==================== block 1
--- src/rtl/mac_ctrl_pkg.sv ---
// rtl/mac_ctrl_pkg.sv - shared types and constants for the MAC control FSM
package mac_ctrl_pkg;

  typedef enum logic [1:0] {
    ST_IDLE  = 2'd0,
    ST_RUN   = 2'd1,
    ST_DRAIN = 2'd2
  } state_t;

  // Per-mode kind, as stored in one bit of ACC_MASK
  localparam logic MODE_STREAM = 1'b0;
  localparam logic MODE_ACC    = 1'b1;

  localparam logic [1:0] DEFAULT_ACC_MASK = 2'b10;

endpackage

--- src/rtl/mac_ctrl_if.sv ---
// rtl/mac_ctrl_if.sv - sample-source / MAC-datapath control bundle
interface mac_ctrl_if #(
  parameter int NUM_MODES = 2,
  parameter int MODE_W    = $clog2(NUM_MODES),
  parameter int CNT_W     = 16
);
  logic [MODE_W-1:0]    mode;
  logic                 valid_in;
  logic                 last_in;
  logic                 in_ready;
  logic [NUM_MODES-1:0] enable;
  logic                 acc_clear;
  logic                 valid_out;
  logic                 last_out;
  logic                 done;
  logic                 busy;
  logic [CNT_W-1:0]     count;
  logic                 mode_err;

  modport master (
    output mode, valid_in, last_in,
    input  in_ready, enable, acc_clear, valid_out, last_out,
    input  done, busy, count, mode_err
  );

  modport slave (
    input  mode, valid_in, last_in,
    output in_ready, enable, acc_clear, valid_out, last_out,
    output done, busy, count, mode_err
  );
endinterface

--- src/rtl/mac_valid_delay.sv ---
// rtl/mac_valid_delay.sv - LATENCY-deep {valid, last} delay line matching datapath latency
module mac_valid_delay #(
  parameter int LATENCY = 1
) (
  input  logic clk,
  input  logic reset,
  input  logic d_valid,
  input  logic d_last,
  output logic q_valid,
  output logic q_last
);
  logic [LATENCY-1:0] v_sr;
  logic [LATENCY-1:0] l_sr;

  always_ff @(posedge clk or posedge reset) begin
    if (reset) begin
      v_sr <= '0;
      l_sr <= '0;
    end else begin
      v_sr[0] <= d_valid;
      l_sr[0] <= d_last;
      for (int i = 1; i < LATENCY; i++) begin
        v_sr[i] <= v_sr[i-1];
        l_sr[i] <= l_sr[i-1];
      end
    end
  end

  assign q_valid = v_sr[LATENCY-1];
  assign q_last  = l_sr[LATENCY-1];
endmodule

--- src/rtl/mac_ctrl_fsm.sv ---
// rtl/mac_ctrl_fsm.sv - multi-mode MAC controller: handshake, beat count, drain, mode enables
module mac_ctrl_fsm
  import mac_ctrl_pkg::*;
#(
  parameter int                   NUM_MODES = 2,
  parameter int                   MODE_W    = $clog2(NUM_MODES),
  parameter logic [NUM_MODES-1:0] ACC_MASK  = NUM_MODES'(DEFAULT_ACC_MASK),
  parameter int                   LATENCY   = 1,
  parameter int                   CNT_W     = 16
) (
  input logic      clk,
  input logic      reset,
  mac_ctrl_if.slave bus
);
  state_t               state, state_nx;
  logic [MODE_W-1:0]    active_mode;
  logic [MODE_W-1:0]    sel;
  logic [NUM_MODES-1:0] dec;
  logic                 sel_acc;
  logic                 legal;
  logic                 idle;
  logic                 busy;
  logic                 in_ready;
  logic                 accept;
  logic                 d_valid, d_last;
  logic                 q_valid, q_last;
  logic [CNT_W-1:0]     count_q;
  logic                 done_q;
  logic                 mode_err_q;

  assign idle   = (state == ST_IDLE);
  assign busy   = ~idle;
  assign accept = bus.valid_in & in_ready;

  // The live mode input only matters on a first beat; afterwards the latched mode rules.
  assign sel = idle ? bus.mode : active_mode;

  always_comb begin
    dec     = '0;
    sel_acc = 1'b0;
    for (int k = 0; k < NUM_MODES; k++) begin
      if (sel == MODE_W'(k)) begin
        dec[k]  = 1'b1;
        sel_acc = (ACC_MASK[k] == MODE_ACC);
      end
    end
  end

  assign legal = |dec;

  always_comb begin
    state_nx = state;
    in_ready = 1'b1;
    case (state)
      ST_IDLE: begin
        if (accept && legal) state_nx = bus.last_in ? ST_DRAIN : ST_RUN;
      end
      ST_RUN: begin
        if (accept && bus.last_in) state_nx = ST_DRAIN;
      end
      ST_DRAIN: begin
        in_ready = 1'b0;
        // The last-flagged result leaving the delay line is the final one of the packet.
        if (q_last) state_nx = ST_IDLE;
      end
      default: state_nx = ST_IDLE;
    endcase
  end

  always_ff @(posedge clk or posedge reset) begin
    if (reset) begin
      state       <= ST_IDLE;
      active_mode <= '0;
      count_q     <= '0;
      done_q      <= 1'b0;
      mode_err_q  <= 1'b0;
    end else begin
      state      <= state_nx;
      done_q     <= (state == ST_DRAIN) && (state_nx == ST_IDLE);
      mode_err_q <= accept & idle & ~legal;
      if (accept && idle && legal) begin
        active_mode <= bus.mode;
        count_q     <= CNT_W'(1);
      end else if (accept && !idle) begin
        count_q <= (&count_q) ? count_q : count_q + 1'b1;
      end
    end
  end

  assign d_last  = accept & legal & bus.last_in;
  assign d_valid = accept & legal & (sel_acc ? bus.last_in : 1'b1);

  mac_valid_delay #(
    .LATENCY (LATENCY)
  ) u_delay (
    .clk     (clk),
    .reset   (reset),
    .d_valid (d_valid),
    .d_last  (d_last),
    .q_valid (q_valid),
    .q_last  (q_last)
  );

  assign bus.in_ready  = in_ready;
  assign bus.enable    = (busy | bus.valid_in) ? dec : '0;
  assign bus.acc_clear = accept & idle & legal & sel_acc;
  assign bus.valid_out = q_valid;
  assign bus.last_out  = q_last;
  assign bus.done      = done_q;
  assign bus.busy      = busy;
  assign bus.count     = count_q;
  assign bus.mode_err  = mode_err_q;
endmodule

--- src/flat_wrapper.sv ---
// flat-port wrapper written by rule: the top's interface ports become plain ports
module mac_ctrl_fsm_flat import mac_ctrl_pkg::*;
#(
  parameter int                   NUM_MODES = 2,
  parameter int                   MODE_W    = $clog2(NUM_MODES),
  parameter logic [NUM_MODES-1:0] ACC_MASK  = NUM_MODES'(DEFAULT_ACC_MASK),
  parameter int                   LATENCY   = 1,
  parameter int                   CNT_W     = 16
)
  (clk, reset, bus_mode, bus_valid_in, bus_last_in, bus_in_ready, bus_enable, bus_acc_clear, bus_valid_out, bus_last_out, bus_done, bus_busy, bus_count, bus_mode_err);
  mac_ctrl_if #(.NUM_MODES(NUM_MODES), .MODE_W(MODE_W), .CNT_W(CNT_W)) bus_i ();
  input logic clk;
  input logic reset;
  input wire logic [$bits(bus_i.mode)-1:0] bus_mode;
  input wire logic [$bits(bus_i.valid_in)-1:0] bus_valid_in;
  input wire logic [$bits(bus_i.last_in)-1:0] bus_last_in;
  output wire logic [$bits(bus_i.in_ready)-1:0] bus_in_ready;
  output wire logic [$bits(bus_i.enable)-1:0] bus_enable;
  output wire logic [$bits(bus_i.acc_clear)-1:0] bus_acc_clear;
  output wire logic [$bits(bus_i.valid_out)-1:0] bus_valid_out;
  output wire logic [$bits(bus_i.last_out)-1:0] bus_last_out;
  output wire logic [$bits(bus_i.done)-1:0] bus_done;
  output wire logic [$bits(bus_i.busy)-1:0] bus_busy;
  output wire logic [$bits(bus_i.count)-1:0] bus_count;
  output wire logic [$bits(bus_i.mode_err)-1:0] bus_mode_err;
  assign bus_i.mode = bus_mode;
  assign bus_i.valid_in = bus_valid_in;
  assign bus_i.last_in = bus_last_in;
  assign bus_in_ready = bus_i.in_ready;
  assign bus_enable = bus_i.enable;
  assign bus_acc_clear = bus_i.acc_clear;
  assign bus_valid_out = bus_i.valid_out;
  assign bus_last_out = bus_i.last_out;
  assign bus_done = bus_i.done;
  assign bus_busy = bus_i.busy;
  assign bus_count = bus_i.count;
  assign bus_mode_err = bus_i.mode_err;
  mac_ctrl_fsm #(.NUM_MODES(NUM_MODES), .MODE_W(MODE_W), .ACC_MASK(ACC_MASK), .LATENCY(LATENCY), .CNT_W(CNT_W)) u_core (.clk(clk), .reset(reset), .bus(bus_i));
endmodule
--- config.mk ---
export PLATFORM = sky130hd
export DESIGN_NAME = mac_ctrl_fsm_flat
export DESIGN_NICKNAME = d
export VERILOG_FILES = /design/src/rtl/mac_ctrl_pkg.sv /design/src/rtl/mac_ctrl_if.sv /design/src/rtl/mac_valid_delay.sv /design/src/rtl/mac_ctrl_fsm.sv /design/src/flat_wrapper.sv
export SDC_FILE = /design/constraint.sdc
export NUM_CORES = 1
export LEC_CHECK = 0
export ABC_AREA = 1
export CAP_MARGIN = 20
export CORE_MARGIN = 4
export CORE_UTILIZATION = 40
export DETAILED_ROUTE_END_ITERATION = 6
export PLACE_DENSITY = 0.66
export SLEW_MARGIN = 10
export SYNTH_ARGS = -nofsm -noshare
export SYNTH_HDL_FRONTEND = slang
export SYNTH_SLANG_ARGS = --single-unit
--- constraint.sdc ---
create_clock -name clk -period 4.3 [get_ports clk]
set_clock_uncertainty 0.2 [all_clocks]
set_input_delay 0.43 -clock clk [delete_from_list [all_inputs] [get_ports clk]]
set_output_delay 0.43 -clock clk [all_outputs]
set_load 0.02 [all_outputs]
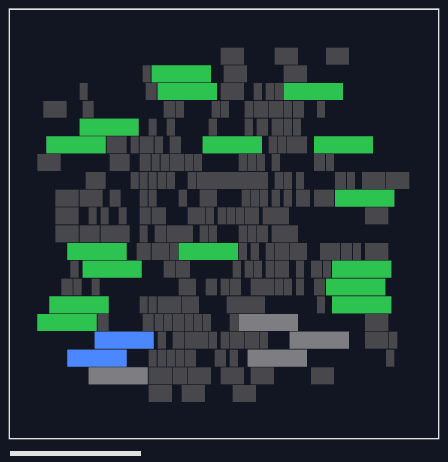
**Above:** block 1 (sequential cells colored by netlist name).
Bar = 20 um. Other sequential cells in the stronger gray, the rest of the logic in the fainter gray.
color	name in the netlist	sequential cells
blue	`u_core.state`	2
green	`u_core.bus.count`	16
not colored	4
flip-flop and latch area: 551 um2
Seq/total area: 32.7%
post-layout util: 54.3%
sequential power: 0.293 mW

==> metrics.cfg <==
[run_status]
outcome=finished clean

[global_routing]
grt_pass1_wl_um=5540
gr-total-overflow=0
grt_max_degree=23

[route]
wl_um=3110
met1_length_um=1510
vias=1226
viasPerCell=4.85
first_pass_iters=4

[synthesis]
syn_avg_cell_area_um2=7.35
syn_inst=180
ys_area_um2=1320
top_area_share_pct=41.6
edf_count=0

[layout]
bufAreaShareNonClock_pct=16.6
layout.cells.most_common_list=nand2_1, clkdlybuf4s50_1, dfrtp_1, inv_1, nor2_1

[timing]
hold_viol_final=0

[floorplanning]
chip_area_um2=4290

[setup_path]
cp-startpoint=u_core.state[0]$_DFF_PP0_
ff2ff_path_depth=8
worstSetupEndpointType=output port

[power_and_ir_drop]
powerDensity_nw_per_um2=479
switching_power_mw=0.321

[cts]
cts_setup_buffers=0
clk_pin_slew_ps=120
cts_root_buf=clkbuf_4

[min_path]
min_path_cells=1

==> sequential cells by signal (all words and copies together) (netlist names) <==
signal                  cells
u_core.u_delay.q_last       1
u_core.active_mode          1
u_core.bus.count           16
u_core.u_delay.q_valid      1
u_core.bus.done             1
u_core.state                2
==> through the flow <==
step	hold slack [ps]	util (%)	instance area [um2]	worst slack, ps	std cells
6_report	323	54.3	1690	1510	253
3_5_place_dp	300	52.6	1630	1670	249
2_1_floorplan	219	-	1320	2410	180
3_3_place_gp	277	52.6	1630	1730	249
5_1_grt	337	54.3	1690	1350	253
4_1_cts	318	54.3	1690	1510	253
==> power groups by stage <==
stage / sequential, mW / clock, mW / combinational, mW
6_report: 0.293 / 0.160 / 0.354
5_1_grt: 0.301 / 0.172 / 0.384
3_5_place_dp: 0.297 / 0 / 0.354
3_3_place_gp: 0.295 / 0 / 0.344
4_1_cts: 0.293 / 0.162 / 0.356
2_1_floorplan: 0.321 / 0 / 0.187
==> per-layer routing <==
layer	global-route usage [%]	vias up
li1	-	632
met1	21.0	572
met2	27.3	20
met3	3.25	2
met4	4.40	0
met5	0	-

==================== block 2
<file path="src/rtl/systolic_skew_feeder.sv">
// Feeds one weight column and a diagonally skewed activation stream into a systolic array.
// Row r of every accepted activation vector is delayed r extra cycles relative to row 0.
module systolic_skew_feeder #(
    parameter int ROWS = 4,
    parameter int DW   = 16
) (
    input  logic               clk,
    input  logic               rst_n,
    input  logic               start,
    input  logic [7:0]         num_vec,
    input  logic [ROWS*DW-1:0] w_data,
    input  logic               in_valid,
    input  logic [ROWS*DW-1:0] in_data,
    output logic               in_ready,
    output logic               load_b,
    output logic [ROWS*DW-1:0] b_out,
    output logic [ROWS*DW-1:0] a_skew,
    output logic               busy,
    output logic               done
);

    localparam int DCW = $clog2(ROWS);

    typedef enum logic [2:0] {
        S_IDLE,
        S_LOAD,
        S_STREAM,
        S_DRAIN,
        S_FIN
    } state_e;

    state_e             state_q, state_d;
    logic [7:0]         cnt_q, cnt_d;
    logic [DCW-1:0]     dcnt_q, dcnt_d;
    logic [ROWS*DW-1:0] b_q, b_d;
    logic               xfer;

    // Control outputs are a pure decode of the state register, so reset clears them at once.
    assign in_ready = (state_q == S_STREAM) && (cnt_q != 8'd0);
    assign load_b   = (state_q == S_LOAD);
    assign busy     = (state_q != S_IDLE);
    assign done     = (state_q == S_FIN);
    assign xfer     = in_valid & in_ready;
    assign b_out    = b_q;

    // NOTE: every variable gets a default at the top of always_comb so no path can infer a latch.
    always_comb begin
        state_d = state_q;
        cnt_d   = cnt_q;
        dcnt_d  = dcnt_q;
        b_d     = b_q;
        case (state_q)
            S_IDLE: begin
                if (start) begin
                    state_d = S_LOAD;
                    cnt_d   = num_vec;
                    b_d     = w_data;
                end
            end
            S_LOAD: begin
                state_d = (cnt_q != 8'd0) ? S_STREAM : S_FIN;
            end
            S_STREAM: begin
                if (xfer) begin
                    cnt_d = cnt_q - 8'd1;
                    if (cnt_q == 8'd1) begin
                        state_d = S_DRAIN;
                        dcnt_d  = DCW'(ROWS - 2);
                    end
                end
            end
            S_DRAIN: begin
                if (dcnt_q == '0) begin
                    state_d = S_FIN;
                end else begin
                    dcnt_d = dcnt_q - DCW'(1);
                end
            end
            S_FIN: begin
                state_d = S_IDLE;
            end
            default: begin
                state_d = S_IDLE;
            end
        endcase
    end

    // NOTE: sequential state uses non-blocking assignments so all flops update from pre-edge values.
    always_ff @(posedge clk or negedge rst_n) begin
        if (!rst_n) begin
            state_q <= S_IDLE;
            cnt_q   <= 8'd0;
            dcnt_q  <= '0;
            b_q     <= '0;
        end else begin
            state_q <= state_d;
            cnt_q   <= cnt_d;
            dcnt_q  <= dcnt_d;
            b_q     <= b_d;
        end
    end

    // Row r is a chain of r+1 registers; non-transfer cycles push zeros so the skew flushes clean.
    for (genvar r = 0; r < ROWS; r++) begin : g_row
        logic [DW-1:0] pipe_q [0:r];
        logic [DW-1:0] pipe_d [0:r];

        always_comb begin
            pipe_d[0] = xfer ? in_data[r*DW +: DW] : '0;
            for (int k = 1; k <= r; k++) begin
                pipe_d[k] = pipe_q[k-1];
            end
        end

        // NOTE: the skew chains are reset explicitly; they are few small registers, not a RAM.
        always_ff @(posedge clk or negedge rst_n) begin
            if (!rst_n) begin
                for (int k = 0; k <= r; k++) begin
                    pipe_q[k] <= '0;
                end
            end else begin
                for (int k = 0; k <= r; k++) begin
                    pipe_q[k] <= pipe_d[k];
                end
            end
        end

        assign a_skew[r*DW +: DW] = pipe_q[r];
    end

endmodule

</file>
<file path="config.mk">
export PLATFORM = sky130hd
export DESIGN_NAME = systolic_skew_feeder
export DESIGN_NICKNAME = d
export VERILOG_FILES = /design/src/rtl/systolic_skew_feeder.sv
export SDC_FILE = /design/constraint.sdc
export NUM_CORES = 1
export LEC_CHECK = 0
export CAP_MARGIN = 10
export CORE_ASPECT_RATIO = 1.75
export CORE_UTILIZATION = 45
export CTS_CLUSTER_DIAMETER = 30
export CTS_CLUSTER_SIZE = 40
export DETAILED_ROUTE_END_ITERATION = 12
export GPL_TIMING_DRIVEN = 0
export PLACE_DENSITY = 0.76
export SLEW_MARGIN = 40
export SYNTH_ARGS = -nofsm -noshare
export SYNTH_HDL_FRONTEND = slang
export SYNTH_SLANG_ARGS = --single-unit
export TNS_END_PERCENT = 5
</file>
<file path="constraint.sdc">
create_clock -name clk -period 2.7 [get_ports clk]
set_clock_uncertainty 0.15 [all_clocks]
set_input_delay 0.54 -clock clk [delete_from_list [all_inputs] [get_ports clk]]
set_output_delay 0.54 -clock clk [all_outputs]
set_load 0.05 [all_outputs]
</file>
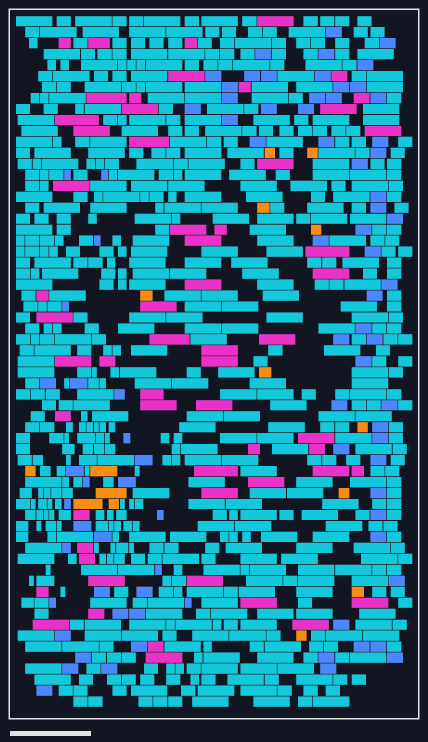
**Above:** block 2 (cells by drive strength).
Bar = 20 um.
color	size	cells	share
magenta	_6 and larger	58	7.3%
cyan	_0 and _1 cells	642	80%
blue	_2 cells	83	10%
orange	_3 and _4 cells	15	1.9%
area growth from synthesis to layout: 54.0%
fin area: 11900 um2
Non-CTS buffers: 296

==> metrics.cfg <==
[timing]
layout_worst_path_cycle_share_pct=96.3
slew_violations=0
hold_viol_final=0
holdWs_ps=184

[route]
wl_um=16700
viasPerCell=4.63
postRouteAntennaNets=0

[layout]
layout.cells.most_common_list=clkdlybuf4s50_1, dfrtp_1, mux2_2, and2_1, clkbuf_16
layout.nets=917
instances_no_fill=1025
dominant_cells=flip-flops and latches
lay_top_count=clkdlybuf4s50_1
seq_cell_count=237

[setup_path]
crit-reg2reg-launch=state_q[1]$_DFFE_PN0P_
crit_buf_inv=3
crit_chain=buf_6 > or3b_1 > buf_6 > a21oi_1 > clkbuf_4
path_depth=5
max_stage_delay_ps=370

[run_status]
outcome=finished clean

[power_and_ir_drop]
switching_power_mw=5.81
pwr-share-seq_pct=33.5

[cts]
cts_num_sinks=237
cts_root_buf=clkbuf_16
cts-htree-levels=1
cts_buffers=30
cts_tree=built
hold_buffers=1

[synthesis]
edf_count=0
yosys.area_share.aoi_pct=3.02
synthMostInstantiatedCell=dfrtp_1
top_area_share_pct=76.6
top_cells_by_area=dfrtp_1, mux2_2, and2_1, a22oi_2, inv_1

[placed_design]
io_buffers=271
place.gp.congestion=0.801

[floorplanning]
chip_area_um2=17800
num_rows=63
ios=272

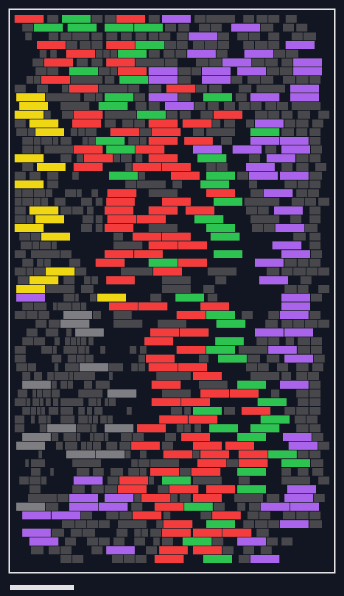
**Above:** block 2 (sequential cells colored by netlist name).
Bar = 20 um. Other sequential cells in the stronger gray, the rest of the logic in the fainter gray.
color	name in the netlist	sequential cells
purple	`b_out`	64
green	`a_skew`	48
red	`g_row.pipe_d`	96
yellow	`g_row.pipe_q`	16
not colored	13

[flip-flops by register name (all words and copies together), names as in the netlist]
signal        flops
a_skew           48
b_out            64
cnt_q             8
dcnt_q            2
g_row.pipe_d     96
g_row.pipe_q     16
state_q           3
[metal layers]
metal	wire length [um]	global-route usage, %	vias to the layer above
li1	-	-	2165
met1	5660	20.9	2338
met2	9460	35.4	215
met3	1120	3.70	31
met4	490	7.43	0
met5	0	0	-
[through the flow]
step | setup TNS (ps) | utilization (%) | total power, mW | worst slack [ps]
floorplan | 0 | - | 8.92 | 272
global placement | -1951880 | 63.7 | 10.9 | -8260
detailed placement | -71.0 | 64.2 | 11.1 | -71.0
CTS | 0 | 70.6 | 15.3 | 44.2
global route | 0 | 70.7 | 15.8 | 16.3
finish | 0 | 70.7 | 15.1 | 99.8
[power groups by stage]
stage               registers, mW  clock network [mW]  logic [mW]
floorplan                    7.41                   0        1.51
global placement             5.05                   0        5.83
detailed placement           5.12                   0        5.95
CTS                          5.07                4.23        5.96
global route                 5.16                4.38        6.21
finish                       5.06                4.13        5.92

==================== block 3
**Block 3: sequential cells colored by netlist name**

Bar = 20 um. Other sequential cells in the stronger gray, the rest of the logic in the fainter gray.
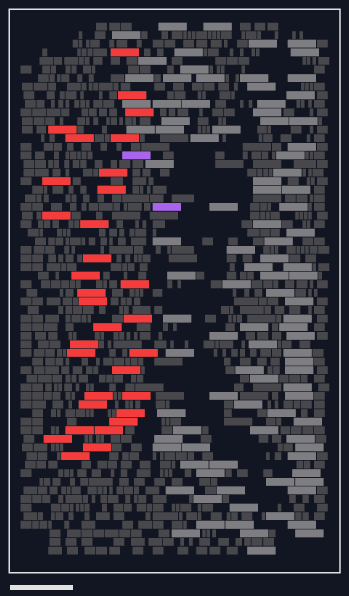
**Block 3: clock wiring as the flow saved it**

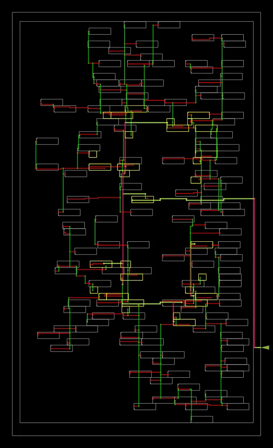
File: config.mk
export PLATFORM = sky130hd
export DESIGN_NAME = fetch_unit
export DESIGN_NICKNAME = d
export VERILOG_FILES = /design/src/rtl/fetch_unit.sv
export SDC_FILE = /design/constraint.sdc
export NUM_CORES = 1
export LEC_CHECK = 0
export CORE_ASPECT_RATIO = 1.75
export CORE_MARGIN = 3
export CORE_UTILIZATION = 42
export CTS_BUF_LIST = sky130_fd_sc_hd__clkbuf_16
export CTS_CLUSTER_SIZE = 24
export DETAILED_ROUTE_END_ITERATION = 12
export PLACE_DENSITY = 0.78
export SETUP_SLACK_MARGIN = 0.4
export SLEW_MARGIN = 30
export SYNTH_ARGS = -nofsm -noshare
export SYNTH_HDL_FRONTEND = slang
export SYNTH_SLANG_ARGS = --single-unit
File: constraint.sdc
create_clock -name clk -period 3.6 [get_ports clk]
set_input_delay 0.36 -clock clk [delete_from_list [all_inputs] [get_ports clk]]
set_output_delay 0.36 -clock clk [all_outputs]
set_load 0.01 [all_outputs]
File: src/rtl/fetch_unit.sv
// Instruction fetch stage: owns the PC, reads a combinational instruction memory
// and fills the IF/ID register, with stall, branch/jump redirect and end-of-program halt.
module fetch_unit #(
  parameter int PROG_LEN = 7
) (
  input  logic        clk,
  input  logic        reset,
  output logic [31:0] program_counter,
  input  logic [31:0] instruction,
  input  logic        stall,
  input  logic        branch_taken,
  input  logic [15:0] branch_offset,
  input  logic [31:0] branch_pc_plus1,
  input  logic        jump,
  input  logic [25:0] jump_target,
  output logic [31:0] instr_out,
  output logic [31:0] pc_plus1_out,
  output logic        valid_out,
  output logic        halted,
  output logic [31:0] fetch_count
);

  localparam logic [1:0] S_IDLE   = 2'd0;
  localparam logic [1:0] S_FETCH  = 2'd1;
  localparam logic [1:0] S_HALTED = 2'd2;

  localparam logic [31:0] PROG_END = 32'(PROG_LEN);

  logic [1:0]  state;
  logic        redirect;
  logic [31:0] branch_addr;
  logic [31:0] jump_addr;
  logic [31:0] redirect_addr;
  logic [31:0] pc_seq;

  assign pc_seq        = program_counter + 32'd1;
  assign branch_addr   = branch_pc_plus1 + {{16{branch_offset[15]}}, branch_offset};
  assign jump_addr     = {branch_pc_plus1[31:26], jump_target};
  assign redirect      = jump | branch_taken;
  // Jump outranks branch; either one outranks stall.
  assign redirect_addr = jump ? jump_addr : branch_addr;

  // NOTE: all state below is updated with non-blocking assignments so every
  // register samples the pre-edge values of its peers.
  always_ff @(posedge clk or posedge reset) begin
    if (reset) begin
      state           <= S_IDLE;
      program_counter <= '0;
      instr_out       <= '0;
      pc_plus1_out    <= '0;
      valid_out       <= 1'b0;
      halted          <= 1'b0;
      fetch_count     <= '0;
    end else begin
      case (state)
        S_IDLE: begin
          state     <= S_FETCH;
          valid_out <= 1'b0;
        end
        S_FETCH, S_HALTED: begin
          if (redirect) begin
            // Squash the wrong-path fetch; IF/ID payload is left as-is.
            program_counter <= redirect_addr;
            valid_out       <= 1'b0;
            halted          <= 1'b0;
            state           <= S_FETCH;
          end else if (state == S_FETCH && !stall) begin
            if (program_counter < PROG_END) begin
              instr_out       <= instruction;
              pc_plus1_out    <= pc_seq;
              valid_out       <= 1'b1;
              fetch_count     <= fetch_count + 32'd1;
              program_counter <= pc_seq;
            end else begin
              valid_out <= 1'b0;
              halted    <= 1'b1;
              state     <= S_HALTED;
            end
          end else if (state == S_HALTED) begin
            valid_out <= 1'b0;
          end
        end
        default: begin
          state     <= S_IDLE;
          valid_out <= 1'b0;
        end
      endcase
    end
  end

endmodule
==> metrics.cfg <==
[layout]
sh_comb_area_pct=34.8
synthToLayoutAreaGrowth_pct=47.5
seq_cell_count=132
mi_logic_area_um2=3640
logic_gates=578
nFillCells=1379
postLayoutCellArea_um2=10500
layout.cells.most_common_list=clkdlybuf4s50_1, nand2_1, dfrtp_1, nor2_1, a21oi_1
layout.nets=1160
clk_share_pct=5.34
dominant_cells=logic gates

[run_status]
outcome=finished clean

[global_routing]
grt_pass1_wl_um=35200
grt_max_degree=52
grt_usage_pct=23.9
grt_antenna_before_repair=0

[power_and_ir_drop]
internal-power_mw=3.39
pwr-share-seq_pct=37.8
switching_power_mw=1.84
comb_power_share_pct=30.6

[synthesis]
top_area_cell=dfrtp_1
synthFlopType=dfrtp_1
syn_avg_cell_area_um2=9.34
ys_warn_count=0
synth_area_um2=7100
top_cells_by_area=dfrtp_1, nand2_1, ha_1, xnor2_1, a21oi_1
top_area_share_pct=46.5

[route]
postRouteAntennaNets=0
drtIter0Drc=319
vias=6713
wl_per_cell_um=17.9

[timing]
slew_headroom_pct=64.1
tightest_slew_ps=534
slew_violations=0
hold_viol_final=0

[placed_design]
place.gp.congestion=1.02
placed_cell_area_um2=9840
io_buffers=240

[setup_path]
setup.worst_path.start_class=input port
crit_chain=clkdlybuf4s50_1 > ha_1 > fa_2 > a21o_1 > a22o_1 > o31ai_4 > o211ai_1 > a221o_1 > a21o_1 > a41oi_1 > xor2_1 > o21ai_0
endpoint=program_counter[24]$_DFFE_PP0P_
crit-reg2reg-launch=program_counter[0]$_DFFE_PP0P_
reg2reg_slack_ps=660
path_delay_family=AND-OR/OR-AND gates

[cts]
cts-htree-levels=4
cts_root_buf=clkbuf_16

[job]
drv_cap=0

[floorplanning]
ios=241
num_rows=62
initial_utilization_pct=43.0

Notes on 'sequential cells colored by netlist name' of block 3 above:
color	name in the netlist	sequential cells
red	`program_counter`	32
purple	`state`	2
Seq/total area: 31.5%
sequential power: 1.98 mW
flip-flop and latch area: 3300 um2

Notes on 'clock wiring as the flow saved it' of block 3 above:
Sink Count: 132
clock-net power: 1.65 mW
Clock Skews: 10.0 ps
number of clock buffers in the layout: 17
Latency at later pin: 410 ps

[repair_timing]
action / 4_1_cts / 5_1_grt
hold buffers: 0 / 0
gates resized: 0 / 5
setup buffers: 0 / 1
hold endpoints to repair: 0 / 0
setup endpoints to repair: 0 / 11
[worst reg2reg max path, delay by kind of cell, from the launching register on]
kind | cells | cell delay (ps)
buf+inv | 1 | 200
fa+ha+maj | 1 | 270
xor+xnor | 1 | 170
simple gates | 8 | 1800
flops | 1 | 440
[logic make-up after synthesis]
| group | count (synthesis) | synth area share [%] |
|---|---|---|
| mux | 4 | 0.582 |
| flops | 132 | 46.5 |
| simple gates | 323 | 21.9 |
| buf+inv | 51 | 2.86 |
| xor+xnor | 59 | 7.28 |
| fa+ha+maj | 38 | 6.81 |
| compound gates | 153 | 14.0 |
[metal layers]
metal  global-route usage [%]  vias to the layer above  share of wire, %
met5                        0                        -                 0
met1                     25.8                     3177                37
li1                         -                     3176                 -
met3                     4.30                       59               5.3
met2                     44.7                      301                54
met4                     11.3                        0               4.1
[sequential cells by signal, summed over array words and instances (netlist names)]
register         cells
valid_out            1
instr_out           32
pc_plus1_out        32
halted               1
program_counter     32
fetch_count         32
state                2

==================== block 4
<file path="config.mk">
export PLATFORM = sky130hd
export DESIGN_NAME = vend_sequencer
export DESIGN_NICKNAME = d
export VERILOG_FILES = /design/src/rtl/vend_pkg.sv /design/src/rtl/vend_timeout_counter.sv /design/src/rtl/vend_sequencer.sv
export SDC_FILE = /design/constraint.sdc
export NUM_CORES = 1
export LEC_CHECK = 0
export CAP_MARGIN = 15
export CORE_UTILIZATION = 40
export CTS_BUF_LIST = sky130_fd_sc_hd__clkbuf_8
export DETAILED_ROUTE_END_ITERATION = 8
export PLACE_DENSITY = 0.6
export SLEW_MARGIN = 5
export SYNTH_ARGS = -nofsm -noshare
export SYNTH_HDL_FRONTEND = slang
export SYNTH_HIERARCHICAL = 1
export SYNTH_SLANG_ARGS = --single-unit
</file>
<file path="constraint.sdc">
create_clock -name clk -period 8.15 [get_ports clk]
set_input_delay 2.445 -clock clk [delete_from_list [all_inputs] [get_ports clk]]
set_output_delay 2.445 -clock clk [all_outputs]
set_load 0.02 [all_outputs]
</file>
<file path="src/rtl/vend_pkg.sv">
// Shared definitions for the soda machine sequencer.
//   - vend_state_t : sequencer state encoding
//   - DISP_*       : codes presented to the OLED display datapath
//   - COIN_*       : coin values in cents
//   - price_of()   : drink price for a one-hot selection (0 when invalid)
//   - sel_valid()  : true for the three legal one-hot selections
//   - coin_value() : coin value by index (0 nickel, 1 dime, 2 quarter)
package vend_pkg;

    typedef enum logic [2:0] {
        ST_IDLE     = 3'd0,
        ST_COLLECT  = 3'd1,
        ST_DISPENSE = 3'd2,
        ST_REFUND   = 3'd3,
        ST_SHOW     = 3'd4
    } vend_state_t;

    localparam logic [1:0] DISP_IDLE      = 2'd0;
    localparam logic [1:0] DISP_COLLECT   = 2'd1;
    localparam logic [1:0] DISP_DISPENSED = 2'd2;
    localparam logic [1:0] DISP_REFUNDED  = 2'd3;

    localparam logic [7:0] COIN_NICKEL  = 8'd5;
    localparam logic [7:0] COIN_DIME    = 8'd10;
    localparam logic [7:0] COIN_QUARTER = 8'd25;

    localparam logic [7:0] PRICE_SEL0 = 8'd50;
    localparam logic [7:0] PRICE_SEL1 = 8'd75;
    localparam logic [7:0] PRICE_SEL2 = 8'd100;

    function automatic logic sel_valid(input logic [2:0] sel);
        return (sel == 3'b001) || (sel == 3'b010) || (sel == 3'b100);
    endfunction

    function automatic logic [7:0] price_of(input logic [2:0] sel);
        logic [7:0] p;
        case (sel)
            3'b001:  p = PRICE_SEL0;
            3'b010:  p = PRICE_SEL1;
            3'b100:  p = PRICE_SEL2;
            default: p = 8'd0;
        endcase
        return p;
    endfunction

    function automatic logic [7:0] coin_value(input int idx);
        logic [7:0] v;
        case (idx)
            0:       v = COIN_NICKEL;
            1:       v = COIN_DIME;
            2:       v = COIN_QUARTER;
            default: v = 8'd0;
        endcase
        return v;
    endfunction

endpackage

</file>
<file path="src/rtl/vend_timeout_counter.sv">
// Idle-cycle counter for the credit collection phase.
// Ports:
//   clk, rst : clock and synchronous active-high reset
//   clr      : synchronous clear (held while not collecting, pulsed per coin)
//   tc       : terminal count, high while the count equals TIMEOUT-1
// The count stops at TIMEOUT-1 so it can never wrap back below terminal.
module vend_timeout_counter #(
    parameter int TIMEOUT = 1000000
) (
    input  logic clk,
    input  logic rst,
    input  logic clr,
    output logic tc
);

    localparam int CNT_W = (TIMEOUT > 1) ? $clog2(TIMEOUT) : 1;
    localparam logic [CNT_W-1:0] TERM = CNT_W'(TIMEOUT - 1);

    logic [CNT_W-1:0] count_reg;

    always_ff @(posedge clk) begin
        if (rst || clr) begin
            count_reg <= '0;
        end else if (count_reg != TERM) begin
            count_reg <= count_reg + 1'b1;
        end
    end

    assign tc = (count_reg == TERM);

endmodule

</file>
<file path="src/rtl/vend_sequencer.sv">
// Central sequencing controller for the soda machine.
// Latches the selection price, accumulates coins into credit, decides
// dispense or refund, then handshakes the result with the display.
// Ports:
//   clk, rst                         : clock, synchronous active-high reset
//   sel[2:0], buy                    : one-hot drink select, purchase level
//   coin_nickel/dime/quarter, cancel : single-cycle input pulses
//   disp_ack                         : display consumed disp_code
//   credit, cost, change             : money values in cents (registered)
//   dispense, refund                 : one-cycle result pulses
//   disp_req, disp_code, busy        : display handshake and status
module vend_sequencer
    import vend_pkg::*;
#(
    parameter int TIMEOUT  = 1000000,
    parameter int CREDIT_W = 8
) (
    input  logic                clk,
    input  logic                rst,
    input  logic [2:0]          sel,
    input  logic                buy,
    input  logic                coin_nickel,
    input  logic                coin_dime,
    input  logic                coin_quarter,
    input  logic                cancel,
    input  logic                disp_ack,
    output logic [CREDIT_W-1:0] credit,
    output logic [CREDIT_W-1:0] cost,
    output logic [CREDIT_W-1:0] change,
    output logic                dispense,
    output logic                refund,
    output logic                disp_req,
    output logic [1:0]          disp_code,
    output logic                busy
);

    // Sum width is wide enough for a full credit plus all three coins (40).
    localparam int SUM_W = ((CREDIT_W > 6) ? CREDIT_W : 6) + 1;
    localparam logic [SUM_W-1:0] CREDIT_MAX = SUM_W'({CREDIT_W{1'b1}});

    vend_state_t         state_reg;
    logic [CREDIT_W-1:0] credit_reg;
    logic [CREDIT_W-1:0] cost_reg;
    logic [CREDIT_W-1:0] change_reg;
    logic                dispense_reg;
    logic                refund_reg;
    logic                disp_req_reg;
    logic [1:0]          disp_code_reg;
    logic                busy_reg;

    // ------------------------------------------------------------------
    // Coin adder with saturation
    // ------------------------------------------------------------------
    logic [2:0]       coin_vec;
    logic [SUM_W-1:0] coin_term [3];
    logic [SUM_W-1:0] raw_sum;
    logic [CREDIT_W-1:0] credit_next;
    logic             coin_any;

    assign coin_vec = {coin_quarter, coin_dime, coin_nickel};
    assign coin_any = |coin_vec;

    for (genvar gi = 0; gi < 3; gi++) begin : g_coin
        assign coin_term[gi] = coin_vec[gi] ? SUM_W'(coin_value(gi)) : '0;
    end

    always_comb begin
        raw_sum = SUM_W'(credit_reg) + coin_term[0] + coin_term[1] + coin_term[2];
        if (raw_sum > CREDIT_MAX) begin
            credit_next = CREDIT_W'(CREDIT_MAX);
        end else begin
            credit_next = CREDIT_W'(raw_sum);
        end
    end

    // ------------------------------------------------------------------
    // Idle timeout: cleared outside COLLECT (so it starts at 0 on entry)
    // and on every coin pulse.
    // ------------------------------------------------------------------
    logic timeout_clr;
    logic timeout_tc;

    assign timeout_clr = (state_reg != ST_COLLECT) || coin_any;

    vend_timeout_counter #(
        .TIMEOUT (TIMEOUT)
    ) u_timeout (
        .clk (clk),
        .rst (rst),
        .clr (timeout_clr),
        .tc  (timeout_tc)
    );

    // A coin in the terminal cycle means the customer is still active,
    // so the timeout only fires on a coinless cycle.
    logic refund_cond;
    assign refund_cond = cancel || !buy || (timeout_tc && !coin_any);

    // ------------------------------------------------------------------
    // Sequencer FSM with registered outputs
    // ------------------------------------------------------------------
    always_ff @(posedge clk) begin
        if (rst) begin
            state_reg     <= ST_IDLE;
            credit_reg    <= '0;
            cost_reg      <= '0;
            change_reg    <= '0;
            dispense_reg  <= 1'b0;
            refund_reg    <= 1'b0;
            disp_req_reg  <= 1'b0;
            disp_code_reg <= DISP_IDLE;
            busy_reg      <= 1'b0;
        end else begin
            dispense_reg <= 1'b0;
            refund_reg   <= 1'b0;
            case (state_reg)
                ST_IDLE: begin
                    if (buy) begin
                        if (sel_valid(sel)) begin
                            cost_reg      <= CREDIT_W'(price_of(sel));
                            credit_reg    <= '0;
                            state_reg     <= ST_COLLECT;
                            busy_reg      <= 1'b1;
                            disp_code_reg <= DISP_COLLECT;
                        end else begin
                            cost_reg <= '0;
                        end
                    end
                end
                ST_COLLECT: begin
                    credit_reg <= credit_next;
                    // Reaching the price wins over cancel in the same cycle.
                    if (credit_next >= cost_reg) begin
                        state_reg    <= ST_DISPENSE;
                        dispense_reg <= 1'b1;
                        change_reg   <= credit_next - cost_reg;
                    end else if (refund_cond) begin
                        state_reg  <= ST_REFUND;
                        refund_reg <= 1'b1;
                        change_reg <= credit_next;
                    end
                end
                ST_DISPENSE: begin
                    credit_reg    <= '0;
                    state_reg     <= ST_SHOW;
                    disp_req_reg  <= 1'b1;
                    disp_code_reg <= DISP_DISPENSED;
                end
                ST_REFUND: begin
                    credit_reg    <= '0;
                    state_reg     <= ST_SHOW;
                    disp_req_reg  <= 1'b1;
                    disp_code_reg <= DISP_REFUNDED;
                end
                ST_SHOW: begin
                    if (disp_ack) begin
                        state_reg     <= ST_IDLE;
                        disp_req_reg  <= 1'b0;
                        disp_code_reg <= DISP_IDLE;
                        busy_reg      <= 1'b0;
                    end
                end
                default: begin
                    state_reg     <= ST_IDLE;
                    disp_req_reg  <= 1'b0;
                    disp_code_reg <= DISP_IDLE;
                    busy_reg      <= 1'b0;
                end
            endcase
        end
    end

    assign credit    = credit_reg;
    assign cost      = cost_reg;
    assign change    = change_reg;
    assign dispense  = dispense_reg;
    assign refund    = refund_reg;
    assign disp_req  = disp_req_reg;
    assign disp_code = disp_code_reg;
    assign busy      = busy_reg;

endmodule
</file>
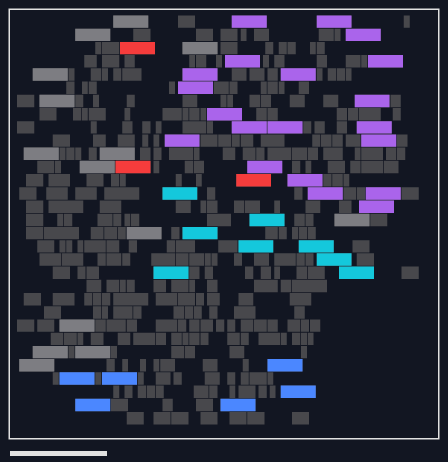
**Above:** block 4 (sequential cells colored by netlist name).
Bar = 20 um. Other sequential cells in the stronger gray, the rest of the logic in the fainter gray.
color	name in the netlist	sequential cells
purple	`u_timeout/count_reg`	20
blue	`cost`	6
cyan	`change`	8
red	`state_reg`	3
not colored	14
sequential power: 0.265 mW
flip-flop and latch area: 1020 um2
post-layout util: 48.6%

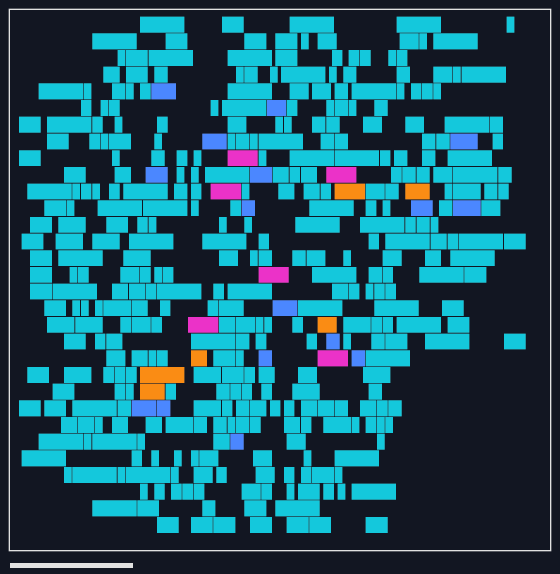
**Above:** block 4 (cells by drive strength).
Bar = 20 um.
color	size	cells	share
orange	_3 and _4 cells	6	1.6%
blue	_2 cells	16	4.1%
cyan	_0 and _1 cells	358	93%
magenta	_6 and larger	6	1.6%

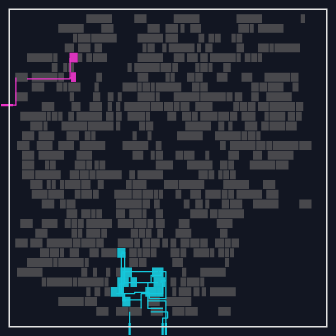
**Above:** block 4 (port wiring).
color	port	bits	direction	edge	end cells	buffers	wire
cyan	`sel`	3	input	bottom	11	3	142 um
magenta	`disp_ack`	1	input	left	2	1	27.0 um

==> metrics.cfg <==
[run_status]
outcome=finished clean

[synthesis]
ys_cells=353
ys_area_um2=2960
top_cells_by_area=dfxtp_1, ha_1, a21oi_1, nor2_1, o21ai_0
synth_area_um2=2960
numSynthFlops=51

[setup_path]
max_stage_delay_ps=550

[power_and_ir_drop]
power.group.top=sequential cells
internal-power_mw=0.399
comb_power_share_pct=28.9
power_clock_mw=0.158
swShare_pct=33.0

[route]
first_pass_iters=4

[cts]
cts_setup_buffers=0
cts_num_sinks=51

[layout]
synthToLayoutAreaGrowth_pct=18.4

[metrics by stage]
stage,utilization (%),power (mW),std cells,hold slack [ps]
6_report,48.6,0.596,485,483
5_1_grt,48.6,0.632,485,501
4_1_cts,48.6,0.599,485,484
3_5_place_dp,47.3,0.441,477,465
3_3_place_gp,47.3,0.440,477,460
2_1_floorplan,-,0.390,353,447
[area by class of cell]
type	instances	area, um2
inverter	20	75.1
tap	99	124
clock inverter	2	16.3
sequential	51	1020
multi-input combinational	268	1800
fill	712	3700
timing repair buffer	39	390
clock buffer	6	82.6
[cells in the final DEF (no fill, tap or decap), types with 7 or more instances in the layout]
master / instances
nor4_1: 7
xor2_1: 7
xnor2_1: 10
clkdlybuf4s50_1: 39
nor2_1: 36
inv_1: 19
ha_1: 16
nand4_1: 9
nor3_1: 15
nand2b_1: 7
dfxtp_1: 51
o21ai_0: 20
nand2_1: 16
a21oi_1: 33
[kinds of logic after synthesis]
kind of cell               share of synthesized area, %
muxes                                              1.39
xor gates and xnor gates                           5.02
AOI/OAI and AO/OA                                  22.0
other                                             0.127
DFF                                                34.4
buffers and inverters                              4.81
adders and majority gates                          9.46
and+or+nand+nor                                    22.8

==================== block 5
**Block 5: sequential cells colored by netlist name**

Bar = 20 um. Other sequential cells in the stronger gray, the rest of the logic in the fainter gray.
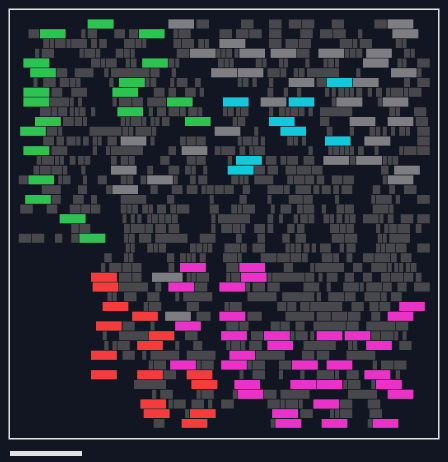
[src/rtl/seq_pkg.sv]
`default_nettype none
// ============================================================================
// seq_pkg
// Shared FSM encoding and song-ROM field layout for the pattern sequencer.
// Revision: 1.0
// ============================================================================
package seq_pkg;

    localparam logic [2:0] c_st_idle       = 3'd0;
    localparam logic [2:0] c_st_order_addr = 3'd1;
    localparam logic [2:0] c_st_order_data = 3'd2;
    localparam logic [2:0] c_st_row_addr   = 3'd3;
    localparam logic [2:0] c_st_row_data   = 3'd4;
    localparam logic [2:0] c_st_emit       = 3'd5;

    localparam int c_note_w  = 6;
    localparam int c_len_w   = 5;
    localparam int c_instr_w = 4;

    // Row word fields
    localparam int c_note_lsb  = 0;
    localparam int c_len_lsb   = 6;
    localparam int c_instr_lsb = 11;

    // Order word fields
    localparam int c_optr_lsb = 0;
    localparam int c_olen_lsb = 8;
    localparam int c_ofield_w = 8;

endpackage
`default_nettype wire

[src/rtl/seq_channel_state.sv]
`default_nettype none
// ============================================================================
// seq_channel_state
// One channel's order index, row index and note-hold tick counter.
// Revision: 1.0
// ============================================================================
module seq_channel_state
    import seq_pkg::*;
#(
    parameter int ORDER_W = 4
) (
    input  logic               i_clk,
    input  logic               i_rst,
    input  logic               dec_i,
    input  logic               load_i,
    input  logic [c_len_w-1:0] load_val_i,
    input  logic               wr_idx_i,
    input  logic [ORDER_W-1:0] order_d_i,
    input  logic [7:0]         row_d_i,
    output logic [ORDER_W-1:0] order_idx_o,
    output logic [7:0]         row_idx_o,
    output logic [c_len_w-1:0] count_o
);

    logic [ORDER_W-1:0] order_idx_q, order_idx_d;
    logic [7:0]         row_idx_q, row_idx_d;
    logic [c_len_w-1:0] count_q, count_d;

    always_comb begin
        order_idx_d = order_idx_q;
        row_idx_d   = row_idx_q;
        count_d     = count_q;
        if (load_i) begin
            count_d = load_val_i;
        end else if (dec_i) begin
            count_d = count_q - c_len_w'(1);
        end
        if (wr_idx_i) begin
            order_idx_d = order_d_i;
            row_idx_d   = row_d_i;
        end
    end

    always_ff @(posedge i_clk) begin
        if (i_rst) begin
            order_idx_q <= '0;
            row_idx_q   <= '0;
            count_q     <= '0;
        end else begin
            order_idx_q <= order_idx_d;
            row_idx_q   <= row_idx_d;
            count_q     <= count_d;
        end
    end

    assign order_idx_o = order_idx_q;
    assign row_idx_o   = row_idx_q;
    assign count_o     = count_q;

endmodule
`default_nettype wire

[src/rtl/multi_channel_pattern_sequencer.sv]
`default_nettype none
// ============================================================================
// multi_channel_pattern_sequencer
// Services tick-due channels one at a time over a shared song-ROM read port.
// Revision: 1.0
// ============================================================================
module multi_channel_pattern_sequencer
    import seq_pkg::*;
#(
    parameter int NUM_CHANNELS = 4,
    parameter int ADDR_WIDTH   = 10,
    parameter int ORDER_DEPTH  = 16,
    parameter int ORDER_BASE   = 0,
    parameter int PATTERN_BASE = 64,
    localparam int c_ch_w      = (NUM_CHANNELS > 1) ? $clog2(NUM_CHANNELS) : 1
) (
    input  logic                  i_clk,
    input  logic                  i_rst,
    input  logic                  i_enable,
    input  logic                  i_tick,
    output logic                  o_note_valid,
    output logic [c_ch_w-1:0]     o_channel,
    output logic [c_note_w-1:0]   o_note,
    output logic [c_len_w-1:0]    o_note_len,
    output logic [c_instr_w-1:0]  o_instrument,
    output logic                  o_busy,
    output logic                  o_overrun,
    output logic [ADDR_WIDTH-1:0] o_rom_addr,
    input  logic [15:0]           i_rom_data
);

    localparam int c_order_w = $clog2(ORDER_DEPTH);

    logic [2:0]              state_q, state_d;
    logic [c_ch_w-1:0]       ch_q, ch_d;
    logic [NUM_CHANNELS-1:0] pend_q, pend_d;
    logic [7:0]              ptr_q, ptr_d;
    logic [7:0]              plen_q, plen_d;
    logic [c_note_w-1:0]     note_q, note_d;
    logic [c_len_w-1:0]      len_q, len_d;
    logic [c_instr_w-1:0]    instr_q, instr_d;
    logic                    overrun_q, overrun_d;

    logic [c_order_w-1:0]    w_order_idx [NUM_CHANNELS];
    logic [7:0]              w_row_idx   [NUM_CHANNELS];
    logic [c_len_w-1:0]      w_count     [NUM_CHANNELS];
    logic [NUM_CHANNELS-1:0] w_zero, w_dec, w_load, w_wr_idx;
    logic [c_order_w-1:0]    w_order_d, w_cur_order;
    logic [7:0]              w_row_d, w_cur_row;
    logic [c_len_w-1:0]      w_load_val;
    logic [NUM_CHANNELS-1:0] w_pend_rest;
    logic [7:0]              w_rom_olen;
    logic                    w_accept;
    logic [ADDR_WIDTH-1:0]   w_order_addr, w_row_addr;

    function automatic logic [c_ch_w-1:0] f_lowest(input logic [NUM_CHANNELS-1:0] m);
        f_lowest = '0;
        for (int i = NUM_CHANNELS - 1; i >= 0; i--) begin
            if (m[i]) f_lowest = c_ch_w'(i);
        end
    endfunction

    generate
        for (genvar g = 0; g < NUM_CHANNELS; g++) begin : g_ch
            seq_channel_state #(
                .ORDER_W (c_order_w)
            ) u_ch (
                .i_clk       (i_clk),
                .i_rst       (i_rst),
                .dec_i       (w_dec[g]),
                .load_i      (w_load[g]),
                .load_val_i  (w_load_val),
                .wr_idx_i    (w_wr_idx[g]),
                .order_d_i   (w_order_d),
                .row_d_i     (w_row_d),
                .order_idx_o (w_order_idx[g]),
                .row_idx_o   (w_row_idx[g]),
                .count_o     (w_count[g])
            );
            assign w_zero[g] = (w_count[g] == '0);
        end
    endgenerate

    assign w_accept    = i_enable && i_tick && (state_q == c_st_idle);
    // Due channels are captured; every other channel spends one tick of its note.
    assign w_dec       = w_accept ? ~w_zero : '0;
    assign w_cur_order = w_order_idx[ch_q];
    assign w_cur_row   = w_row_idx[ch_q];
    assign w_pend_rest = pend_q & ~(NUM_CHANNELS'(1) << ch_q);
    assign w_load_val  = i_rom_data[c_len_lsb +: c_len_w];
    assign w_rom_olen  = i_rom_data[c_olen_lsb +: c_ofield_w];

    assign w_order_addr = ADDR_WIDTH'(ORDER_BASE + int'(ch_q) * ORDER_DEPTH + int'(w_cur_order));
    assign w_row_addr   = ADDR_WIDTH'(PATTERN_BASE + int'(ptr_q) + int'(w_cur_row));

    always_comb begin
        state_d   = state_q;
        ch_d      = ch_q;
        pend_d    = pend_q;
        ptr_d     = ptr_q;
        plen_d    = plen_q;
        note_d    = note_q;
        len_d     = len_q;
        instr_d   = instr_q;
        overrun_d = overrun_q | (i_enable && i_tick && (state_q != c_st_idle));
        w_load    = '0;
        w_wr_idx  = '0;
        w_order_d = w_cur_order;
        w_row_d   = w_cur_row;

        case (state_q)
            c_st_idle: begin
                if (pend_q != '0) begin
                    ch_d    = f_lowest(pend_q);
                    state_d = c_st_order_addr;
                end
                if (w_accept) pend_d = w_zero;
            end
            c_st_order_addr: state_d = c_st_order_data;
            c_st_order_data: begin
                ptr_d  = i_rom_data[c_optr_lsb +: c_ofield_w];
                plen_d = w_rom_olen;
                if (w_rom_olen != '0) begin
                    state_d = c_st_row_addr;
                end else if (w_cur_order != '0) begin
                    w_wr_idx[ch_q] = 1'b1;
                    w_order_d      = '0;
                    state_d        = c_st_order_addr;
                end else begin
                    // Empty first order entry: channel is muted this tick.
                    pend_d = w_pend_rest;
                    if (w_pend_rest != '0) begin
                        ch_d    = f_lowest(w_pend_rest);
                        state_d = c_st_order_addr;
                    end else begin
                        state_d = c_st_idle;
                    end
                end
            end
            c_st_row_addr: state_d = c_st_row_data;
            c_st_row_data: begin
                note_d         = i_rom_data[c_note_lsb +: c_note_w];
                len_d          = w_load_val;
                instr_d        = i_rom_data[c_instr_lsb +: c_instr_w];
                w_load[ch_q]   = 1'b1;
                w_wr_idx[ch_q] = 1'b1;
                if (({1'b0, w_cur_row} + 9'd1) == {1'b0, plen_q}) begin
                    w_row_d   = '0;
                    w_order_d = w_cur_order + c_order_w'(1);
                end else begin
                    w_row_d = w_cur_row + 8'd1;
                end
                state_d = c_st_emit;
            end
            c_st_emit: begin
                pend_d = w_pend_rest;
                if (w_pend_rest != '0) begin
                    ch_d    = f_lowest(w_pend_rest);
                    state_d = c_st_order_addr;
                end else begin
                    state_d = c_st_idle;
                end
            end
            default: state_d = c_st_idle;
        endcase
    end

    always_ff @(posedge i_clk) begin
        if (i_rst) begin
            state_q   <= c_st_idle;
            ch_q      <= '0;
            pend_q    <= '0;
            ptr_q     <= '0;
            plen_q    <= '0;
            note_q    <= '0;
            len_q     <= '0;
            instr_q   <= '0;
            overrun_q <= 1'b0;
        end else begin
            state_q   <= state_d;
            ch_q      <= ch_d;
            pend_q    <= pend_d;
            ptr_q     <= ptr_d;
            plen_q    <= plen_d;
            note_q    <= note_d;
            len_q     <= len_d;
            instr_q   <= instr_d;
            overrun_q <= overrun_d;
        end
    end

    assign o_note_valid = (state_q == c_st_emit);
    assign o_channel    = (state_q == c_st_emit) ? ch_q : '0;
    assign o_note       = note_q;
    assign o_note_len   = len_q;
    assign o_instrument = instr_q;
    assign o_busy       = (state_q != c_st_idle);
    assign o_overrun    = overrun_q;
    assign o_rom_addr   = (state_q == c_st_order_addr) ? w_order_addr :
                          (state_q == c_st_row_addr)   ? w_row_addr   : '0;

endmodule
`default_nettype wire

[config.mk]
export PLATFORM = sky130hd
export DESIGN_NAME = multi_channel_pattern_sequencer
export DESIGN_NICKNAME = d
export VERILOG_FILES = /design/src/rtl/seq_pkg.sv /design/src/rtl/seq_channel_state.sv /design/src/rtl/multi_channel_pattern_sequencer.sv
export SDC_FILE = /design/constraint.sdc
export NUM_CORES = 1
export LEC_CHECK = 0
export CAP_MARGIN = 40
export CORE_MARGIN = 2
export CORE_UTILIZATION = 45
export DETAILED_ROUTE_END_ITERATION = 8
export GPL_ROUTABILITY_DRIVEN = 0
export SYNTH_ARGS = -nofsm -noshare
export SYNTH_HDL_FRONTEND = slang
export SYNTH_HIERARCHICAL = 1
export SYNTH_SLANG_ARGS = --single-unit
[constraint.sdc]
create_clock -name i_clk -period 4.2 [get_ports i_clk]
set_clock_uncertainty 0.2 [all_clocks]
set_input_delay 0.63 -clock i_clk [delete_from_list [all_inputs] [get_ports i_clk]]
set_output_delay 0.63 -clock i_clk [all_outputs]
set_load 0.01 [all_outputs]
==> metrics.cfg <==
[power_and_ir_drop]
leakagePower_nw=2.72
power.group.top=sequential cells
pwr-share-seq_pct=40.8

[layout]
layout.nets=800
bufAreaShareNonClock_pct=10.2
n_antenna_cell=0

[synthesis]
synth_nets=754
top_logic_kind=simple AND/OR/NAND/NOR gates

[route]
vias=5083
postRouteAntennaNets=0

[setup_path]
cp-startpoint=ch_q[0]$_SDFFE_PP0P_

[run_status]
outcome=finished clean

[cts]
cts_num_sinks=109

[timing]
slew_violations=0
holdWs_ps=256

[floorplanning]
core_region_area_um2=13100

About 'sequential cells colored by netlist name' of block 5:
color	name in the netlist	sequential cells
green	`g_ch.u_ch/count_o`	20
magenta	`g_ch.u_ch/row_idx_o`	32
cyan	`plen_q`	8
red	`g_ch.u_ch/order_idx_o`	16
sequential power: 1.24 mW
Seq/total area: 30.7%
flip-flop and latch area: 2190 um2
post-layout util: 54.2%

path summary, 6_finish.rpt:
path	cells past startpoint	slack, ps	endpoint
worst max register to register	14	450	g_ch[2].u_ch/row_idx_o[7]$_SDFFE_PP0P_
worst min register to register	2	260	o_note[4]$_SDFFE_PP0P_
worst max-delay path	15	110	o_rom_addr[7]
worst min-delay path	2	260	o_note[4]$_SDFFE_PP0P_
per-stage QoR:
| stage | utilization, % | power, mW |
|---|---|---|
| detailed placement | 51.1 | 2.16 |
| floorplan | - | 1.90 |
| global route | 54.2 | 3.22 |
| CTS | 53.9 | 3.06 |
| finish | 54.2 | 3.04 |
| global placement | 50.9 | 2.14 |
critical path, delay by kind of cell, from the launching register on:
kind,cells,cell delay [ps]
flip-flops,1,380
AND/OR/NAND/NOR,1,50
XOR/XNOR,1,100
AND-OR/OR-AND,4,550
buffers and inverters,5,490
multiplexers,1,540
adder cells (fa/ha/maj),3,790
sequential cells by signal (all words and copies together) (netlist names), 5 cells and up:
| register | flops |
|---|---|
| g_ch.u_ch/count_o | 20 |
| g_ch.u_ch/order_idx_o | 16 |
| g_ch.u_ch/row_idx_o | 32 |
| o_note | 6 |
| o_note_len | 5 |
| plen_q | 8 |
| ptr_q | 8 |

==================== block 6
**Block 6: metal layers overlaid**

Bar = 20 um.
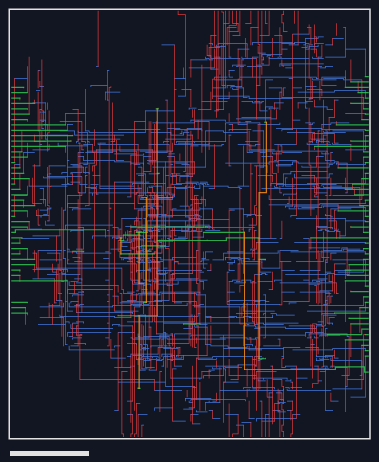
**Block 6: port wiring**

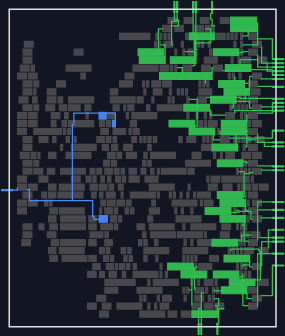
`src/rtl/lut_dump_capture.sv`:
```
// LUT dump capture engine.
// A rising edge on dump_trig latches the requested sample count (clamped to the
// buffer depth) and writes that many valid samples to BRAM addresses 0..N-1,
// then raises a sticky done flag that software polls before reading the buffer.
//
// Sample stream handshake: sample_valid qualifies sample_in in the cycle it is
// high; there is no ready/backpressure, so every valid sample seen while
// capturing is accepted and written one cycle later. Samples outside a
// capture are dropped.
module lut_dump_capture #(
    parameter int ADDR_WIDTH = 10,
    parameter int DATA_WIDTH = 32
) (
    input  logic                  user_clk,
    input  logic                  user_rst,
    input  logic [31:0]           buffer_size,
    input  logic                  dump_trig,
    input  logic                  dump_clr,
    input  logic [DATA_WIDTH-1:0] sample_in,
    input  logic                  sample_valid,
    output logic [ADDR_WIDTH-1:0] bram_addr,
    output logic [DATA_WIDTH-1:0] bram_din,
    output logic                  bram_we,
    output logic                  busy,
    output logic                  done,
    output logic [ADDR_WIDTH:0]   words_written,
    output logic [1:0]            fsm_state
);

    localparam logic [1:0] ST_IDLE    = 2'd0;
    localparam logic [1:0] ST_CAPTURE = 2'd1;
    localparam logic [1:0] ST_DONE    = 2'd2;

    // Buffer depth in words; requests larger than this are clamped.
    localparam logic [31:0] DEPTH = 32'(1) << ADDR_WIDTH;

    logic [1:0]            state;
    logic                  trig_d;
    logic                  start;
    logic [ADDR_WIDTH:0]   n_lat;
    logic [ADDR_WIDTH:0]   size_clamped;
    logic [ADDR_WIDTH:0]   ww_inc;

    // Edge detect, size clamp and next write count.
    always_comb begin
        start        = dump_trig & ~trig_d;
        size_clamped = (buffer_size > DEPTH) ? DEPTH[ADDR_WIDTH:0] : buffer_size[ADDR_WIDTH:0];
        ww_inc       = words_written + {{ADDR_WIDTH{1'b0}}, 1'b1};
    end

    // Capture FSM with registered BRAM write port; clear beats a same-cycle start.
    always_ff @(posedge user_clk or posedge user_rst) begin
        if (user_rst) begin
            state         <= ST_IDLE;
            trig_d        <= 1'b0;
            n_lat         <= '0;
            words_written <= '0;
            bram_we       <= 1'b0;
            bram_addr     <= '0;
            bram_din      <= '0;
        end else begin
            trig_d  <= dump_trig;
            bram_we <= 1'b0;
            if (dump_clr) begin
                state         <= ST_IDLE;
                words_written <= '0;
            end else begin
                case (state)
                    ST_IDLE, ST_DONE: begin
                        if (start) begin
                            n_lat         <= size_clamped;
                            words_written <= '0;
                            state         <= (size_clamped == '0) ? ST_DONE : ST_CAPTURE;
                        end
                    end
                    ST_CAPTURE: begin
                        // A new trigger edge here is ignored; software clears first.
                        if (sample_valid) begin
                            bram_we       <= 1'b1;
                            bram_addr     <= words_written[ADDR_WIDTH-1:0];
                            bram_din      <= sample_in;
                            words_written <= ww_inc;
                            if (ww_inc == n_lat) begin
                                state <= ST_DONE;
                            end
                        end
                    end
                    default: state <= ST_IDLE;
                endcase
            end
        end
    end

    // Status flags decode straight from the state so reset clears them at once.
    always_comb begin
        busy      = (state == ST_CAPTURE);
        done      = (state == ST_DONE);
        fsm_state = state;
    end

endmodule

```
`config.mk`:
```
export PLATFORM = sky130hd
export DESIGN_NAME = lut_dump_capture
export DESIGN_NICKNAME = d
export VERILOG_FILES = /design/src/rtl/lut_dump_capture.sv
export SDC_FILE = /design/constraint.sdc
export NUM_CORES = 1
export LEC_CHECK = 0
export CORE_ASPECT_RATIO = 1.2
export CORE_MARGIN = 2
export CORE_UTILIZATION = 35
export CTS_BUF_LIST = sky130_fd_sc_hd__clkbuf_8 sky130_fd_sc_hd__clkbuf_16
export CTS_CLUSTER_SIZE = 16
export DETAILED_ROUTE_END_ITERATION = 10
export GPL_TIMING_DRIVEN = 0
export PLACE_DENSITY = 0.67
export SLEW_MARGIN = 25
export SYNTH_ARGS = -nofsm -noshare
export SYNTH_HDL_FRONTEND = slang
export SYNTH_SLANG_ARGS = --single-unit
export TNS_END_PERCENT = 100
```
`constraint.sdc`:
```
create_clock -name user_clk -period 5.9 [get_ports user_clk]
set_input_delay 0.885 -clock user_clk [delete_from_list [all_inputs] [get_ports user_clk]]
set_output_delay 0.885 -clock user_clk [all_outputs]
set_load 0.02 [all_outputs]
```
==> metrics.cfg <==
[route]
met2WireLength_um=4000
postRouteAntennaNets=0
wl_met3_um=539
drtIter0Drc=86
met1_length_um=3560

[global_routing]
met2_usage_pct=29.4
gr-total-overflow=0
top_usage_layer=met2
grt_max_degree=46
use_met1_pct=21.4

[timing]
setup_slack_ps=3360
fin_crit_ps=2540
holdWs_ps=473
tns_ps=0
hold_viol_final=0
slew_headroom_pct=61.3
rsz0062_at_grt=false
layout_worst_path_cycle_share_pct=43.1
clock.fmax_mhz=394

[synthesis]
syn_avg_cell_area_um2=9.12
top_logic_kind=simple AND/OR/NAND/NOR gates
synthFlopType=dfrtp_1
ys_seq_share_pct=53.6
synth_nets=418
synth_area_um2=3170
mux_share_pct=0
simple_gate_share_pct=27.2
synth_cell_types=45
yosys.area_share.aoi_pct=12.1
yosys.area_share.adder_pct=0.394

[floorplanning]
initial_utilization_pct=35.5
die_w_um=90.9

[layout]
layout.nets=556
final_layout_size_suffix_gt1_share_pct=5.70
n_antenna_cell=0
lay_top_count=nand2_1
instances_no_fill=611

[setup_path]
required_ps=5020
cp_max_fo=5
path_depth=2
crit_type=flip-flop to output port
crit-reg2reg-capture=fsm_state[1]$_DFFE_PP0P_
crit_slowest_cell=clkdlybuf4s50_1
crit_buf_inv=1

[run_status]
outcome=finished clean

[min_path]
min_path_cells=2
hold_class=flip-flop to flip-flop
min-delay-start=bram_addr[8]$_DFFE_PP0P_
min_to=bram_addr[8]$_DFFE_PP0P_

[cts]
cts_setup_buffers=0
cts-htree-levels=3

[power_and_ir_drop]
internal-power_mw=1.11
switching_power_mw=0.537
p_comb_mw=0.594
pwr-share-seq_pct=38.5
swShare_pct=32.6
power_clock_mw=0.419
powerDensity_nw_per_um2=341
max-vdd-ir-drop_mv=0.123
seq-power_mw=0.635

[placed_design]
place.gp.congestion=0.874
dp_slack_ps=3080

[job]
warnings=26

About 'metal layers overlaid' of block 6:
color	layer	wire length
red	metal 2	4000 um
blue	metal 1	3560 um
green	metal 3	540 um
orange	metal 4	211 um
WL/cell: 13.6 um
GRT Overall Usage: 17.7%
via count: 2964

About 'port wiring' of block 6:
color	port	bits	direction	edge	end cells	buffers	wire
blue	`sample_valid`	1	input	left	3	1	86.8 um
green	`bram_din`	32	output	24 right, 5 top, 3 bottom	32	32	651 um
I/O Pins: 127
Port-buffer cells: 126

[layout make-up]
class                           instances  area (um2)
Fill cell                             860        4110
Sequential cell                        68        1700
Multi-Input combinational cell        258        1370
Timing Repair Buffer                  127        1290
Tap cell                              120         150
Clock buffer                           10         138
Buffer                                 19        95.1
Clock inverter                          6        80.1
Inverter                                3        13.8
[Yosys cell counts, drive strengths merged, types with 2 or more instances]
cell | number | area (um2)
o211ai | 2 | 15.0
clkbuf | 12 | 45.0
nor3 | 6 | 30.0
inv | 2 | 7.51
xnor2 | 9 | 78.8
and4 | 2 | 20.0
nand2 | 133 | 499
nor2b | 3 | 18.8
and3 | 8 | 50.1
nand4 | 3 | 18.8
nor4 | 9 | 56.3
xor2 | 3 | 26.3
buf | 7 | 50.1
a21oi | 8 | 40.0
nand3 | 8 | 45.0
nor2 | 4 | 15.0
a22o | 11 | 96.3
a311oi | 2 | 17.5
or3 | 2 | 12.5
and2 | 2 | 12.5
dfrtp | 68 | 1700
nand2b | 5 | 31.3
a21o | 2 | 15.0
o21ai | 17 | 85.1
a31oi | 2 | 12.5
o31ai | 2 | 15.0
a211oi | 2 | 15.0

==================== block 7
--- config.mk ---
export PLATFORM = sky130hd
export DESIGN_NAME = mem_write_control_flat
export DESIGN_NICKNAME = d
export VERILOG_FILES = /design/src/rtl/mem_write_control_pkg.sv /design/src/rtl/mem_write_control_if.sv /design/src/rtl/mem_write_control_sync_fifo.sv /design/src/rtl/mem_write_control.sv /design/src/flat_wrapper.sv
export SDC_FILE = /design/constraint.sdc
export NUM_CORES = 1
export LEC_CHECK = 0
export ABC_AREA = 1
export CAP_MARGIN = 20
export CORE_ASPECT_RATIO = 2
export CORE_MARGIN = 1
export CORE_UTILIZATION = 30
export CTS_BUF_LIST = sky130_fd_sc_hd__clkbuf_8 sky130_fd_sc_hd__clkbuf_16
export CTS_CLUSTER_DIAMETER = 150
export DETAILED_ROUTE_END_ITERATION = 6
export GPL_TIMING_DRIVEN = 0
export PLACE_DENSITY = 0.55
export SETUP_SLACK_MARGIN = 0.05
export SLEW_MARGIN = 20
export SYNTH_ARGS = -nofsm -noshare
export SYNTH_HDL_FRONTEND = slang
export SYNTH_HIERARCHICAL = 1
export SYNTH_SLANG_ARGS = --single-unit
export TNS_END_PERCENT = 1
--- constraint.sdc ---
create_clock -name clk -period 2.2 [get_ports clk]
set_clock_uncertainty 0.1 [all_clocks]
set_input_delay 0.44 -clock clk [delete_from_list [all_inputs] [get_ports clk]]
set_output_delay 0.44 -clock clk [all_outputs]
set_load 0.01 [all_outputs]
--- src/rtl/mem_write_control_pkg.sv ---
`default_nettype none
// ============================================================================
//  Module      : mem_ctrl_pkg
//  Description : Types and defaults shared by the memory read and write
//                controllers: default bus widths, the write-request record,
//                the write-side FSM state type and a saturating increment.
//  Revision    : 1.0  initial release
// ============================================================================
package mem_ctrl_pkg;

    localparam int c_def_addr_w = 8;
    localparam int c_def_data_w = 8;
    localparam int c_drop_cnt_w = 8;

    typedef struct packed {
        logic [c_def_addr_w-1:0] addr;
        logic [c_def_data_w-1:0] data;
    } wr_req_t;

    typedef enum logic [0:0] {
        IDLE  = 1'b0,
        WRITE = 1'b1
    } wr_state_e;

    // Saturating increment for the drop counter.
    function automatic logic [c_drop_cnt_w-1:0] sat_inc(input logic [c_drop_cnt_w-1:0] v);
        return (v == {c_drop_cnt_w{1'b1}}) ? v : v + c_drop_cnt_w'(1);
    endfunction

endpackage
`default_nettype wire

--- src/rtl/mem_write_control_if.sv ---
`default_nettype none
// ============================================================================
//  Module      : mem_write_control_if
//  Description : Requester and memory-side signals of the write controller.
//                master : environment view (drives requests and mem_ack)
//                slave  : controller view
//                Requester : wr_en, addr, wdata -> ; <- wr_ready
//                Memory    : <- mem_we, mem_addr, mem_wdata ; mem_ack ->
//                Status    : <- busy, drop_cnt
//  Revision    : 1.0  initial release
// ============================================================================
interface mem_write_control_if #(
    parameter int ADDR_W = mem_ctrl_pkg::c_def_addr_w,
    parameter int DATA_W = mem_ctrl_pkg::c_def_data_w
);
    logic              wr_en;
    logic [ADDR_W-1:0] addr;
    logic [DATA_W-1:0] wdata;
    logic              wr_ready;
    logic              mem_we;
    logic [ADDR_W-1:0] mem_addr;
    logic [DATA_W-1:0] mem_wdata;
    logic              mem_ack;
    logic              busy;
    logic [7:0]        drop_cnt;

    modport master (
        output wr_en, addr, wdata, mem_ack,
        input  wr_ready, mem_we, mem_addr, mem_wdata, busy, drop_cnt
    );

    modport slave (
        input  wr_en, addr, wdata, mem_ack,
        output wr_ready, mem_we, mem_addr, mem_wdata, busy, drop_cnt
    );
endinterface
`default_nettype wire

--- src/rtl/mem_write_control_sync_fifo.sv ---
`default_nettype none
// ============================================================================
//  Module      : sync_fifo
//  Description : Single-clock FIFO, DEPTH a power of two. Occupancy counter is
//                one bit wider than the pointers so full and empty differ.
//                No bypass: a push into an empty FIFO is visible next cycle.
//                Ports: clk, rst_n (sync, active-low), i_push/i_din,
//                i_pop/o_dout (head, combinational), o_full, o_empty, o_count.
//  Revision    : 1.0  initial release
// ============================================================================
module sync_fifo #(
    parameter int WIDTH = 16,
    parameter int DEPTH = 4
) (
    input  logic                     clk,
    input  logic                     rst_n,
    input  logic                     i_push,
    input  logic [WIDTH-1:0]         i_din,
    input  logic                     i_pop,
    output logic [WIDTH-1:0]         o_dout,
    output logic                     o_full,
    output logic                     o_empty,
    output logic [$clog2(DEPTH):0]   o_count
);
    localparam int c_ptr_w = $clog2(DEPTH);
    localparam int c_cnt_w = c_ptr_w + 1;

    logic [WIDTH-1:0]   r_mem [DEPTH];
    logic [c_ptr_w-1:0] r_wr_ptr;
    logic [c_ptr_w-1:0] r_rd_ptr;
    logic [c_cnt_w-1:0] r_count;
    logic               w_do_push;
    logic               w_do_pop;

    assign o_full    = (r_count == c_cnt_w'(DEPTH));
    assign o_empty   = (r_count == '0);
    assign o_count   = r_count;
    assign o_dout    = r_mem[r_rd_ptr];
    assign w_do_push = i_push && !o_full;
    assign w_do_pop  = i_pop && !o_empty;

    always_ff @(posedge clk) begin
        if (!rst_n) begin
            r_wr_ptr <= '0;
            r_rd_ptr <= '0;
            r_count  <= '0;
        end else begin
            if (w_do_push) r_wr_ptr <= r_wr_ptr + c_ptr_w'(1);
            if (w_do_pop)  r_rd_ptr <= r_rd_ptr + c_ptr_w'(1);
            case ({w_do_push, w_do_pop})
                2'b10:   r_count <= r_count + c_cnt_w'(1);
                2'b01:   r_count <= r_count - c_cnt_w'(1);
                default: r_count <= r_count;
            endcase
        end
    end

    // Storage needs no reset; only slots behind the pointers are ever read.
    always_ff @(posedge clk) begin
        if (w_do_push) r_mem[r_wr_ptr] <= i_din;
    end
endmodule
`default_nettype wire

--- src/rtl/mem_write_control.sv ---
`default_nettype none
// ============================================================================
//  Module      : mem_write_control
//  Description : Buffers single-beat write requests in a FIFO and drains them
//                to an SRAM-style port with a we/ack handshake. Requests
//                arriving while the FIFO is full are dropped and counted.
//                Ports: clk, rst_n (sync, active-low), bus (slave modport of
//                mem_write_control_if: request, memory and status signals).
//  Revision    : 1.0  initial release
// ============================================================================
module mem_write_control
    import mem_ctrl_pkg::*;
#(
    parameter int ADDR_W = c_def_addr_w,
    parameter int DATA_W = c_def_data_w,
    parameter int DEPTH  = 4
) (
    input  logic               clk,
    input  logic               rst_n,
    mem_write_control_if.slave bus
);
    localparam int c_req_w = ADDR_W + DATA_W;

    wr_state_e             r_state;
    wr_state_e             w_state_nxt;
    logic [ADDR_W-1:0]     r_mem_addr;
    logic [DATA_W-1:0]     r_mem_wdata;
    logic [7:0]            r_drop_cnt;
    logic                  w_push;
    logic                  w_pop;
    logic                  w_full;
    logic                  w_empty;
    logic [c_req_w-1:0]    w_head;
    logic [$clog2(DEPTH):0] w_count;
    logic                  w_mem_we;

    // wr_ready comes from the registered count only, so a full FIFO never
    // accepts a push even when the same cycle pops.
    assign w_push = bus.wr_en && !w_full;

    sync_fifo #(
        .WIDTH (c_req_w),
        .DEPTH (DEPTH)
    ) u_fifo (
        .clk     (clk),
        .rst_n   (rst_n),
        .i_push  (w_push),
        .i_din   ({bus.addr, bus.wdata}),
        .i_pop   (w_pop),
        .o_dout  (w_head),
        .o_full  (w_full),
        .o_empty (w_empty),
        .o_count (w_count)
    );

    // A pop always loads the output registers; in WRITE it replaces the
    // acknowledged entry so mem_we stays high for back-to-back writes.
    always_comb begin
        w_state_nxt = r_state;
        w_pop       = 1'b0;
        case (r_state)
            IDLE: begin
                if (!w_empty) begin
                    w_pop       = 1'b1;
                    w_state_nxt = WRITE;
                end
            end
            WRITE: begin
                if (bus.mem_ack) begin
                    if (!w_empty) w_pop       = 1'b1;
                    else          w_state_nxt = IDLE;
                end
            end
            default: w_state_nxt = IDLE;
        endcase
    end

    always_ff @(posedge clk) begin
        if (!rst_n) begin
            r_state     <= IDLE;
            r_mem_addr  <= '0;
            r_mem_wdata <= '0;
            r_drop_cnt  <= '0;
        end else begin
            r_state <= w_state_nxt;
            if (w_pop) begin
                r_mem_addr  <= w_head[c_req_w-1:DATA_W];
                r_mem_wdata <= w_head[DATA_W-1:0];
            end
            if (bus.wr_en && w_full) r_drop_cnt <= sat_inc(r_drop_cnt);
        end
    end

    assign w_mem_we      = (r_state == WRITE);
    assign bus.wr_ready  = !w_full;
    assign bus.mem_we    = w_mem_we;
    assign bus.mem_addr  = r_mem_addr;
    assign bus.mem_wdata = r_mem_wdata;
    assign bus.busy      = (w_count != '0) || w_mem_we;
    assign bus.drop_cnt  = r_drop_cnt;
endmodule
`default_nettype wire

--- src/flat_wrapper.sv ---
// flat-port wrapper written by rule: the top's interface ports become plain ports
module mem_write_control_flat import mem_ctrl_pkg::*;
#(
    parameter int ADDR_W = c_def_addr_w,
    parameter int DATA_W = c_def_data_w,
    parameter int DEPTH  = 4
)
  (clk, rst_n, bus_wr_en, bus_addr, bus_wdata, bus_mem_ack, bus_wr_ready, bus_mem_we, bus_mem_addr, bus_mem_wdata, bus_busy, bus_drop_cnt);
  mem_write_control_if #(.ADDR_W(ADDR_W), .DATA_W(DATA_W)) bus_i ();
  input  logic clk;
  input  logic rst_n;
  input wire logic [$bits(bus_i.wr_en)-1:0] bus_wr_en;
  input wire logic [$bits(bus_i.addr)-1:0] bus_addr;
  input wire logic [$bits(bus_i.wdata)-1:0] bus_wdata;
  input wire logic [$bits(bus_i.mem_ack)-1:0] bus_mem_ack;
  output wire logic [$bits(bus_i.wr_ready)-1:0] bus_wr_ready;
  output wire logic [$bits(bus_i.mem_we)-1:0] bus_mem_we;
  output wire logic [$bits(bus_i.mem_addr)-1:0] bus_mem_addr;
  output wire logic [$bits(bus_i.mem_wdata)-1:0] bus_mem_wdata;
  output wire logic [$bits(bus_i.busy)-1:0] bus_busy;
  output wire logic [$bits(bus_i.drop_cnt)-1:0] bus_drop_cnt;
  assign bus_i.wr_en = bus_wr_en;
  assign bus_i.addr = bus_addr;
  assign bus_i.wdata = bus_wdata;
  assign bus_i.mem_ack = bus_mem_ack;
  assign bus_wr_ready = bus_i.wr_ready;
  assign bus_mem_we = bus_i.mem_we;
  assign bus_mem_addr = bus_i.mem_addr;
  assign bus_mem_wdata = bus_i.mem_wdata;
  assign bus_busy = bus_i.busy;
  assign bus_drop_cnt = bus_i.drop_cnt;
  mem_write_control #(.ADDR_W(ADDR_W), .DATA_W(DATA_W), .DEPTH(DEPTH)) u_core (.clk(clk), .rst_n(rst_n), .bus(bus_i));
endmodule
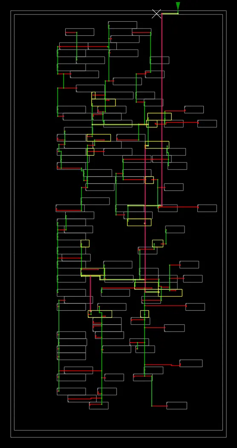
**Above:** block 7 (clock wiring as the flow saved it).
number of clock buffers in the layout: 9
Sink Count: 98
Latency at later pin: 340 ps
flop count: 98

==> metrics.cfg <==
[synthesis]
synthArstFlopShare_pct=0
synthMostInstantiatedCell=nor2_1
yosys.area_share.aoi_pct=10.7
edf_count=64
top_area_cell=edfxtp_1
synth_cell_types=25
mux_share_pct=0
top_area_share_pct=48.4
synth_nets=406
simple_gate_share_pct=16.1
synth_area_um2=3970

[route]
wl_um=9030
vias=2842
wl_met3_um=227
drtIter0Drc=128
drt_drc_violations_left=2
viasPerCell=4.70
top_layer=met4

[setup_path]
setup.worst_path.start_class=flip-flop
crit_chain=nor2_4 > nand2_2 > inv_2 > inv_1 > clkdlybuf4s50_1
max_stage_delay_ps=460
crit_type=flip-flop to output port
worstSetupEndpointType=output port
crit_buf_inv=3

[placed_design]
placed_cell_area_um2=4680
dp_hpwl_um=6510
place.gp.congestion=0.773

[floorplanning]
ios=47
n_tap_cell=152
chip_area_um2=13700
num_rows=59

[layout]
layout.nets=475
lay_top_count=nor2_1
sh_seq_area_pct=51.2
sh_comb_area_pct=24.0
postLayoutCellArea_um2=5090
nFillCells=1222
n_all_buffers=70
final_layout_size_suffix_gt1_share_pct=17.7
n_antenna_cell=0
clk_share_pct=5.60

[timing]
slew_violations=0
rsz0062_at_grt=true
hold_viol_final=0
clock.fmax_mhz=480

[cts]
clockBufferDepth=2
cts_buffers=9
hold_buffers=0
clk_pin_slew_ps=70

[power_and_ir_drop]
pwr-share-seq_pct=39.1
clkPwrFrac_pct=23.3
power.group.top=sequential cells
seq-power_mw=2.51
comb_power_share_pct=37.6
swShare_pct=35.8

[global_routing]
met2_usage_pct=27.5
top_usage_layer=met2
met3_usage_pct=1.90

[job]
warnings=30

[run_status]
outcome=complete, but fails checks
violations=design-rule violations

==> path summary, 6_finish.rpt <==
| kind | slack (ps) | endpoint | cells past startpoint | startpoint |
|---|---|---|---|---|
| max | 120 | bus_wr_ready | 5 | u_core/u_fifo/o_count[1]$_SDFFE_PN0P_ |
| min | 310 | u_core/bus.mem_we$_SDFF_PN0_ | 4 | bus_mem_ack |
| min reg2reg | 410 | u_core/u_fifo/r_rd_ptr[1]$_SDFFE_PN0P_ | 2 | u_core/u_fifo/r_rd_ptr[1]$_SDFFE_PN0P_ |
| max reg2reg | 120 | u_core/u_fifo/r_mem[3][5]$_DFFE_PP_ | 7 | u_core/u_fifo/o_count[2]$_SDFFE_PN0P_ |
==> repair_timing <==
item	4_1_cts	5_1_grt
setup buffers	3	5
pin swaps	1	8
endpoints found under the setup margin	6	21
resized	7	17
==> logic make-up (layout without fill, tap and decap cells) <==
logic type / count (synthesis) / in the layout
AOI/OAI and AO/OA: 78 / 78
and+or+nand+nor: 150 / 150
buffers and inverters: 46 / 120
adders and majority gates: 7 / 7
DFF: 98 / 98

==================== block 8
File: config.mk
export PLATFORM = sky130hd
export DESIGN_NAME = pulse_peak_detector
export DESIGN_NICKNAME = d
export VERILOG_FILES = /design/src/rtl/pulse_peak_detector_pkg.sv /design/src/rtl/pulse_peak_detector_event_out.sv /design/src/rtl/pulse_peak_detector.sv
export SDC_FILE = /design/constraint.sdc
export NUM_CORES = 1
export LEC_CHECK = 0
export ABC_CLOCK_PERIOD_IN_PS = 7200
export CELL_PAD_IN_SITES_DETAIL_PLACEMENT = 0
export CELL_PAD_IN_SITES_GLOBAL_PLACEMENT = 1
export CORE_MARGIN = 2
export CORE_UTILIZATION = 46
export DETAILED_ROUTE_END_ITERATION = 12
export DONT_BUFFER_PORTS = 1
export PLACE_DENSITY = 0.85
export SYNTH_ARGS = -nofsm -noshare
export SYNTH_HDL_FRONTEND = slang
export SYNTH_SLANG_ARGS = --single-unit
File: constraint.sdc
create_clock -name clk -period 7.2 [get_ports clk]
set_input_delay 1.44 -clock clk [delete_from_list [all_inputs] [get_ports clk]]
set_output_delay 1.44 -clock clk [all_outputs]
set_load 0.01 [all_outputs]
File: src/rtl/pulse_peak_detector_pkg.sv
// Shared types and default constants for the pulse peak detector.
// Contents:
//   SIZE_ADC_DATA      width of the shaped samples (two's complement)
//   PD_TS_W            width of the free-running timestamp
//   PD_MAX_RISE        default rise length before a pulse is forced out as pile-up
//   PD_DEAD_TIME       default dead time after each event
//   PD_LOST_W          default width of the lost-event counter
//   pd_state_t         detector FSM states
//   pd_event_t         one event record at default widths (amp, ts, pileup),
//                      used when packing events for the downstream FIFO
package pulse_peak_detector_pkg;

  localparam int SIZE_ADC_DATA = 16;
  localparam int PD_TS_W       = 32;
  localparam int PD_MAX_RISE   = 64;
  localparam int PD_DEAD_TIME  = 16;
  localparam int PD_LOST_W     = 16;

  typedef enum logic [1:0] {
    PD_IDLE  = 2'd0,
    PD_RISE  = 2'd1,
    PD_DEAD  = 2'd2,
    PD_REARM = 2'd3
  } pd_state_t;

  typedef struct packed {
    logic signed [SIZE_ADC_DATA-1:0] amp;
    logic        [PD_TS_W-1:0]       ts;
    logic                            pileup;
  } pd_event_t;

endpackage

File: src/rtl/pulse_peak_detector_event_out.sv
// Single-entry event output register with valid/ready handshake and a
// saturating count of events that arrived while the entry was still full.
// Ports:
//   clk, reset          system clock, asynchronous active-high reset
//   emit                one-cycle strobe: a new event is offered
//   emit_amp/ts/pileup  fields of the offered event
//   evt_ready           consumer accepts the held event
//   evt_valid           held event available
//   evt_amp/ts/pileup   held event fields, stable while valid && !ready
//   lost_count          events dropped because the entry was full (saturating)
module pd_event_out #(
  parameter int DATA_W = 16,
  parameter int TS_W   = 32,
  parameter int LOST_W = 16
) (
  input  logic              clk,
  input  logic              reset,
  input  logic              emit,
  input  logic [DATA_W-1:0] emit_amp,
  input  logic [TS_W-1:0]   emit_ts,
  input  logic              emit_pileup,
  input  logic              evt_ready,
  output logic              evt_valid,
  output logic [DATA_W-1:0] evt_amp,
  output logic [TS_W-1:0]   evt_ts,
  output logic              evt_pileup,
  output logic [LOST_W-1:0] lost_count
);

  localparam logic [LOST_W-1:0] LOST_ONE = LOST_W'(1);

  logic              valid_q,  valid_d;
  logic [DATA_W-1:0] amp_q,    amp_d;
  logic [TS_W-1:0]   ts_q,     ts_d;
  logic              pileup_q, pileup_d;
  logic [LOST_W-1:0] lost_q,   lost_d;

  // Next-state of the holding entry and the lost counter.
  always_comb begin
    valid_d  = valid_q;
    amp_d    = amp_q;
    ts_d     = ts_q;
    pileup_d = pileup_q;
    lost_d   = lost_q;
    if (emit) begin
      // An acceptance in the same cycle frees the entry, so only a held,
      // unaccepted event causes the newcomer to be dropped.
      if (valid_q && !evt_ready) begin
        if (lost_q != '1) begin
          lost_d = lost_q + LOST_ONE;
        end else begin
          lost_d = lost_q;
        end
      end else begin
        valid_d  = 1'b1;
        amp_d    = emit_amp;
        ts_d     = emit_ts;
        pileup_d = emit_pileup;
      end
    end else if (valid_q && evt_ready) begin
      valid_d = 1'b0;
    end else begin
      valid_d = valid_q;
    end
  end

  // Entry and counter registers.
  always_ff @(posedge clk or posedge reset) begin
    if (reset) begin
      valid_q  <= 1'b0;
      amp_q    <= '0;
      ts_q     <= '0;
      pileup_q <= 1'b0;
      lost_q   <= '0;
    end else begin
      valid_q  <= valid_d;
      amp_q    <= amp_d;
      ts_q     <= ts_d;
      pileup_q <= pileup_d;
      lost_q   <= lost_d;
    end
  end

  assign evt_valid  = valid_q;
  assign evt_amp    = amp_q;
  assign evt_ts     = ts_q;
  assign evt_pileup = pileup_q;
  assign lost_count = lost_q;

endmodule

File: src/rtl/pulse_peak_detector.sv
// Threshold-triggered pulse peak detector placed after the shaping filter.
// Tracks the peak amplitude and its timestamp while a pulse rises, emits one
// event per pulse, enforces a dead time, and flags pile-up (rise timeout or
// input staying above threshold through re-arm).
// Ports:
//   clk, reset         system clock, asynchronous active-high reset
//   filter_data        shaped sample, signed, one per clock
//   threshold          signed trigger level
//   enable             0 forces IDLE and suppresses capture (timestamp keeps running)
//   evt_valid/ready    event handshake towards the readout stage
//   evt_amp/ts/pileup  event fields
//   lost_count         saturating count of events dropped on a full output
//   busy               detector is not idle
module pulse_peak_detector
  import pulse_peak_detector_pkg::*;
#(
  parameter int DATA_W    = SIZE_ADC_DATA,
  parameter int TS_W      = PD_TS_W,
  parameter int MAX_RISE  = PD_MAX_RISE,
  parameter int DEAD_TIME = PD_DEAD_TIME,
  parameter int LOST_W    = PD_LOST_W
) (
  input  logic                     clk,
  input  logic                     reset,
  input  logic signed [DATA_W-1:0] filter_data,
  input  logic signed [DATA_W-1:0] threshold,
  input  logic                     enable,
  output logic                     evt_valid,
  input  logic                     evt_ready,
  output logic signed [DATA_W-1:0] evt_amp,
  output logic        [TS_W-1:0]   evt_ts,
  output logic                     evt_pileup,
  output logic        [LOST_W-1:0] lost_count,
  output logic                     busy
);

  localparam int CNT_W  = $clog2(MAX_RISE + 1);
  localparam int DCNT_W = $clog2(DEAD_TIME + 1);
  localparam logic [CNT_W-1:0]  CNT_ONE   = CNT_W'(1);
  localparam logic [CNT_W-1:0]  RISE_LAST = CNT_W'(MAX_RISE - 1);
  localparam logic [DCNT_W-1:0] DCNT_ONE  = DCNT_W'(1);
  localparam logic [DCNT_W-1:0] DEAD_LAST = DCNT_W'(DEAD_TIME - 1);
  localparam logic [TS_W-1:0]   TS_ONE    = TS_W'(1);

  pd_state_t                state_q, state_d;
  logic        [TS_W-1:0]   ts_cnt_q, ts_cnt_d;
  logic signed [DATA_W-1:0] max_q, max_d;
  logic        [TS_W-1:0]   peak_ts_q, peak_ts_d;
  logic        [CNT_W-1:0]  rise_cnt_q, rise_cnt_d;
  logic        [DCNT_W-1:0] dead_cnt_q, dead_cnt_d;
  logic        [CNT_W-1:0]  rearm_cnt_q, rearm_cnt_d;
  logic                     pend_pileup_q, pend_pileup_d;
  logic                     emit_q, emit_d;
  logic signed [DATA_W-1:0] emit_amp_q, emit_amp_d;
  logic        [TS_W-1:0]   emit_ts_q, emit_ts_d;
  logic                     emit_pileup_q, emit_pileup_d;
  logic                     busy_q, busy_d;

  logic above_s;
  logic rise_s;
  logic drop_s;

  assign above_s = filter_data > threshold;
  assign rise_s  = filter_data > max_q;
  assign drop_s  = filter_data < max_q;

  // Detector FSM, peak capture and event formation.
  always_comb begin
    state_d       = state_q;
    ts_cnt_d      = ts_cnt_q + TS_ONE;
    max_d         = max_q;
    peak_ts_d     = peak_ts_q;
    rise_cnt_d    = rise_cnt_q;
    dead_cnt_d    = dead_cnt_q;
    rearm_cnt_d   = rearm_cnt_q;
    pend_pileup_d = pend_pileup_q;
    emit_d        = 1'b0;
    emit_amp_d    = emit_amp_q;
    emit_ts_d     = emit_ts_q;
    emit_pileup_d = emit_pileup_q;
    if (!enable) begin
      state_d = PD_IDLE;
    end else begin
      case (state_q)
        PD_IDLE: begin
          if (above_s) begin
            state_d    = PD_RISE;
            max_d      = filter_data;
            peak_ts_d  = ts_cnt_q;
            rise_cnt_d = CNT_ONE;
          end else begin
            state_d = PD_IDLE;
          end
        end
        PD_RISE: begin
          // Strictly greater only: a flat top keeps the earliest timestamp.
          if (rise_s) begin
            max_d     = filter_data;
            peak_ts_d = ts_cnt_q;
          end else begin
            max_d     = max_q;
            peak_ts_d = peak_ts_q;
          end
          if (drop_s) begin
            emit_d        = 1'b1;
            emit_amp_d    = max_q;
            emit_ts_d     = peak_ts_q;
            emit_pileup_d = pend_pileup_q;
            pend_pileup_d = 1'b0;
            dead_cnt_d    = '0;
            state_d       = PD_DEAD;
          end else if (rise_cnt_q == RISE_LAST) begin
            // The timeout sample itself still counts towards the peak.
            emit_d        = 1'b1;
            emit_amp_d    = rise_s ? filter_data : max_q;
            emit_ts_d     = rise_s ? ts_cnt_q : peak_ts_q;
            emit_pileup_d = 1'b1;
            pend_pileup_d = 1'b0;
            dead_cnt_d    = '0;
            state_d       = PD_DEAD;
          end else begin
            rise_cnt_d = rise_cnt_q + CNT_ONE;
          end
        end
        PD_DEAD: begin
          if (dead_cnt_q == DEAD_LAST) begin
            if (above_s) begin
              rearm_cnt_d = '0;
              state_d     = PD_REARM;
            end else begin
              state_d = PD_IDLE;
            end
          end else begin
            dead_cnt_d = dead_cnt_q + DCNT_ONE;
          end
        end
        PD_REARM: begin
          // Staying above for a full rise window marks the next event as pile-up.
          if (!above_s) begin
            state_d = PD_IDLE;
          end else if (rearm_cnt_q == RISE_LAST) begin
            pend_pileup_d = 1'b1;
          end else begin
            rearm_cnt_d = rearm_cnt_q + CNT_ONE;
          end
        end
        default: begin
          state_d = PD_IDLE;
        end
      endcase
    end
    busy_d = (state_d != PD_IDLE);
  end

  // FSM, timestamp, capture and emit-stage registers.
  always_ff @(posedge clk or posedge reset) begin
    if (reset) begin
      state_q       <= PD_IDLE;
      ts_cnt_q      <= '0;
      max_q         <= '0;
      peak_ts_q     <= '0;
      rise_cnt_q    <= '0;
      dead_cnt_q    <= '0;
      rearm_cnt_q   <= '0;
      pend_pileup_q <= 1'b0;
      emit_q        <= 1'b0;
      emit_amp_q    <= '0;
      emit_ts_q     <= '0;
      emit_pileup_q <= 1'b0;
      busy_q        <= 1'b0;
    end else begin
      state_q       <= state_d;
      ts_cnt_q      <= ts_cnt_d;
      max_q         <= max_d;
      peak_ts_q     <= peak_ts_d;
      rise_cnt_q    <= rise_cnt_d;
      dead_cnt_q    <= dead_cnt_d;
      rearm_cnt_q   <= rearm_cnt_d;
      pend_pileup_q <= pend_pileup_d;
      emit_q        <= emit_d;
      emit_amp_q    <= emit_amp_d;
      emit_ts_q     <= emit_ts_d;
      emit_pileup_q <= emit_pileup_d;
      busy_q        <= busy_d;
    end
  end

  assign busy = busy_q;

  pd_event_out #(
    .DATA_W(DATA_W),
    .TS_W  (TS_W),
    .LOST_W(LOST_W)
  ) u_event_out (
    .clk        (clk),
    .reset      (reset),
    .emit       (emit_q),
    .emit_amp   (emit_amp_q),
    .emit_ts    (emit_ts_q),
    .emit_pileup(emit_pileup_q),
    .evt_ready  (evt_ready),
    .evt_valid  (evt_valid),
    .evt_amp    (evt_amp),
    .evt_ts     (evt_ts),
    .evt_pileup (evt_pileup),
    .lost_count (lost_count)
  );

endmodule

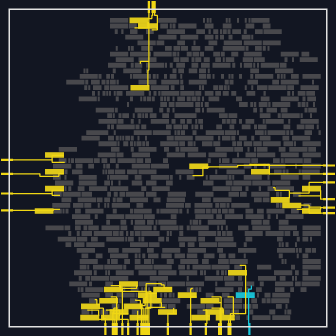
**Above:** block 8 (port wiring).
color	port	bits	direction	edge	end cells	buffers	wire
cyan	`evt_valid`	1	output	bottom	1	0	23.8 um
yellow	`evt_ts`	32	output	19 bottom, 6 right, 4 left, 3 top	32	0	782 um

==> metrics.cfg <==
[power_and_ir_drop]
p_comb_mw=1.12
internal-power_mw=2.89
seq-power_mw=1.92
clkPwrFrac_pct=28.7
pwr-share-seq_pct=45.0
powerDensity_nw_per_um2=378

[layout]
n_antenna_cell=0
nFillCells=1897
layout.nets=939
final_layout_size_suffix_gt1_share_pct=16.5
instances_no_fill=1160
layout.cells.most_common_list=dfrtp_1, nor2_1, a21oi_1, mux2_2, mux2i_1

[cts]
post_cts_resized=0
clk_pin_slew_ps=60
cts_num_sinks=219
cts_setup_buffers=0
cts_tree=built
cts_root_buf=clkbuf_16
clock_latency_ps=510
hold_buffers=0
clockBufferDepth=3

[floorplanning]
die_w_um=153
num_rows=54
fp.dieH_um=153
chip_area_um2=23500
initial_utilization_pct=47.0

[setup_path]
crit_type=input port to flip-flop
crit_buf_inv=2
cp-startpoint=threshold[15]
crit_chain=inv_1 > ha_1 > nand4_2 > or3_1 > a21o_1 > nand3_1 > o211ai_2 > nand2_4 > a21o_2 > buf_4 > mux2_4
crit_arrival_ps=4660
worstSetupEndpointType=flip-flop
endpoint=peak_ts_q[21]$_DFFE_PP0P_
ff2ff_path_depth=11
crit-reg2reg-launch=max_q[12]$_DFFE_PP0P_
path_depth=11
max_stage_delay_ps=760
crit_slowest_cell=a21o_2

[route]
wl_per_cell_um=16.8
wl_um=19500
met1_length_um=9110
postRouteAntennaNets=0

[global_routing]
met2_usage_pct=26.6
use_met1_pct=23.8
grt_max_degree=202
grt_usage_pct=16.8
grt_pass1_wl_um=33100

[synthesis]
syn_avg_cell_area_um2=11.8
ys_warn_count=0
numSynthFlops=219
synthMostInstantiatedCell=dfrtp_1
syn_inst=870
synth_cell_types=54

[placed_design]
dp_slack_ps=2390
dp.cells=1120
io_buffers=0
dp_hpwl_um=12800

[timing]
tns_ps=0
finClkSkew_ps=10.3
layout_worst_path_cycle_share_pct=59.2
tightest_slew_ps=1140
rsz0062_at_grt=false
hold_viol_final=0
slew_violations=0

[min_path]
min-delay-start=dead_cnt_q[4]$_DFFE_PP0P_
min_to=dead_cnt_q[4]$_DFFE_PP0P_

[run_status]
outcome=finished clean

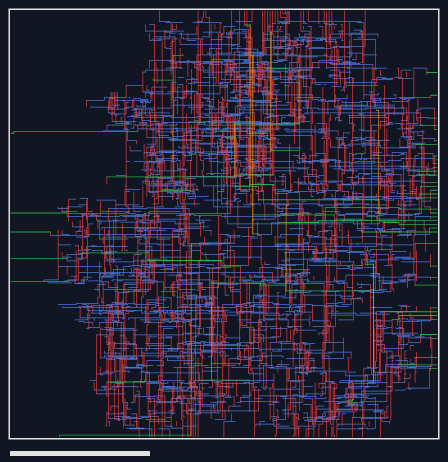
**Above:** block 8 (metal layers overlaid).
Bar = 50 um.
color	layer	wire length
blue	metal 1	9110 um
orange	metal 4	452 um
green	metal 3	924 um
red	metal 2	8980 um

-- kinds of logic (layout without fill, tap and decap cells) --
logic type | count (synthesis) | count (layout) | share of synthesized area [%]
AOI/OAI and AO/OA | 118 | 118 | 7.14
xor gates and xnor gates | 47 | 47 | 4.02
adders and majority gates | 38 | 38 | 4.64
buffers and inverters | 81 | 91 | 3.41
DFF | 219 | 219 | 53.5
muxes | 142 | 142 | 16.5
and+or+nand+nor | 225 | 225 | 10.9
-- area by class of cell --
class                           count  area [um2]  share of cell area, %
Clock inverter                      8         135                   1.20
Clock buffer                       32         649                   5.75
Sequential cell                   219        5480                   48.6
Multi-Input combinational cell    570        4440                   39.4
Timing Repair Buffer                6        57.6                  0.510
Tap cell                          280         350                   3.10
Inverter                           45         173                   1.53
-- metrics by stage --
| step | util (%) | hold WS [ps] | power (mW) | cell area [um2] |
|---|---|---|---|---|
| after global routing | 51.7 | 524 | 4.53 | 11300 |
| after floorplan | - | 450 | 2.82 | 10300 |
| after global placement | 48.1 | 465 | 3.04 | 10500 |
| after CTS | 51.7 | 491 | 4.32 | 11300 |
| final | 51.7 | 491 | 4.26 | 11300 |
| after detailed placement | 48.1 | 477 | 3.07 | 10500 |

==================== block 9
**Block 9: sequential cells colored by netlist name**

Bar = 50 um. Other sequential cells in the stronger gray, the rest of the logic in the fainter gray.
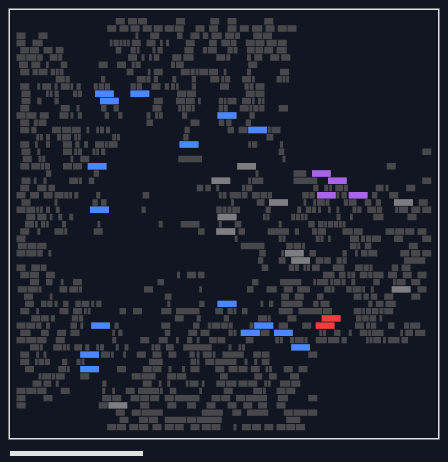
**Block 9: cells by drive strength**

Bar = 50 um.
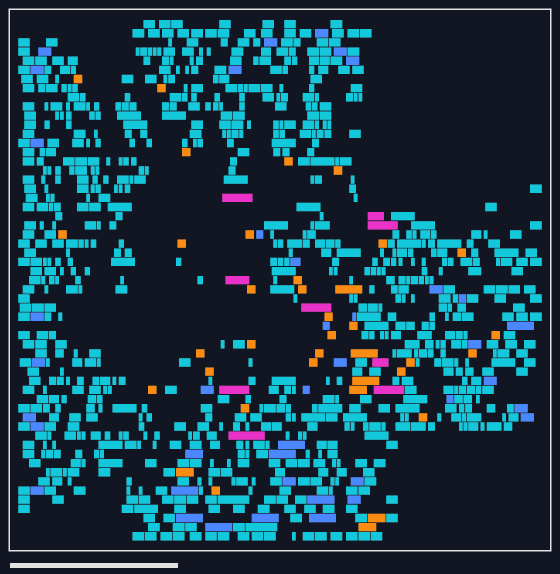
`config.mk`:
```
export PLATFORM = sky130hd
export DESIGN_NAME = bus_arb
export DESIGN_NICKNAME = d
export VERILOG_FILES = /design/src/rtl/bus_pkg.sv /design/src/rtl/rr_arbiter.sv /design/src/rtl/bus_arb.sv
export SDC_FILE = /design/constraint.sdc
export NUM_CORES = 1
export LEC_CHECK = 0
export CELL_PAD_IN_SITES_DETAIL_PLACEMENT = 0
export CELL_PAD_IN_SITES_GLOBAL_PLACEMENT = 2
export CORE_MARGIN = 2
export CORE_UTILIZATION = 17
export DETAILED_ROUTE_END_ITERATION = 7
export PLACE_DENSITY = 0.81
export SLEW_MARGIN = 20
export SYNTH_ARGS = -nofsm -noshare
export SYNTH_HDL_FRONTEND = slang
export SYNTH_SLANG_ARGS = --single-unit
```
`constraint.sdc`:
```
create_clock -name clock -period 3.45 [get_ports clock]
set_input_delay 0.345 -clock clock [delete_from_list [all_inputs] [get_ports clock]]
set_output_delay 0.345 -clock clock [all_outputs]
set_load 0.02 [all_outputs]
```
`src/rtl/bus_pkg.sv`:
```
// Shared types and helpers for the multi-master bus arbiter and its data path.
package bus_pkg;

    localparam int SRC_ZERO = 0;

    typedef enum logic {
        IDLE,
        OWNED
    } arb_state_t;

    // Index of the first set bit of req at or above start, wrapping modulo n; returns start when req is empty.
    function automatic int rr_next(input logic [31:0] req, input int start, input int n);
        int  idx;
        logic found;
        rr_next = start;
        found   = 1'b0;
        for (int i = 0; i < 32; i++) begin
            if (i < n) begin
                idx = start + i;
                if (idx >= n) idx = idx - n;
                if (!found && req[idx[4:0]]) begin
                    rr_next = idx;
                    found   = 1'b1;
                end
            end
        end
    endfunction

endpackage

```
`src/rtl/rr_arbiter.sv`:
```
// Round-robin arbiter with bounded hold: one owner at a time, handover without idle cycles.
module rr_arbiter
    import bus_pkg::*;
#(
    parameter int NUM_MASTERS = 4,
    parameter int MAX_HOLD    = 8,
    localparam int IDX_W      = $clog2(NUM_MASTERS),
    localparam int HOLD_W     = $clog2(MAX_HOLD + 1)
) (
    input  logic                   clock,
    input  logic                   reset,
    input  logic [NUM_MASTERS-1:0] req,
    output logic [NUM_MASTERS-1:0] gnt,
    output logic [IDX_W-1:0]       owner,
    output logic                   gnt_active
);

    arb_state_t              state, state_nxt;
    logic [NUM_MASTERS-1:0]  gnt_nxt;
    logic [IDX_W-1:0]        owner_nxt, owner_inc, rr_ptr, rr_ptr_nxt;
    logic [IDX_W-1:0]        win_idle, win_next;
    logic [HOLD_W-1:0]       hold_cnt, hold_nxt;
    logic [NUM_MASTERS-1:0]  others;

    function automatic logic [NUM_MASTERS-1:0] onehot(input logic [IDX_W-1:0] i);
        onehot    = '0;
        onehot[i] = 1'b1;
    endfunction

    always_ff @(posedge clock) begin
        if (reset) begin
            state    <= IDLE;
            gnt      <= '0;
            owner    <= '0;
            rr_ptr   <= '0;
            hold_cnt <= '0;
        end else begin
            state    <= state_nxt;
            gnt      <= gnt_nxt;
            owner    <= owner_nxt;
            rr_ptr   <= rr_ptr_nxt;
            hold_cnt <= hold_nxt;
        end
    end

    assign owner_inc  = (int'(owner) == NUM_MASTERS - 1) ? '0 : owner + 1'b1;
    // gnt is one-hot on the owner while OWNED, so this masks the owner out of req
    assign others     = req & ~gnt;
    assign win_idle   = IDX_W'(rr_next(32'(req), int'(rr_ptr), NUM_MASTERS));
    assign win_next   = IDX_W'(rr_next(32'(req), int'(owner_inc), NUM_MASTERS));
    assign gnt_active = (state == OWNED);

    always_comb begin
        state_nxt  = state;
        gnt_nxt    = gnt;
        owner_nxt  = owner;
        rr_ptr_nxt = rr_ptr;
        hold_nxt   = hold_cnt;
        case (state)
            IDLE: begin
                if (|req) begin
                    state_nxt = OWNED;
                    gnt_nxt   = onehot(win_idle);
                    owner_nxt = win_idle;
                    hold_nxt  = HOLD_W'(1);
                end
            end
            OWNED: begin
                if (!req[owner]) begin
                    rr_ptr_nxt = owner_inc;
                    if (|others) begin
                        gnt_nxt   = onehot(win_next);
                        owner_nxt = win_next;
                        hold_nxt  = HOLD_W'(1);
                    end else begin
                        state_nxt = IDLE;
                        gnt_nxt   = '0;
                    end
                end else if (hold_cnt == HOLD_W'(MAX_HOLD)) begin
                    hold_nxt = HOLD_W'(1);
                    if (|others) begin
                        rr_ptr_nxt = owner_inc;
                        gnt_nxt    = onehot(win_next);
                        owner_nxt  = win_next;
                    end
                end else begin
                    hold_nxt = hold_cnt + 1'b1;
                end
            end
            default: begin
                state_nxt = IDLE;
                gnt_nxt   = '0;
            end
        endcase
    end

endmodule

```
`src/rtl/bus_arb.sv`:
```
// Shared data bus: the arbitrated owner's select picks a source slot, registered onto busout.
module bus_arb
    import bus_pkg::*;
#(
    parameter int WIDTH       = 16,
    parameter int NUM_SRC     = 16,
    parameter int SEL_W       = 4,
    parameter int NUM_MASTERS = 4,
    parameter int MAX_HOLD    = 8,
    localparam int IDX_W      = $clog2(NUM_MASTERS)
) (
    input  logic                         clock,
    input  logic                         reset,
    input  logic [NUM_MASTERS-1:0]       req,
    input  logic [NUM_MASTERS*SEL_W-1:0] read_en,
    input  logic [NUM_SRC*WIDTH-1:0]     src_data,
    output logic [NUM_MASTERS-1:0]       gnt,
    output logic [WIDTH-1:0]             busout,
    output logic                         bus_valid,
    output logic [IDX_W-1:0]             bus_owner,
    output logic                         sel_err
);

    logic [IDX_W-1:0] owner;
    logic             gnt_active;
    logic [SEL_W-1:0] sel_idx;
    logic             sel_ok;
    logic [WIDTH-1:0] slot_word;

    rr_arbiter #(
        .NUM_MASTERS(NUM_MASTERS),
        .MAX_HOLD   (MAX_HOLD)
    ) u_arb (
        .clock     (clock),
        .reset     (reset),
        .req       (req),
        .gnt       (gnt),
        .owner     (owner),
        .gnt_active(gnt_active)
    );

    assign sel_idx = read_en[int'(owner)*SEL_W +: SEL_W];
    assign sel_ok  = int'(sel_idx) < NUM_SRC;

    // Slot 0 is hard-wired to zero regardless of what the source vector carries there
    always_comb begin
        slot_word = '0;
        if (sel_ok && int'(sel_idx) != SRC_ZERO) begin
            slot_word = src_data[int'(sel_idx)*WIDTH +: WIDTH];
        end
    end

    always_ff @(posedge clock) begin
        if (reset) begin
            busout    <= '0;
            bus_valid <= 1'b0;
            bus_owner <= '0;
            sel_err   <= 1'b0;
        end else if (gnt_active) begin
            bus_valid <= 1'b1;
            bus_owner <= owner;
            busout    <= slot_word;
            sel_err   <= !sel_ok;
        end else begin
            bus_valid <= 1'b0;
            sel_err   <= 1'b0;
        end
    end

endmodule

```
==> metrics.cfg <==
[route]
wl_met3_um=1550
met2WireLength_um=10500
viasPerCell=4.66
drtIter0Drc=237

[synthesis]
edf_count=0
simple_gate_share_pct=29.6
ys_area_um2=4170
synth_cell_types=59
synthMostInstantiatedCell=nand2_1
yosys.area_share.aoi_pct=25.5
ys_cells=604
numSynthFlops=32
netlist_top_cells_count=nand2_1, nor2_1, a21oi_1
top_logic_kind=simple AND/OR/NAND/NOR gates
yosys.area_share.adder_pct=2.70
ys_sh_xor_pct=1.05
ys_warn_count=0
top_cells_by_area=dfxtp_1, nand2_1, mux2_2, mux4_2, a21oi_1
top_area_cell=dfxtp_1

[floorplanning]
chip_area_um2=25800
die_w_um=161
num_rows=57

[setup_path]
cpMostUsedCell=mux2_4
path_depth=8
setup.worst_path.start_class=flip-flop
crit_buf_inv=1
crit_slowest_cell=dfxtp_1
worstSetupEndpointType=flip-flop
endpoint=busout[7]$_SDFFE_PP0P_
reg2reg_slack_ps=530

[job]
warnings=48

[global_routing]
grt_max_degree=32
grt_pass1_wl_um=33500

[layout]
final_layout_size_suffix_gt1_share_pct=9.73
flop_area_um2=641

[timing]
slew_headroom_pct=52.6
layout_worst_path_cycle_share_pct=84.5
tns_ps=0

[power_and_ir_drop]
comb_power_share_pct=76.2
clkPwrFrac_pct=11.8
power.group.top=combinational cells
powerDensity_nw_per_um2=629
internal-power_mw=2.46

[run_status]
outcome=finished clean

[min_path]
min_to=busout[8]$_SDFFE_PP0P_
min_path_cells=2

[cts]
clockBufferDepth=2
clk_pin_slew_ps=60
hold_buffers=0
post_cts_resized=0
cts_num_sinks=32
cts-htree-levels=2

Notes on 'sequential cells colored by netlist name' of block 9 above:
color	name in the netlist	sequential cells
red	`u_arb.rr_ptr`	2
purple	`u_arb.gnt`	4
blue	`busout`	16

Notes on 'cells by drive strength' of block 9 above:
color	size	cells	share
blue	_2 cells	40	4.6%
cyan	_0 and _1 cells	789	90%
magenta	_6 and larger	9	1.0%
orange	_3 and _4 cells	36	4.1%
area growth from synthesis to layout: 82.7%
Worst Slack Setup Final: 535 ps
Non-CTS buffers: 314

[stage by stage]
stage	total power, mW	instances	util, %	cell area (um2)	hold slack (ps)
final	4.79	1199	31.5	7620	465
after global routing	5.24	1198	31.5	7620	499
after CTS	4.87	1198	31.5	7620	466
after detailed placement	4.27	1190	30.7	7430	452
after global placement	4.28	1190	30.7	7430	440
after floorplan	2.88	604	-	4170	480
[flip-flops by register name (all words and copies together) (netlist names)]
name              cells
bus_owner             2
u_arb.rr_ptr          2
u_arb.owner           2
busout               16
u_arb.gnt             4
u_arb.hold_cnt        4
bus_valid             1
u_arb.gnt_active      1
[layout by cell type (no fill, tap or decap), types with 10 or more instances in the layout]
cell               n
a21oi_1           38
a221oi_1          10
a31oi_1           14
buf_4             29
clkdlybuf4s50_1  284
dfxtp_1           32
inv_1             12
mux2_2            23
mux2i_1           16
nand2_1          137
nand3_1           28
nor2_1            40
nor3_1            11
o21ai_0           28
o22ai_1           25
[final cells by class]
class                   instances  area share [%]
diodes                          1          0.0328
clock buffers                   7            2.00
clock inverters                 1           0.394
inverters                      13           0.640
multi-input cells             507            42.8
flip-flops and latches         32            8.41
well taps                     324            5.32
repair buffers                314            40.4

==================== block 10
`config.mk`:
```
export PLATFORM = sky130hd
export DESIGN_NAME = servo_pwm_bank
export DESIGN_NICKNAME = d
export VERILOG_FILES = /design/src/rtl/servo_pkg.sv /design/src/rtl/servo_channel.sv /design/src/rtl/servo_pwm_bank.sv
export SDC_FILE = /design/constraint.sdc
export NUM_CORES = 1
export LEC_CHECK = 0
export ABC_CLOCK_PERIOD_IN_PS = 3980
export CORE_ASPECT_RATIO = 0.5
export CORE_MARGIN = 2
export CORE_UTILIZATION = 35
export CTS_BUF_LIST = sky130_fd_sc_hd__clkbuf_4 sky130_fd_sc_hd__clkbuf_8
export CTS_CLUSTER_SIZE = 20
export DETAILED_ROUTE_END_ITERATION = 6
export PLACE_DENSITY = 0.53
export SETUP_SLACK_MARGIN = 0.15
export SLEW_MARGIN = 10
export SYNTH_ARGS = -nofsm -noshare
export SYNTH_HDL_FRONTEND = slang
export SYNTH_SLANG_ARGS = --single-unit
export TNS_END_PERCENT = 20
```
`constraint.sdc`:
```
create_clock -name clk -period 3.98 [get_ports clk]
set_clock_uncertainty 0.15 [all_clocks]
set_input_delay 0.597 -clock clk [delete_from_list [all_inputs] [get_ports clk]]
set_output_delay 0.597 -clock clk [all_outputs]
set_load 0.02 [all_outputs]
```
`src/rtl/servo_pkg.sv`:
```
// Shared constants and pulse-width helper for the servo PWM subsystem.
// Latency: n/a (package only).
// Backpressure: n/a.
//
// Defaults assume a 50 MHz core clock: 20 ms frame, 1 ms minimum pulse and
// 196 cycles per position LSB, so position 255 gives roughly 2 ms.
package servo_pkg;

    localparam int FRAME_TICKS_50M = 1000000;
    localparam int MIN_TICKS_50M   = 50000;
    localparam int STEP_TICKS_50M  = 196;
    localparam int RESET_POS       = 128;

    // Pulse width in clock cycles for a given position code.
    function automatic logic [31:0] width_ticks(
        input logic [31:0] pos,
        input logic [31:0] min_ticks,
        input logic [31:0] step_ticks
    );
        return min_ticks + pos * step_ticks;
    endfunction

endpackage

```
`src/rtl/servo_channel.sv`:
```
// One servo output: target/current position, per-frame slew and pulse compare.
// Latency: pwm/at_target registered, one cycle behind the shared frame counter.
// Backpressure: none; writes are accepted unconditionally when i_wr is high.
//
// Ports:
//   clk, rst      clock and synchronous active-high reset
//   i_fcnt        shared frame counter value
//   i_update      frame-boundary strobe (last cycle of the frame)
//   i_wr/i_wr_pos target write strobe and new target position
//   o_pwm         servo pulse output
//   o_at_target   high when current position equals target
module servo_channel #(
    parameter int POS_W      = 8,
    parameter int MIN_TICKS  = servo_pkg::MIN_TICKS_50M,
    parameter int STEP_TICKS = servo_pkg::STEP_TICKS_50M,
    parameter int SLEW       = 4,
    parameter int RESET_POS  = servo_pkg::RESET_POS
) (
    input  logic             clk,
    input  logic             rst,
    input  logic [31:0]      i_fcnt,
    input  logic             i_update,
    input  logic             i_wr,
    input  logic [POS_W-1:0] i_wr_pos,
    output logic             o_pwm,
    output logic             o_at_target
);
    import servo_pkg::*;

    localparam logic [POS_W-1:0] RST_POS = POS_W'(RESET_POS);
    localparam logic [POS_W-1:0] SLEW_P  = POS_W'(SLEW);
    localparam logic [31:0]      SLEW_U  = 32'(SLEW);

    logic [POS_W-1:0]        r_target;
    logic [POS_W-1:0]        r_cur;
    logic                    r_pwm;
    logic                    r_at_target;
    logic signed [POS_W:0]   w_diff;
    logic [POS_W:0]          w_mag;
    logic [POS_W-1:0]        w_cur_next;
    logic [31:0]             w_width;

    // Slew step: jump straight to target when close enough (or unlimited),
    // otherwise move exactly SLEW toward it. Because the step is only taken
    // when |d| > SLEW, cur can neither overshoot nor wrap.
    always_comb begin
        w_diff     = $signed({1'b0, r_target}) - $signed({1'b0, r_cur});
        w_mag      = w_diff[POS_W] ? $unsigned(-w_diff) : $unsigned(w_diff);
        w_cur_next = r_target;
        if ((SLEW_U != 32'd0) && (32'(w_mag) > SLEW_U)) begin
            if (w_diff[POS_W]) begin
                w_cur_next = r_cur - SLEW_P;
            end else begin
                w_cur_next = r_cur + SLEW_P;
            end
        end
    end

    // cur only changes on the last cycle of a frame, so the width is stable
    // for the whole of the following frame.
    assign w_width = width_ticks(32'(r_cur), 32'(MIN_TICKS), 32'(STEP_TICKS));

    always_ff @(posedge clk) begin
        if (rst) begin
            r_target    <= RST_POS;
            r_cur       <= RST_POS;
            r_pwm       <= 1'b0;
            r_at_target <= 1'b1;
        end else begin
            if (i_wr) begin
                r_target <= i_wr_pos;
            end
            // A write in the update cycle lands in r_target, while this
            // update still reads the old r_target.
            if (i_update) begin
                r_cur <= w_cur_next;
            end
            r_pwm       <= (i_fcnt < w_width);
            r_at_target <= (r_cur == r_target);
        end
    end

    assign o_pwm       = r_pwm;
    assign o_at_target = r_at_target;

endmodule

```
`src/rtl/servo_pwm_bank.sv`:
```
// Multi-channel hobby-servo PWM bank with host-commanded, rate-limited motion.
// Latency: outputs one cycle behind fcnt; new targets show from the next frame.
// Backpressure: cmd_ready is high whenever out of reset; one command per cycle.
//
// Ports:
//   clk, rst                       clock and synchronous active-high reset
//   cmd_valid/cmd_ready            command handshake
//   cmd_chan/cmd_pos               target channel and position code
//   cmd_err                        pulse after accepting an out-of-range channel
//   pwm                            per-channel servo pulses
//   frame_start                    pulse on the first output cycle of each frame
//   at_target                      per-channel current == target
module servo_pwm_bank #(
    parameter int  CHANNELS    = 4,
    parameter int  POS_W       = 8,
    parameter int  FRAME_TICKS = servo_pkg::FRAME_TICKS_50M,
    parameter int  MIN_TICKS   = servo_pkg::MIN_TICKS_50M,
    parameter int  STEP_TICKS  = servo_pkg::STEP_TICKS_50M,
    parameter int  SLEW        = 4,
    parameter int  RESET_POS   = servo_pkg::RESET_POS,
    localparam int CHAN_W      = (CHANNELS > 1) ? $clog2(CHANNELS) : 1
) (
    input  logic                clk,
    input  logic                rst,
    input  logic                cmd_valid,
    output logic                cmd_ready,
    input  logic [CHAN_W-1:0]   cmd_chan,
    input  logic [POS_W-1:0]    cmd_pos,
    output logic                cmd_err,
    output logic [CHANNELS-1:0] pwm,
    output logic                frame_start,
    output logic [CHANNELS-1:0] at_target
);
    import servo_pkg::*;

    // Configuration sanity: the widest pulse must fit inside one frame.
    if ((CHANNELS < 1) || (CHANNELS > 16)) begin : g_bad_channels
        $error("servo_pwm_bank: CHANNELS must be 1..16");
    end
    if (MIN_TICKS + ((1 << POS_W) - 1) * STEP_TICKS >= FRAME_TICKS) begin : g_bad_timing
        $error("servo_pwm_bank: maximum pulse width does not fit in a frame");
    end

    logic [31:0] r_fcnt;
    logic        r_cmd_ready;
    logic        r_cmd_err;
    logic        r_frame_start;
    logic        w_accept;
    logic        w_chan_bad;
    logic        w_update;

    assign w_accept   = cmd_valid && r_cmd_ready;
    assign w_chan_bad = (32'(cmd_chan) >= 32'(CHANNELS));
    assign w_update   = (r_fcnt == 32'(FRAME_TICKS - 1));

    always_ff @(posedge clk) begin
        if (rst) begin
            r_fcnt        <= 32'd0;
            r_cmd_ready   <= 1'b0;
            r_cmd_err     <= 1'b0;
            r_frame_start <= 1'b0;
        end else begin
            r_fcnt        <= w_update ? 32'd0 : r_fcnt + 32'd1;
            r_cmd_ready   <= 1'b1;
            r_cmd_err     <= w_accept && w_chan_bad;
            r_frame_start <= (r_fcnt == 32'd0);
        end
    end

    for (genvar gi = 0; gi < CHANNELS; gi++) begin : g_chan
        logic w_wr;
        assign w_wr = w_accept && !w_chan_bad && (32'(cmd_chan) == 32'(gi));

        servo_channel #(
            .POS_W      (POS_W),
            .MIN_TICKS  (MIN_TICKS),
            .STEP_TICKS (STEP_TICKS),
            .SLEW       (SLEW),
            .RESET_POS  (RESET_POS)
        ) u_chan (
            .clk         (clk),
            .rst         (rst),
            .i_fcnt      (r_fcnt),
            .i_update    (w_update),
            .i_wr        (w_wr),
            .i_wr_pos    (cmd_pos),
            .o_pwm       (pwm[gi]),
            .o_at_target (at_target[gi])
        );
    end

    assign cmd_ready   = r_cmd_ready;
    assign cmd_err     = r_cmd_err;
    assign frame_start = r_frame_start;

endmodule

```
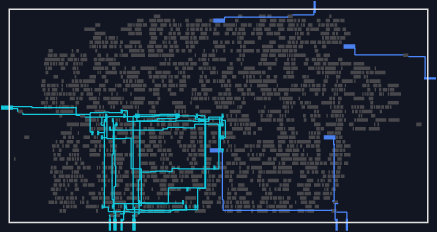
**Above:** block 10 (port wiring).
color	port	bits	direction	edge	end cells	buffers	wire
cyan	`cmd_pos`	8	input	6 bottom, 2 left	32	8	1330 um
blue	`pwm`	4	output	2 bottom, 1 top, 1 right	4	4	292 um

[cell families (layout without fill, tap and decap cells)]
group	after synthesis	in the layout	synth area share, %
flip-flops	106	106	18.2
XOR/XNOR	124	124	9.31
AND/OR/NAND/NOR	421	421	18.4
other	1	1	0.0321
AND-OR/OR-AND	337	337	20.6
buffers and inverters	148	236	5.31
multiplexers	8	8	0.697
adder cells (fa/ha/maj)	244	244	27.4
[what timing repair did]
item                       in CTS  in global routing
gates resized                  12                 32
setup endpoints to repair       5                 29
setup buffers                   4                  0
pin swaps                      27                 38
[area by class of cell]
type | count | area (um2) | area share [%]
flip-flops and latches | 106 | 2140 | 16.0
well taps | 441 | 552 | 4.11
clock inverters | 7 | 90.1 | 0.671
inverters | 104 | 390 | 2.91
clock buffers | 9 | 124 | 0.922
repair buffers | 116 | 941 | 7.01
multi-input cells | 1135 | 9190 | 68.4
[report_power, final]
| group | internal, mW | leakage [nW] | switching [mW] |
|---|---|---|---|
| clock | 0.311 | 0.111 | 0.458 |
| sequential | 1.08 | 0.865 | 0.0154 |
| combinational | 0.191 | 5.13 | 0.306 |
==> metrics.cfg <==
[cts]
cts_tree=built
cts-htree-levels=3
hold_buffers=0
clk_pin_slew_ps=130

[floorplanning]
core_region_area_um2=32900
initial_utilization_pct=35.4
fp.dieH_um=133

[run_status]
violations=negative setup slack
outcome=complete, but fails checks

[layout]
lay_top_count=ha_1
layout.nets=1729
nFillCells=3322
layout.cells.most_common_list=ha_1, nand2_1, inv_1, a21oi_1, dfxtp_1
final_layout_size_suffix_gt1_share_pct=14.4

[global_routing]
grt_pass1_vias=9942
grt_usage_pct=18.0
gr-total-overflow=0
met2_usage_pct=29.1
grt_max_degree=66

[timing]
setup_slack_ps=-126
finalSetupViolCount=4
tns_ps=-318
layout_worst_path_cycle_share_pct=103
slew_headroom_pct=29.2
fin_crit_ps=4110

[setup_path]
crit-reg2reg-launch=g_chan[3].u_chan.r_cur[2]$_SDFFE_PP0N_
crit-reg2reg-capture=g_chan[3].u_chan.o_pwm$_SDFF_PP0_
ff2ff_path_depth=19
path_depth=19
required_ps=4200
cp_max_fo=4
endpoint=g_chan[3].u_chan.o_pwm$_SDFF_PP0_
crit_buf_inv=1

[placed_design]
placed_cell_area_um2=13000
dp_slack_ps=-183

[min_path]
min_to=g_chan[0].u_chan.r_target[0]$_SDFFE_PP0P_

[synthesis]
ys_area_um2=11700
synthMostInstantiatedCell=ha_1
numSynthFlops=106
netlist_top_cells_count=ha_1, nand2_1, dfxtp_1

[route]
wl_um=31400
postRouteAntennaNets=0



==> notes/layouts.md <==
Pictures saved along the way, in no particular order.

Sequential cells colored by netlist name.
shot_01.png
Bar = 50 um. Other sequential cells in the stronger gray, the rest of the logic in the fainter gray.
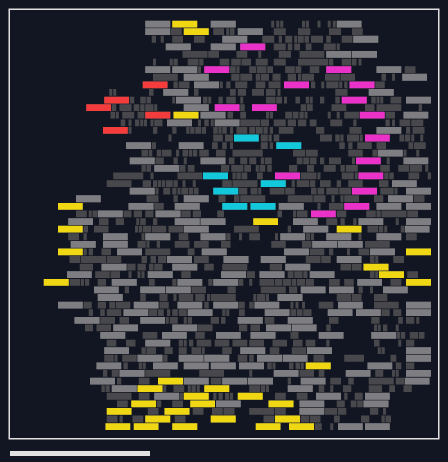
shot_02.png
Bar = 20 um. Other sequential cells in the stronger gray, the rest of the logic in the fainter gray.
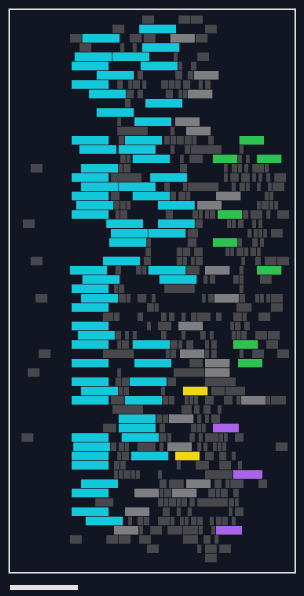
shot_03.png
Bar = 100 um. Other sequential cells in the stronger gray, the rest of the logic in the fainter gray.
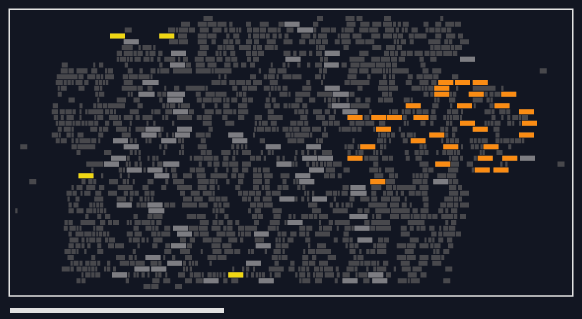
shot_04.png
Bar = 20 um. Other sequential cells in the stronger gray, the rest of the logic in the fainter gray.
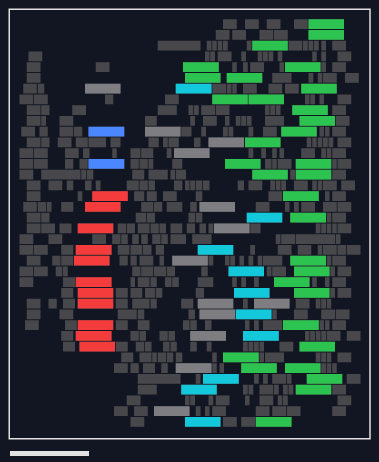
block 10: shot_03.png
block 6: shot_04.png
block 7: shot_02.png
block 8: shot_01.png
Of these, most cells: shot_03.png
Of these, fewest sequential cells: shot_04.png


==> notes/layouts.md <==
Pictures saved along the way, in no particular order.

Clock wiring as the flow saved it.
Plate I
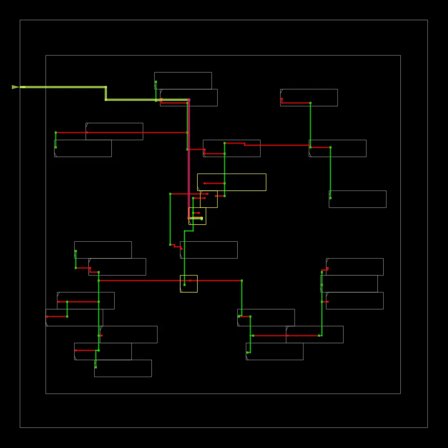
Plate II
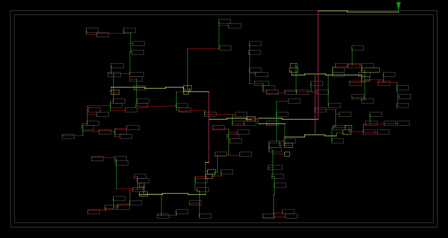
Plate III
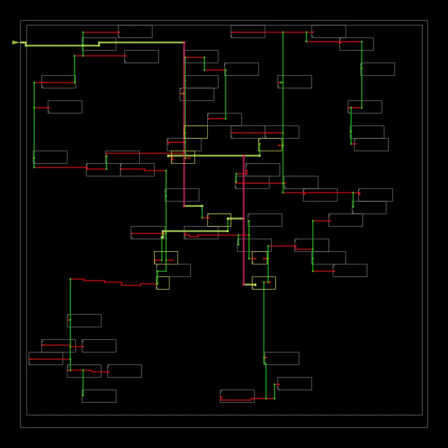
Plate IV
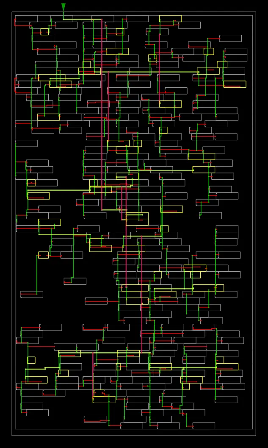
Plate V
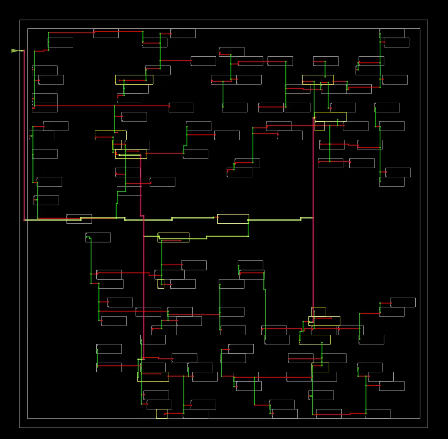
Plate VI
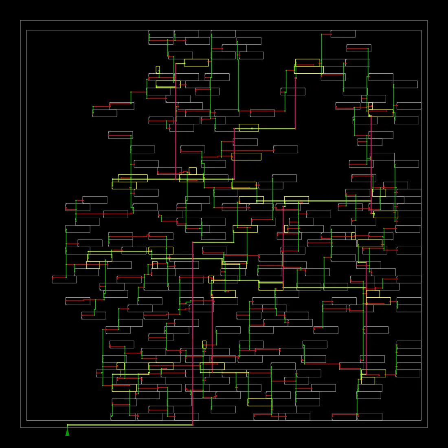
Of these, fewest sequential cells: Plate I
Of these, fewest clock buffers: Plate I
Block 2 is Plate IV.
Block 8 is Plate VI.
Block 10 is Plate II.
Block 1 is Plate I.
Block 4 is Plate III.
Block 5 is Plate V.

Power and IR drop assume default switching activity.
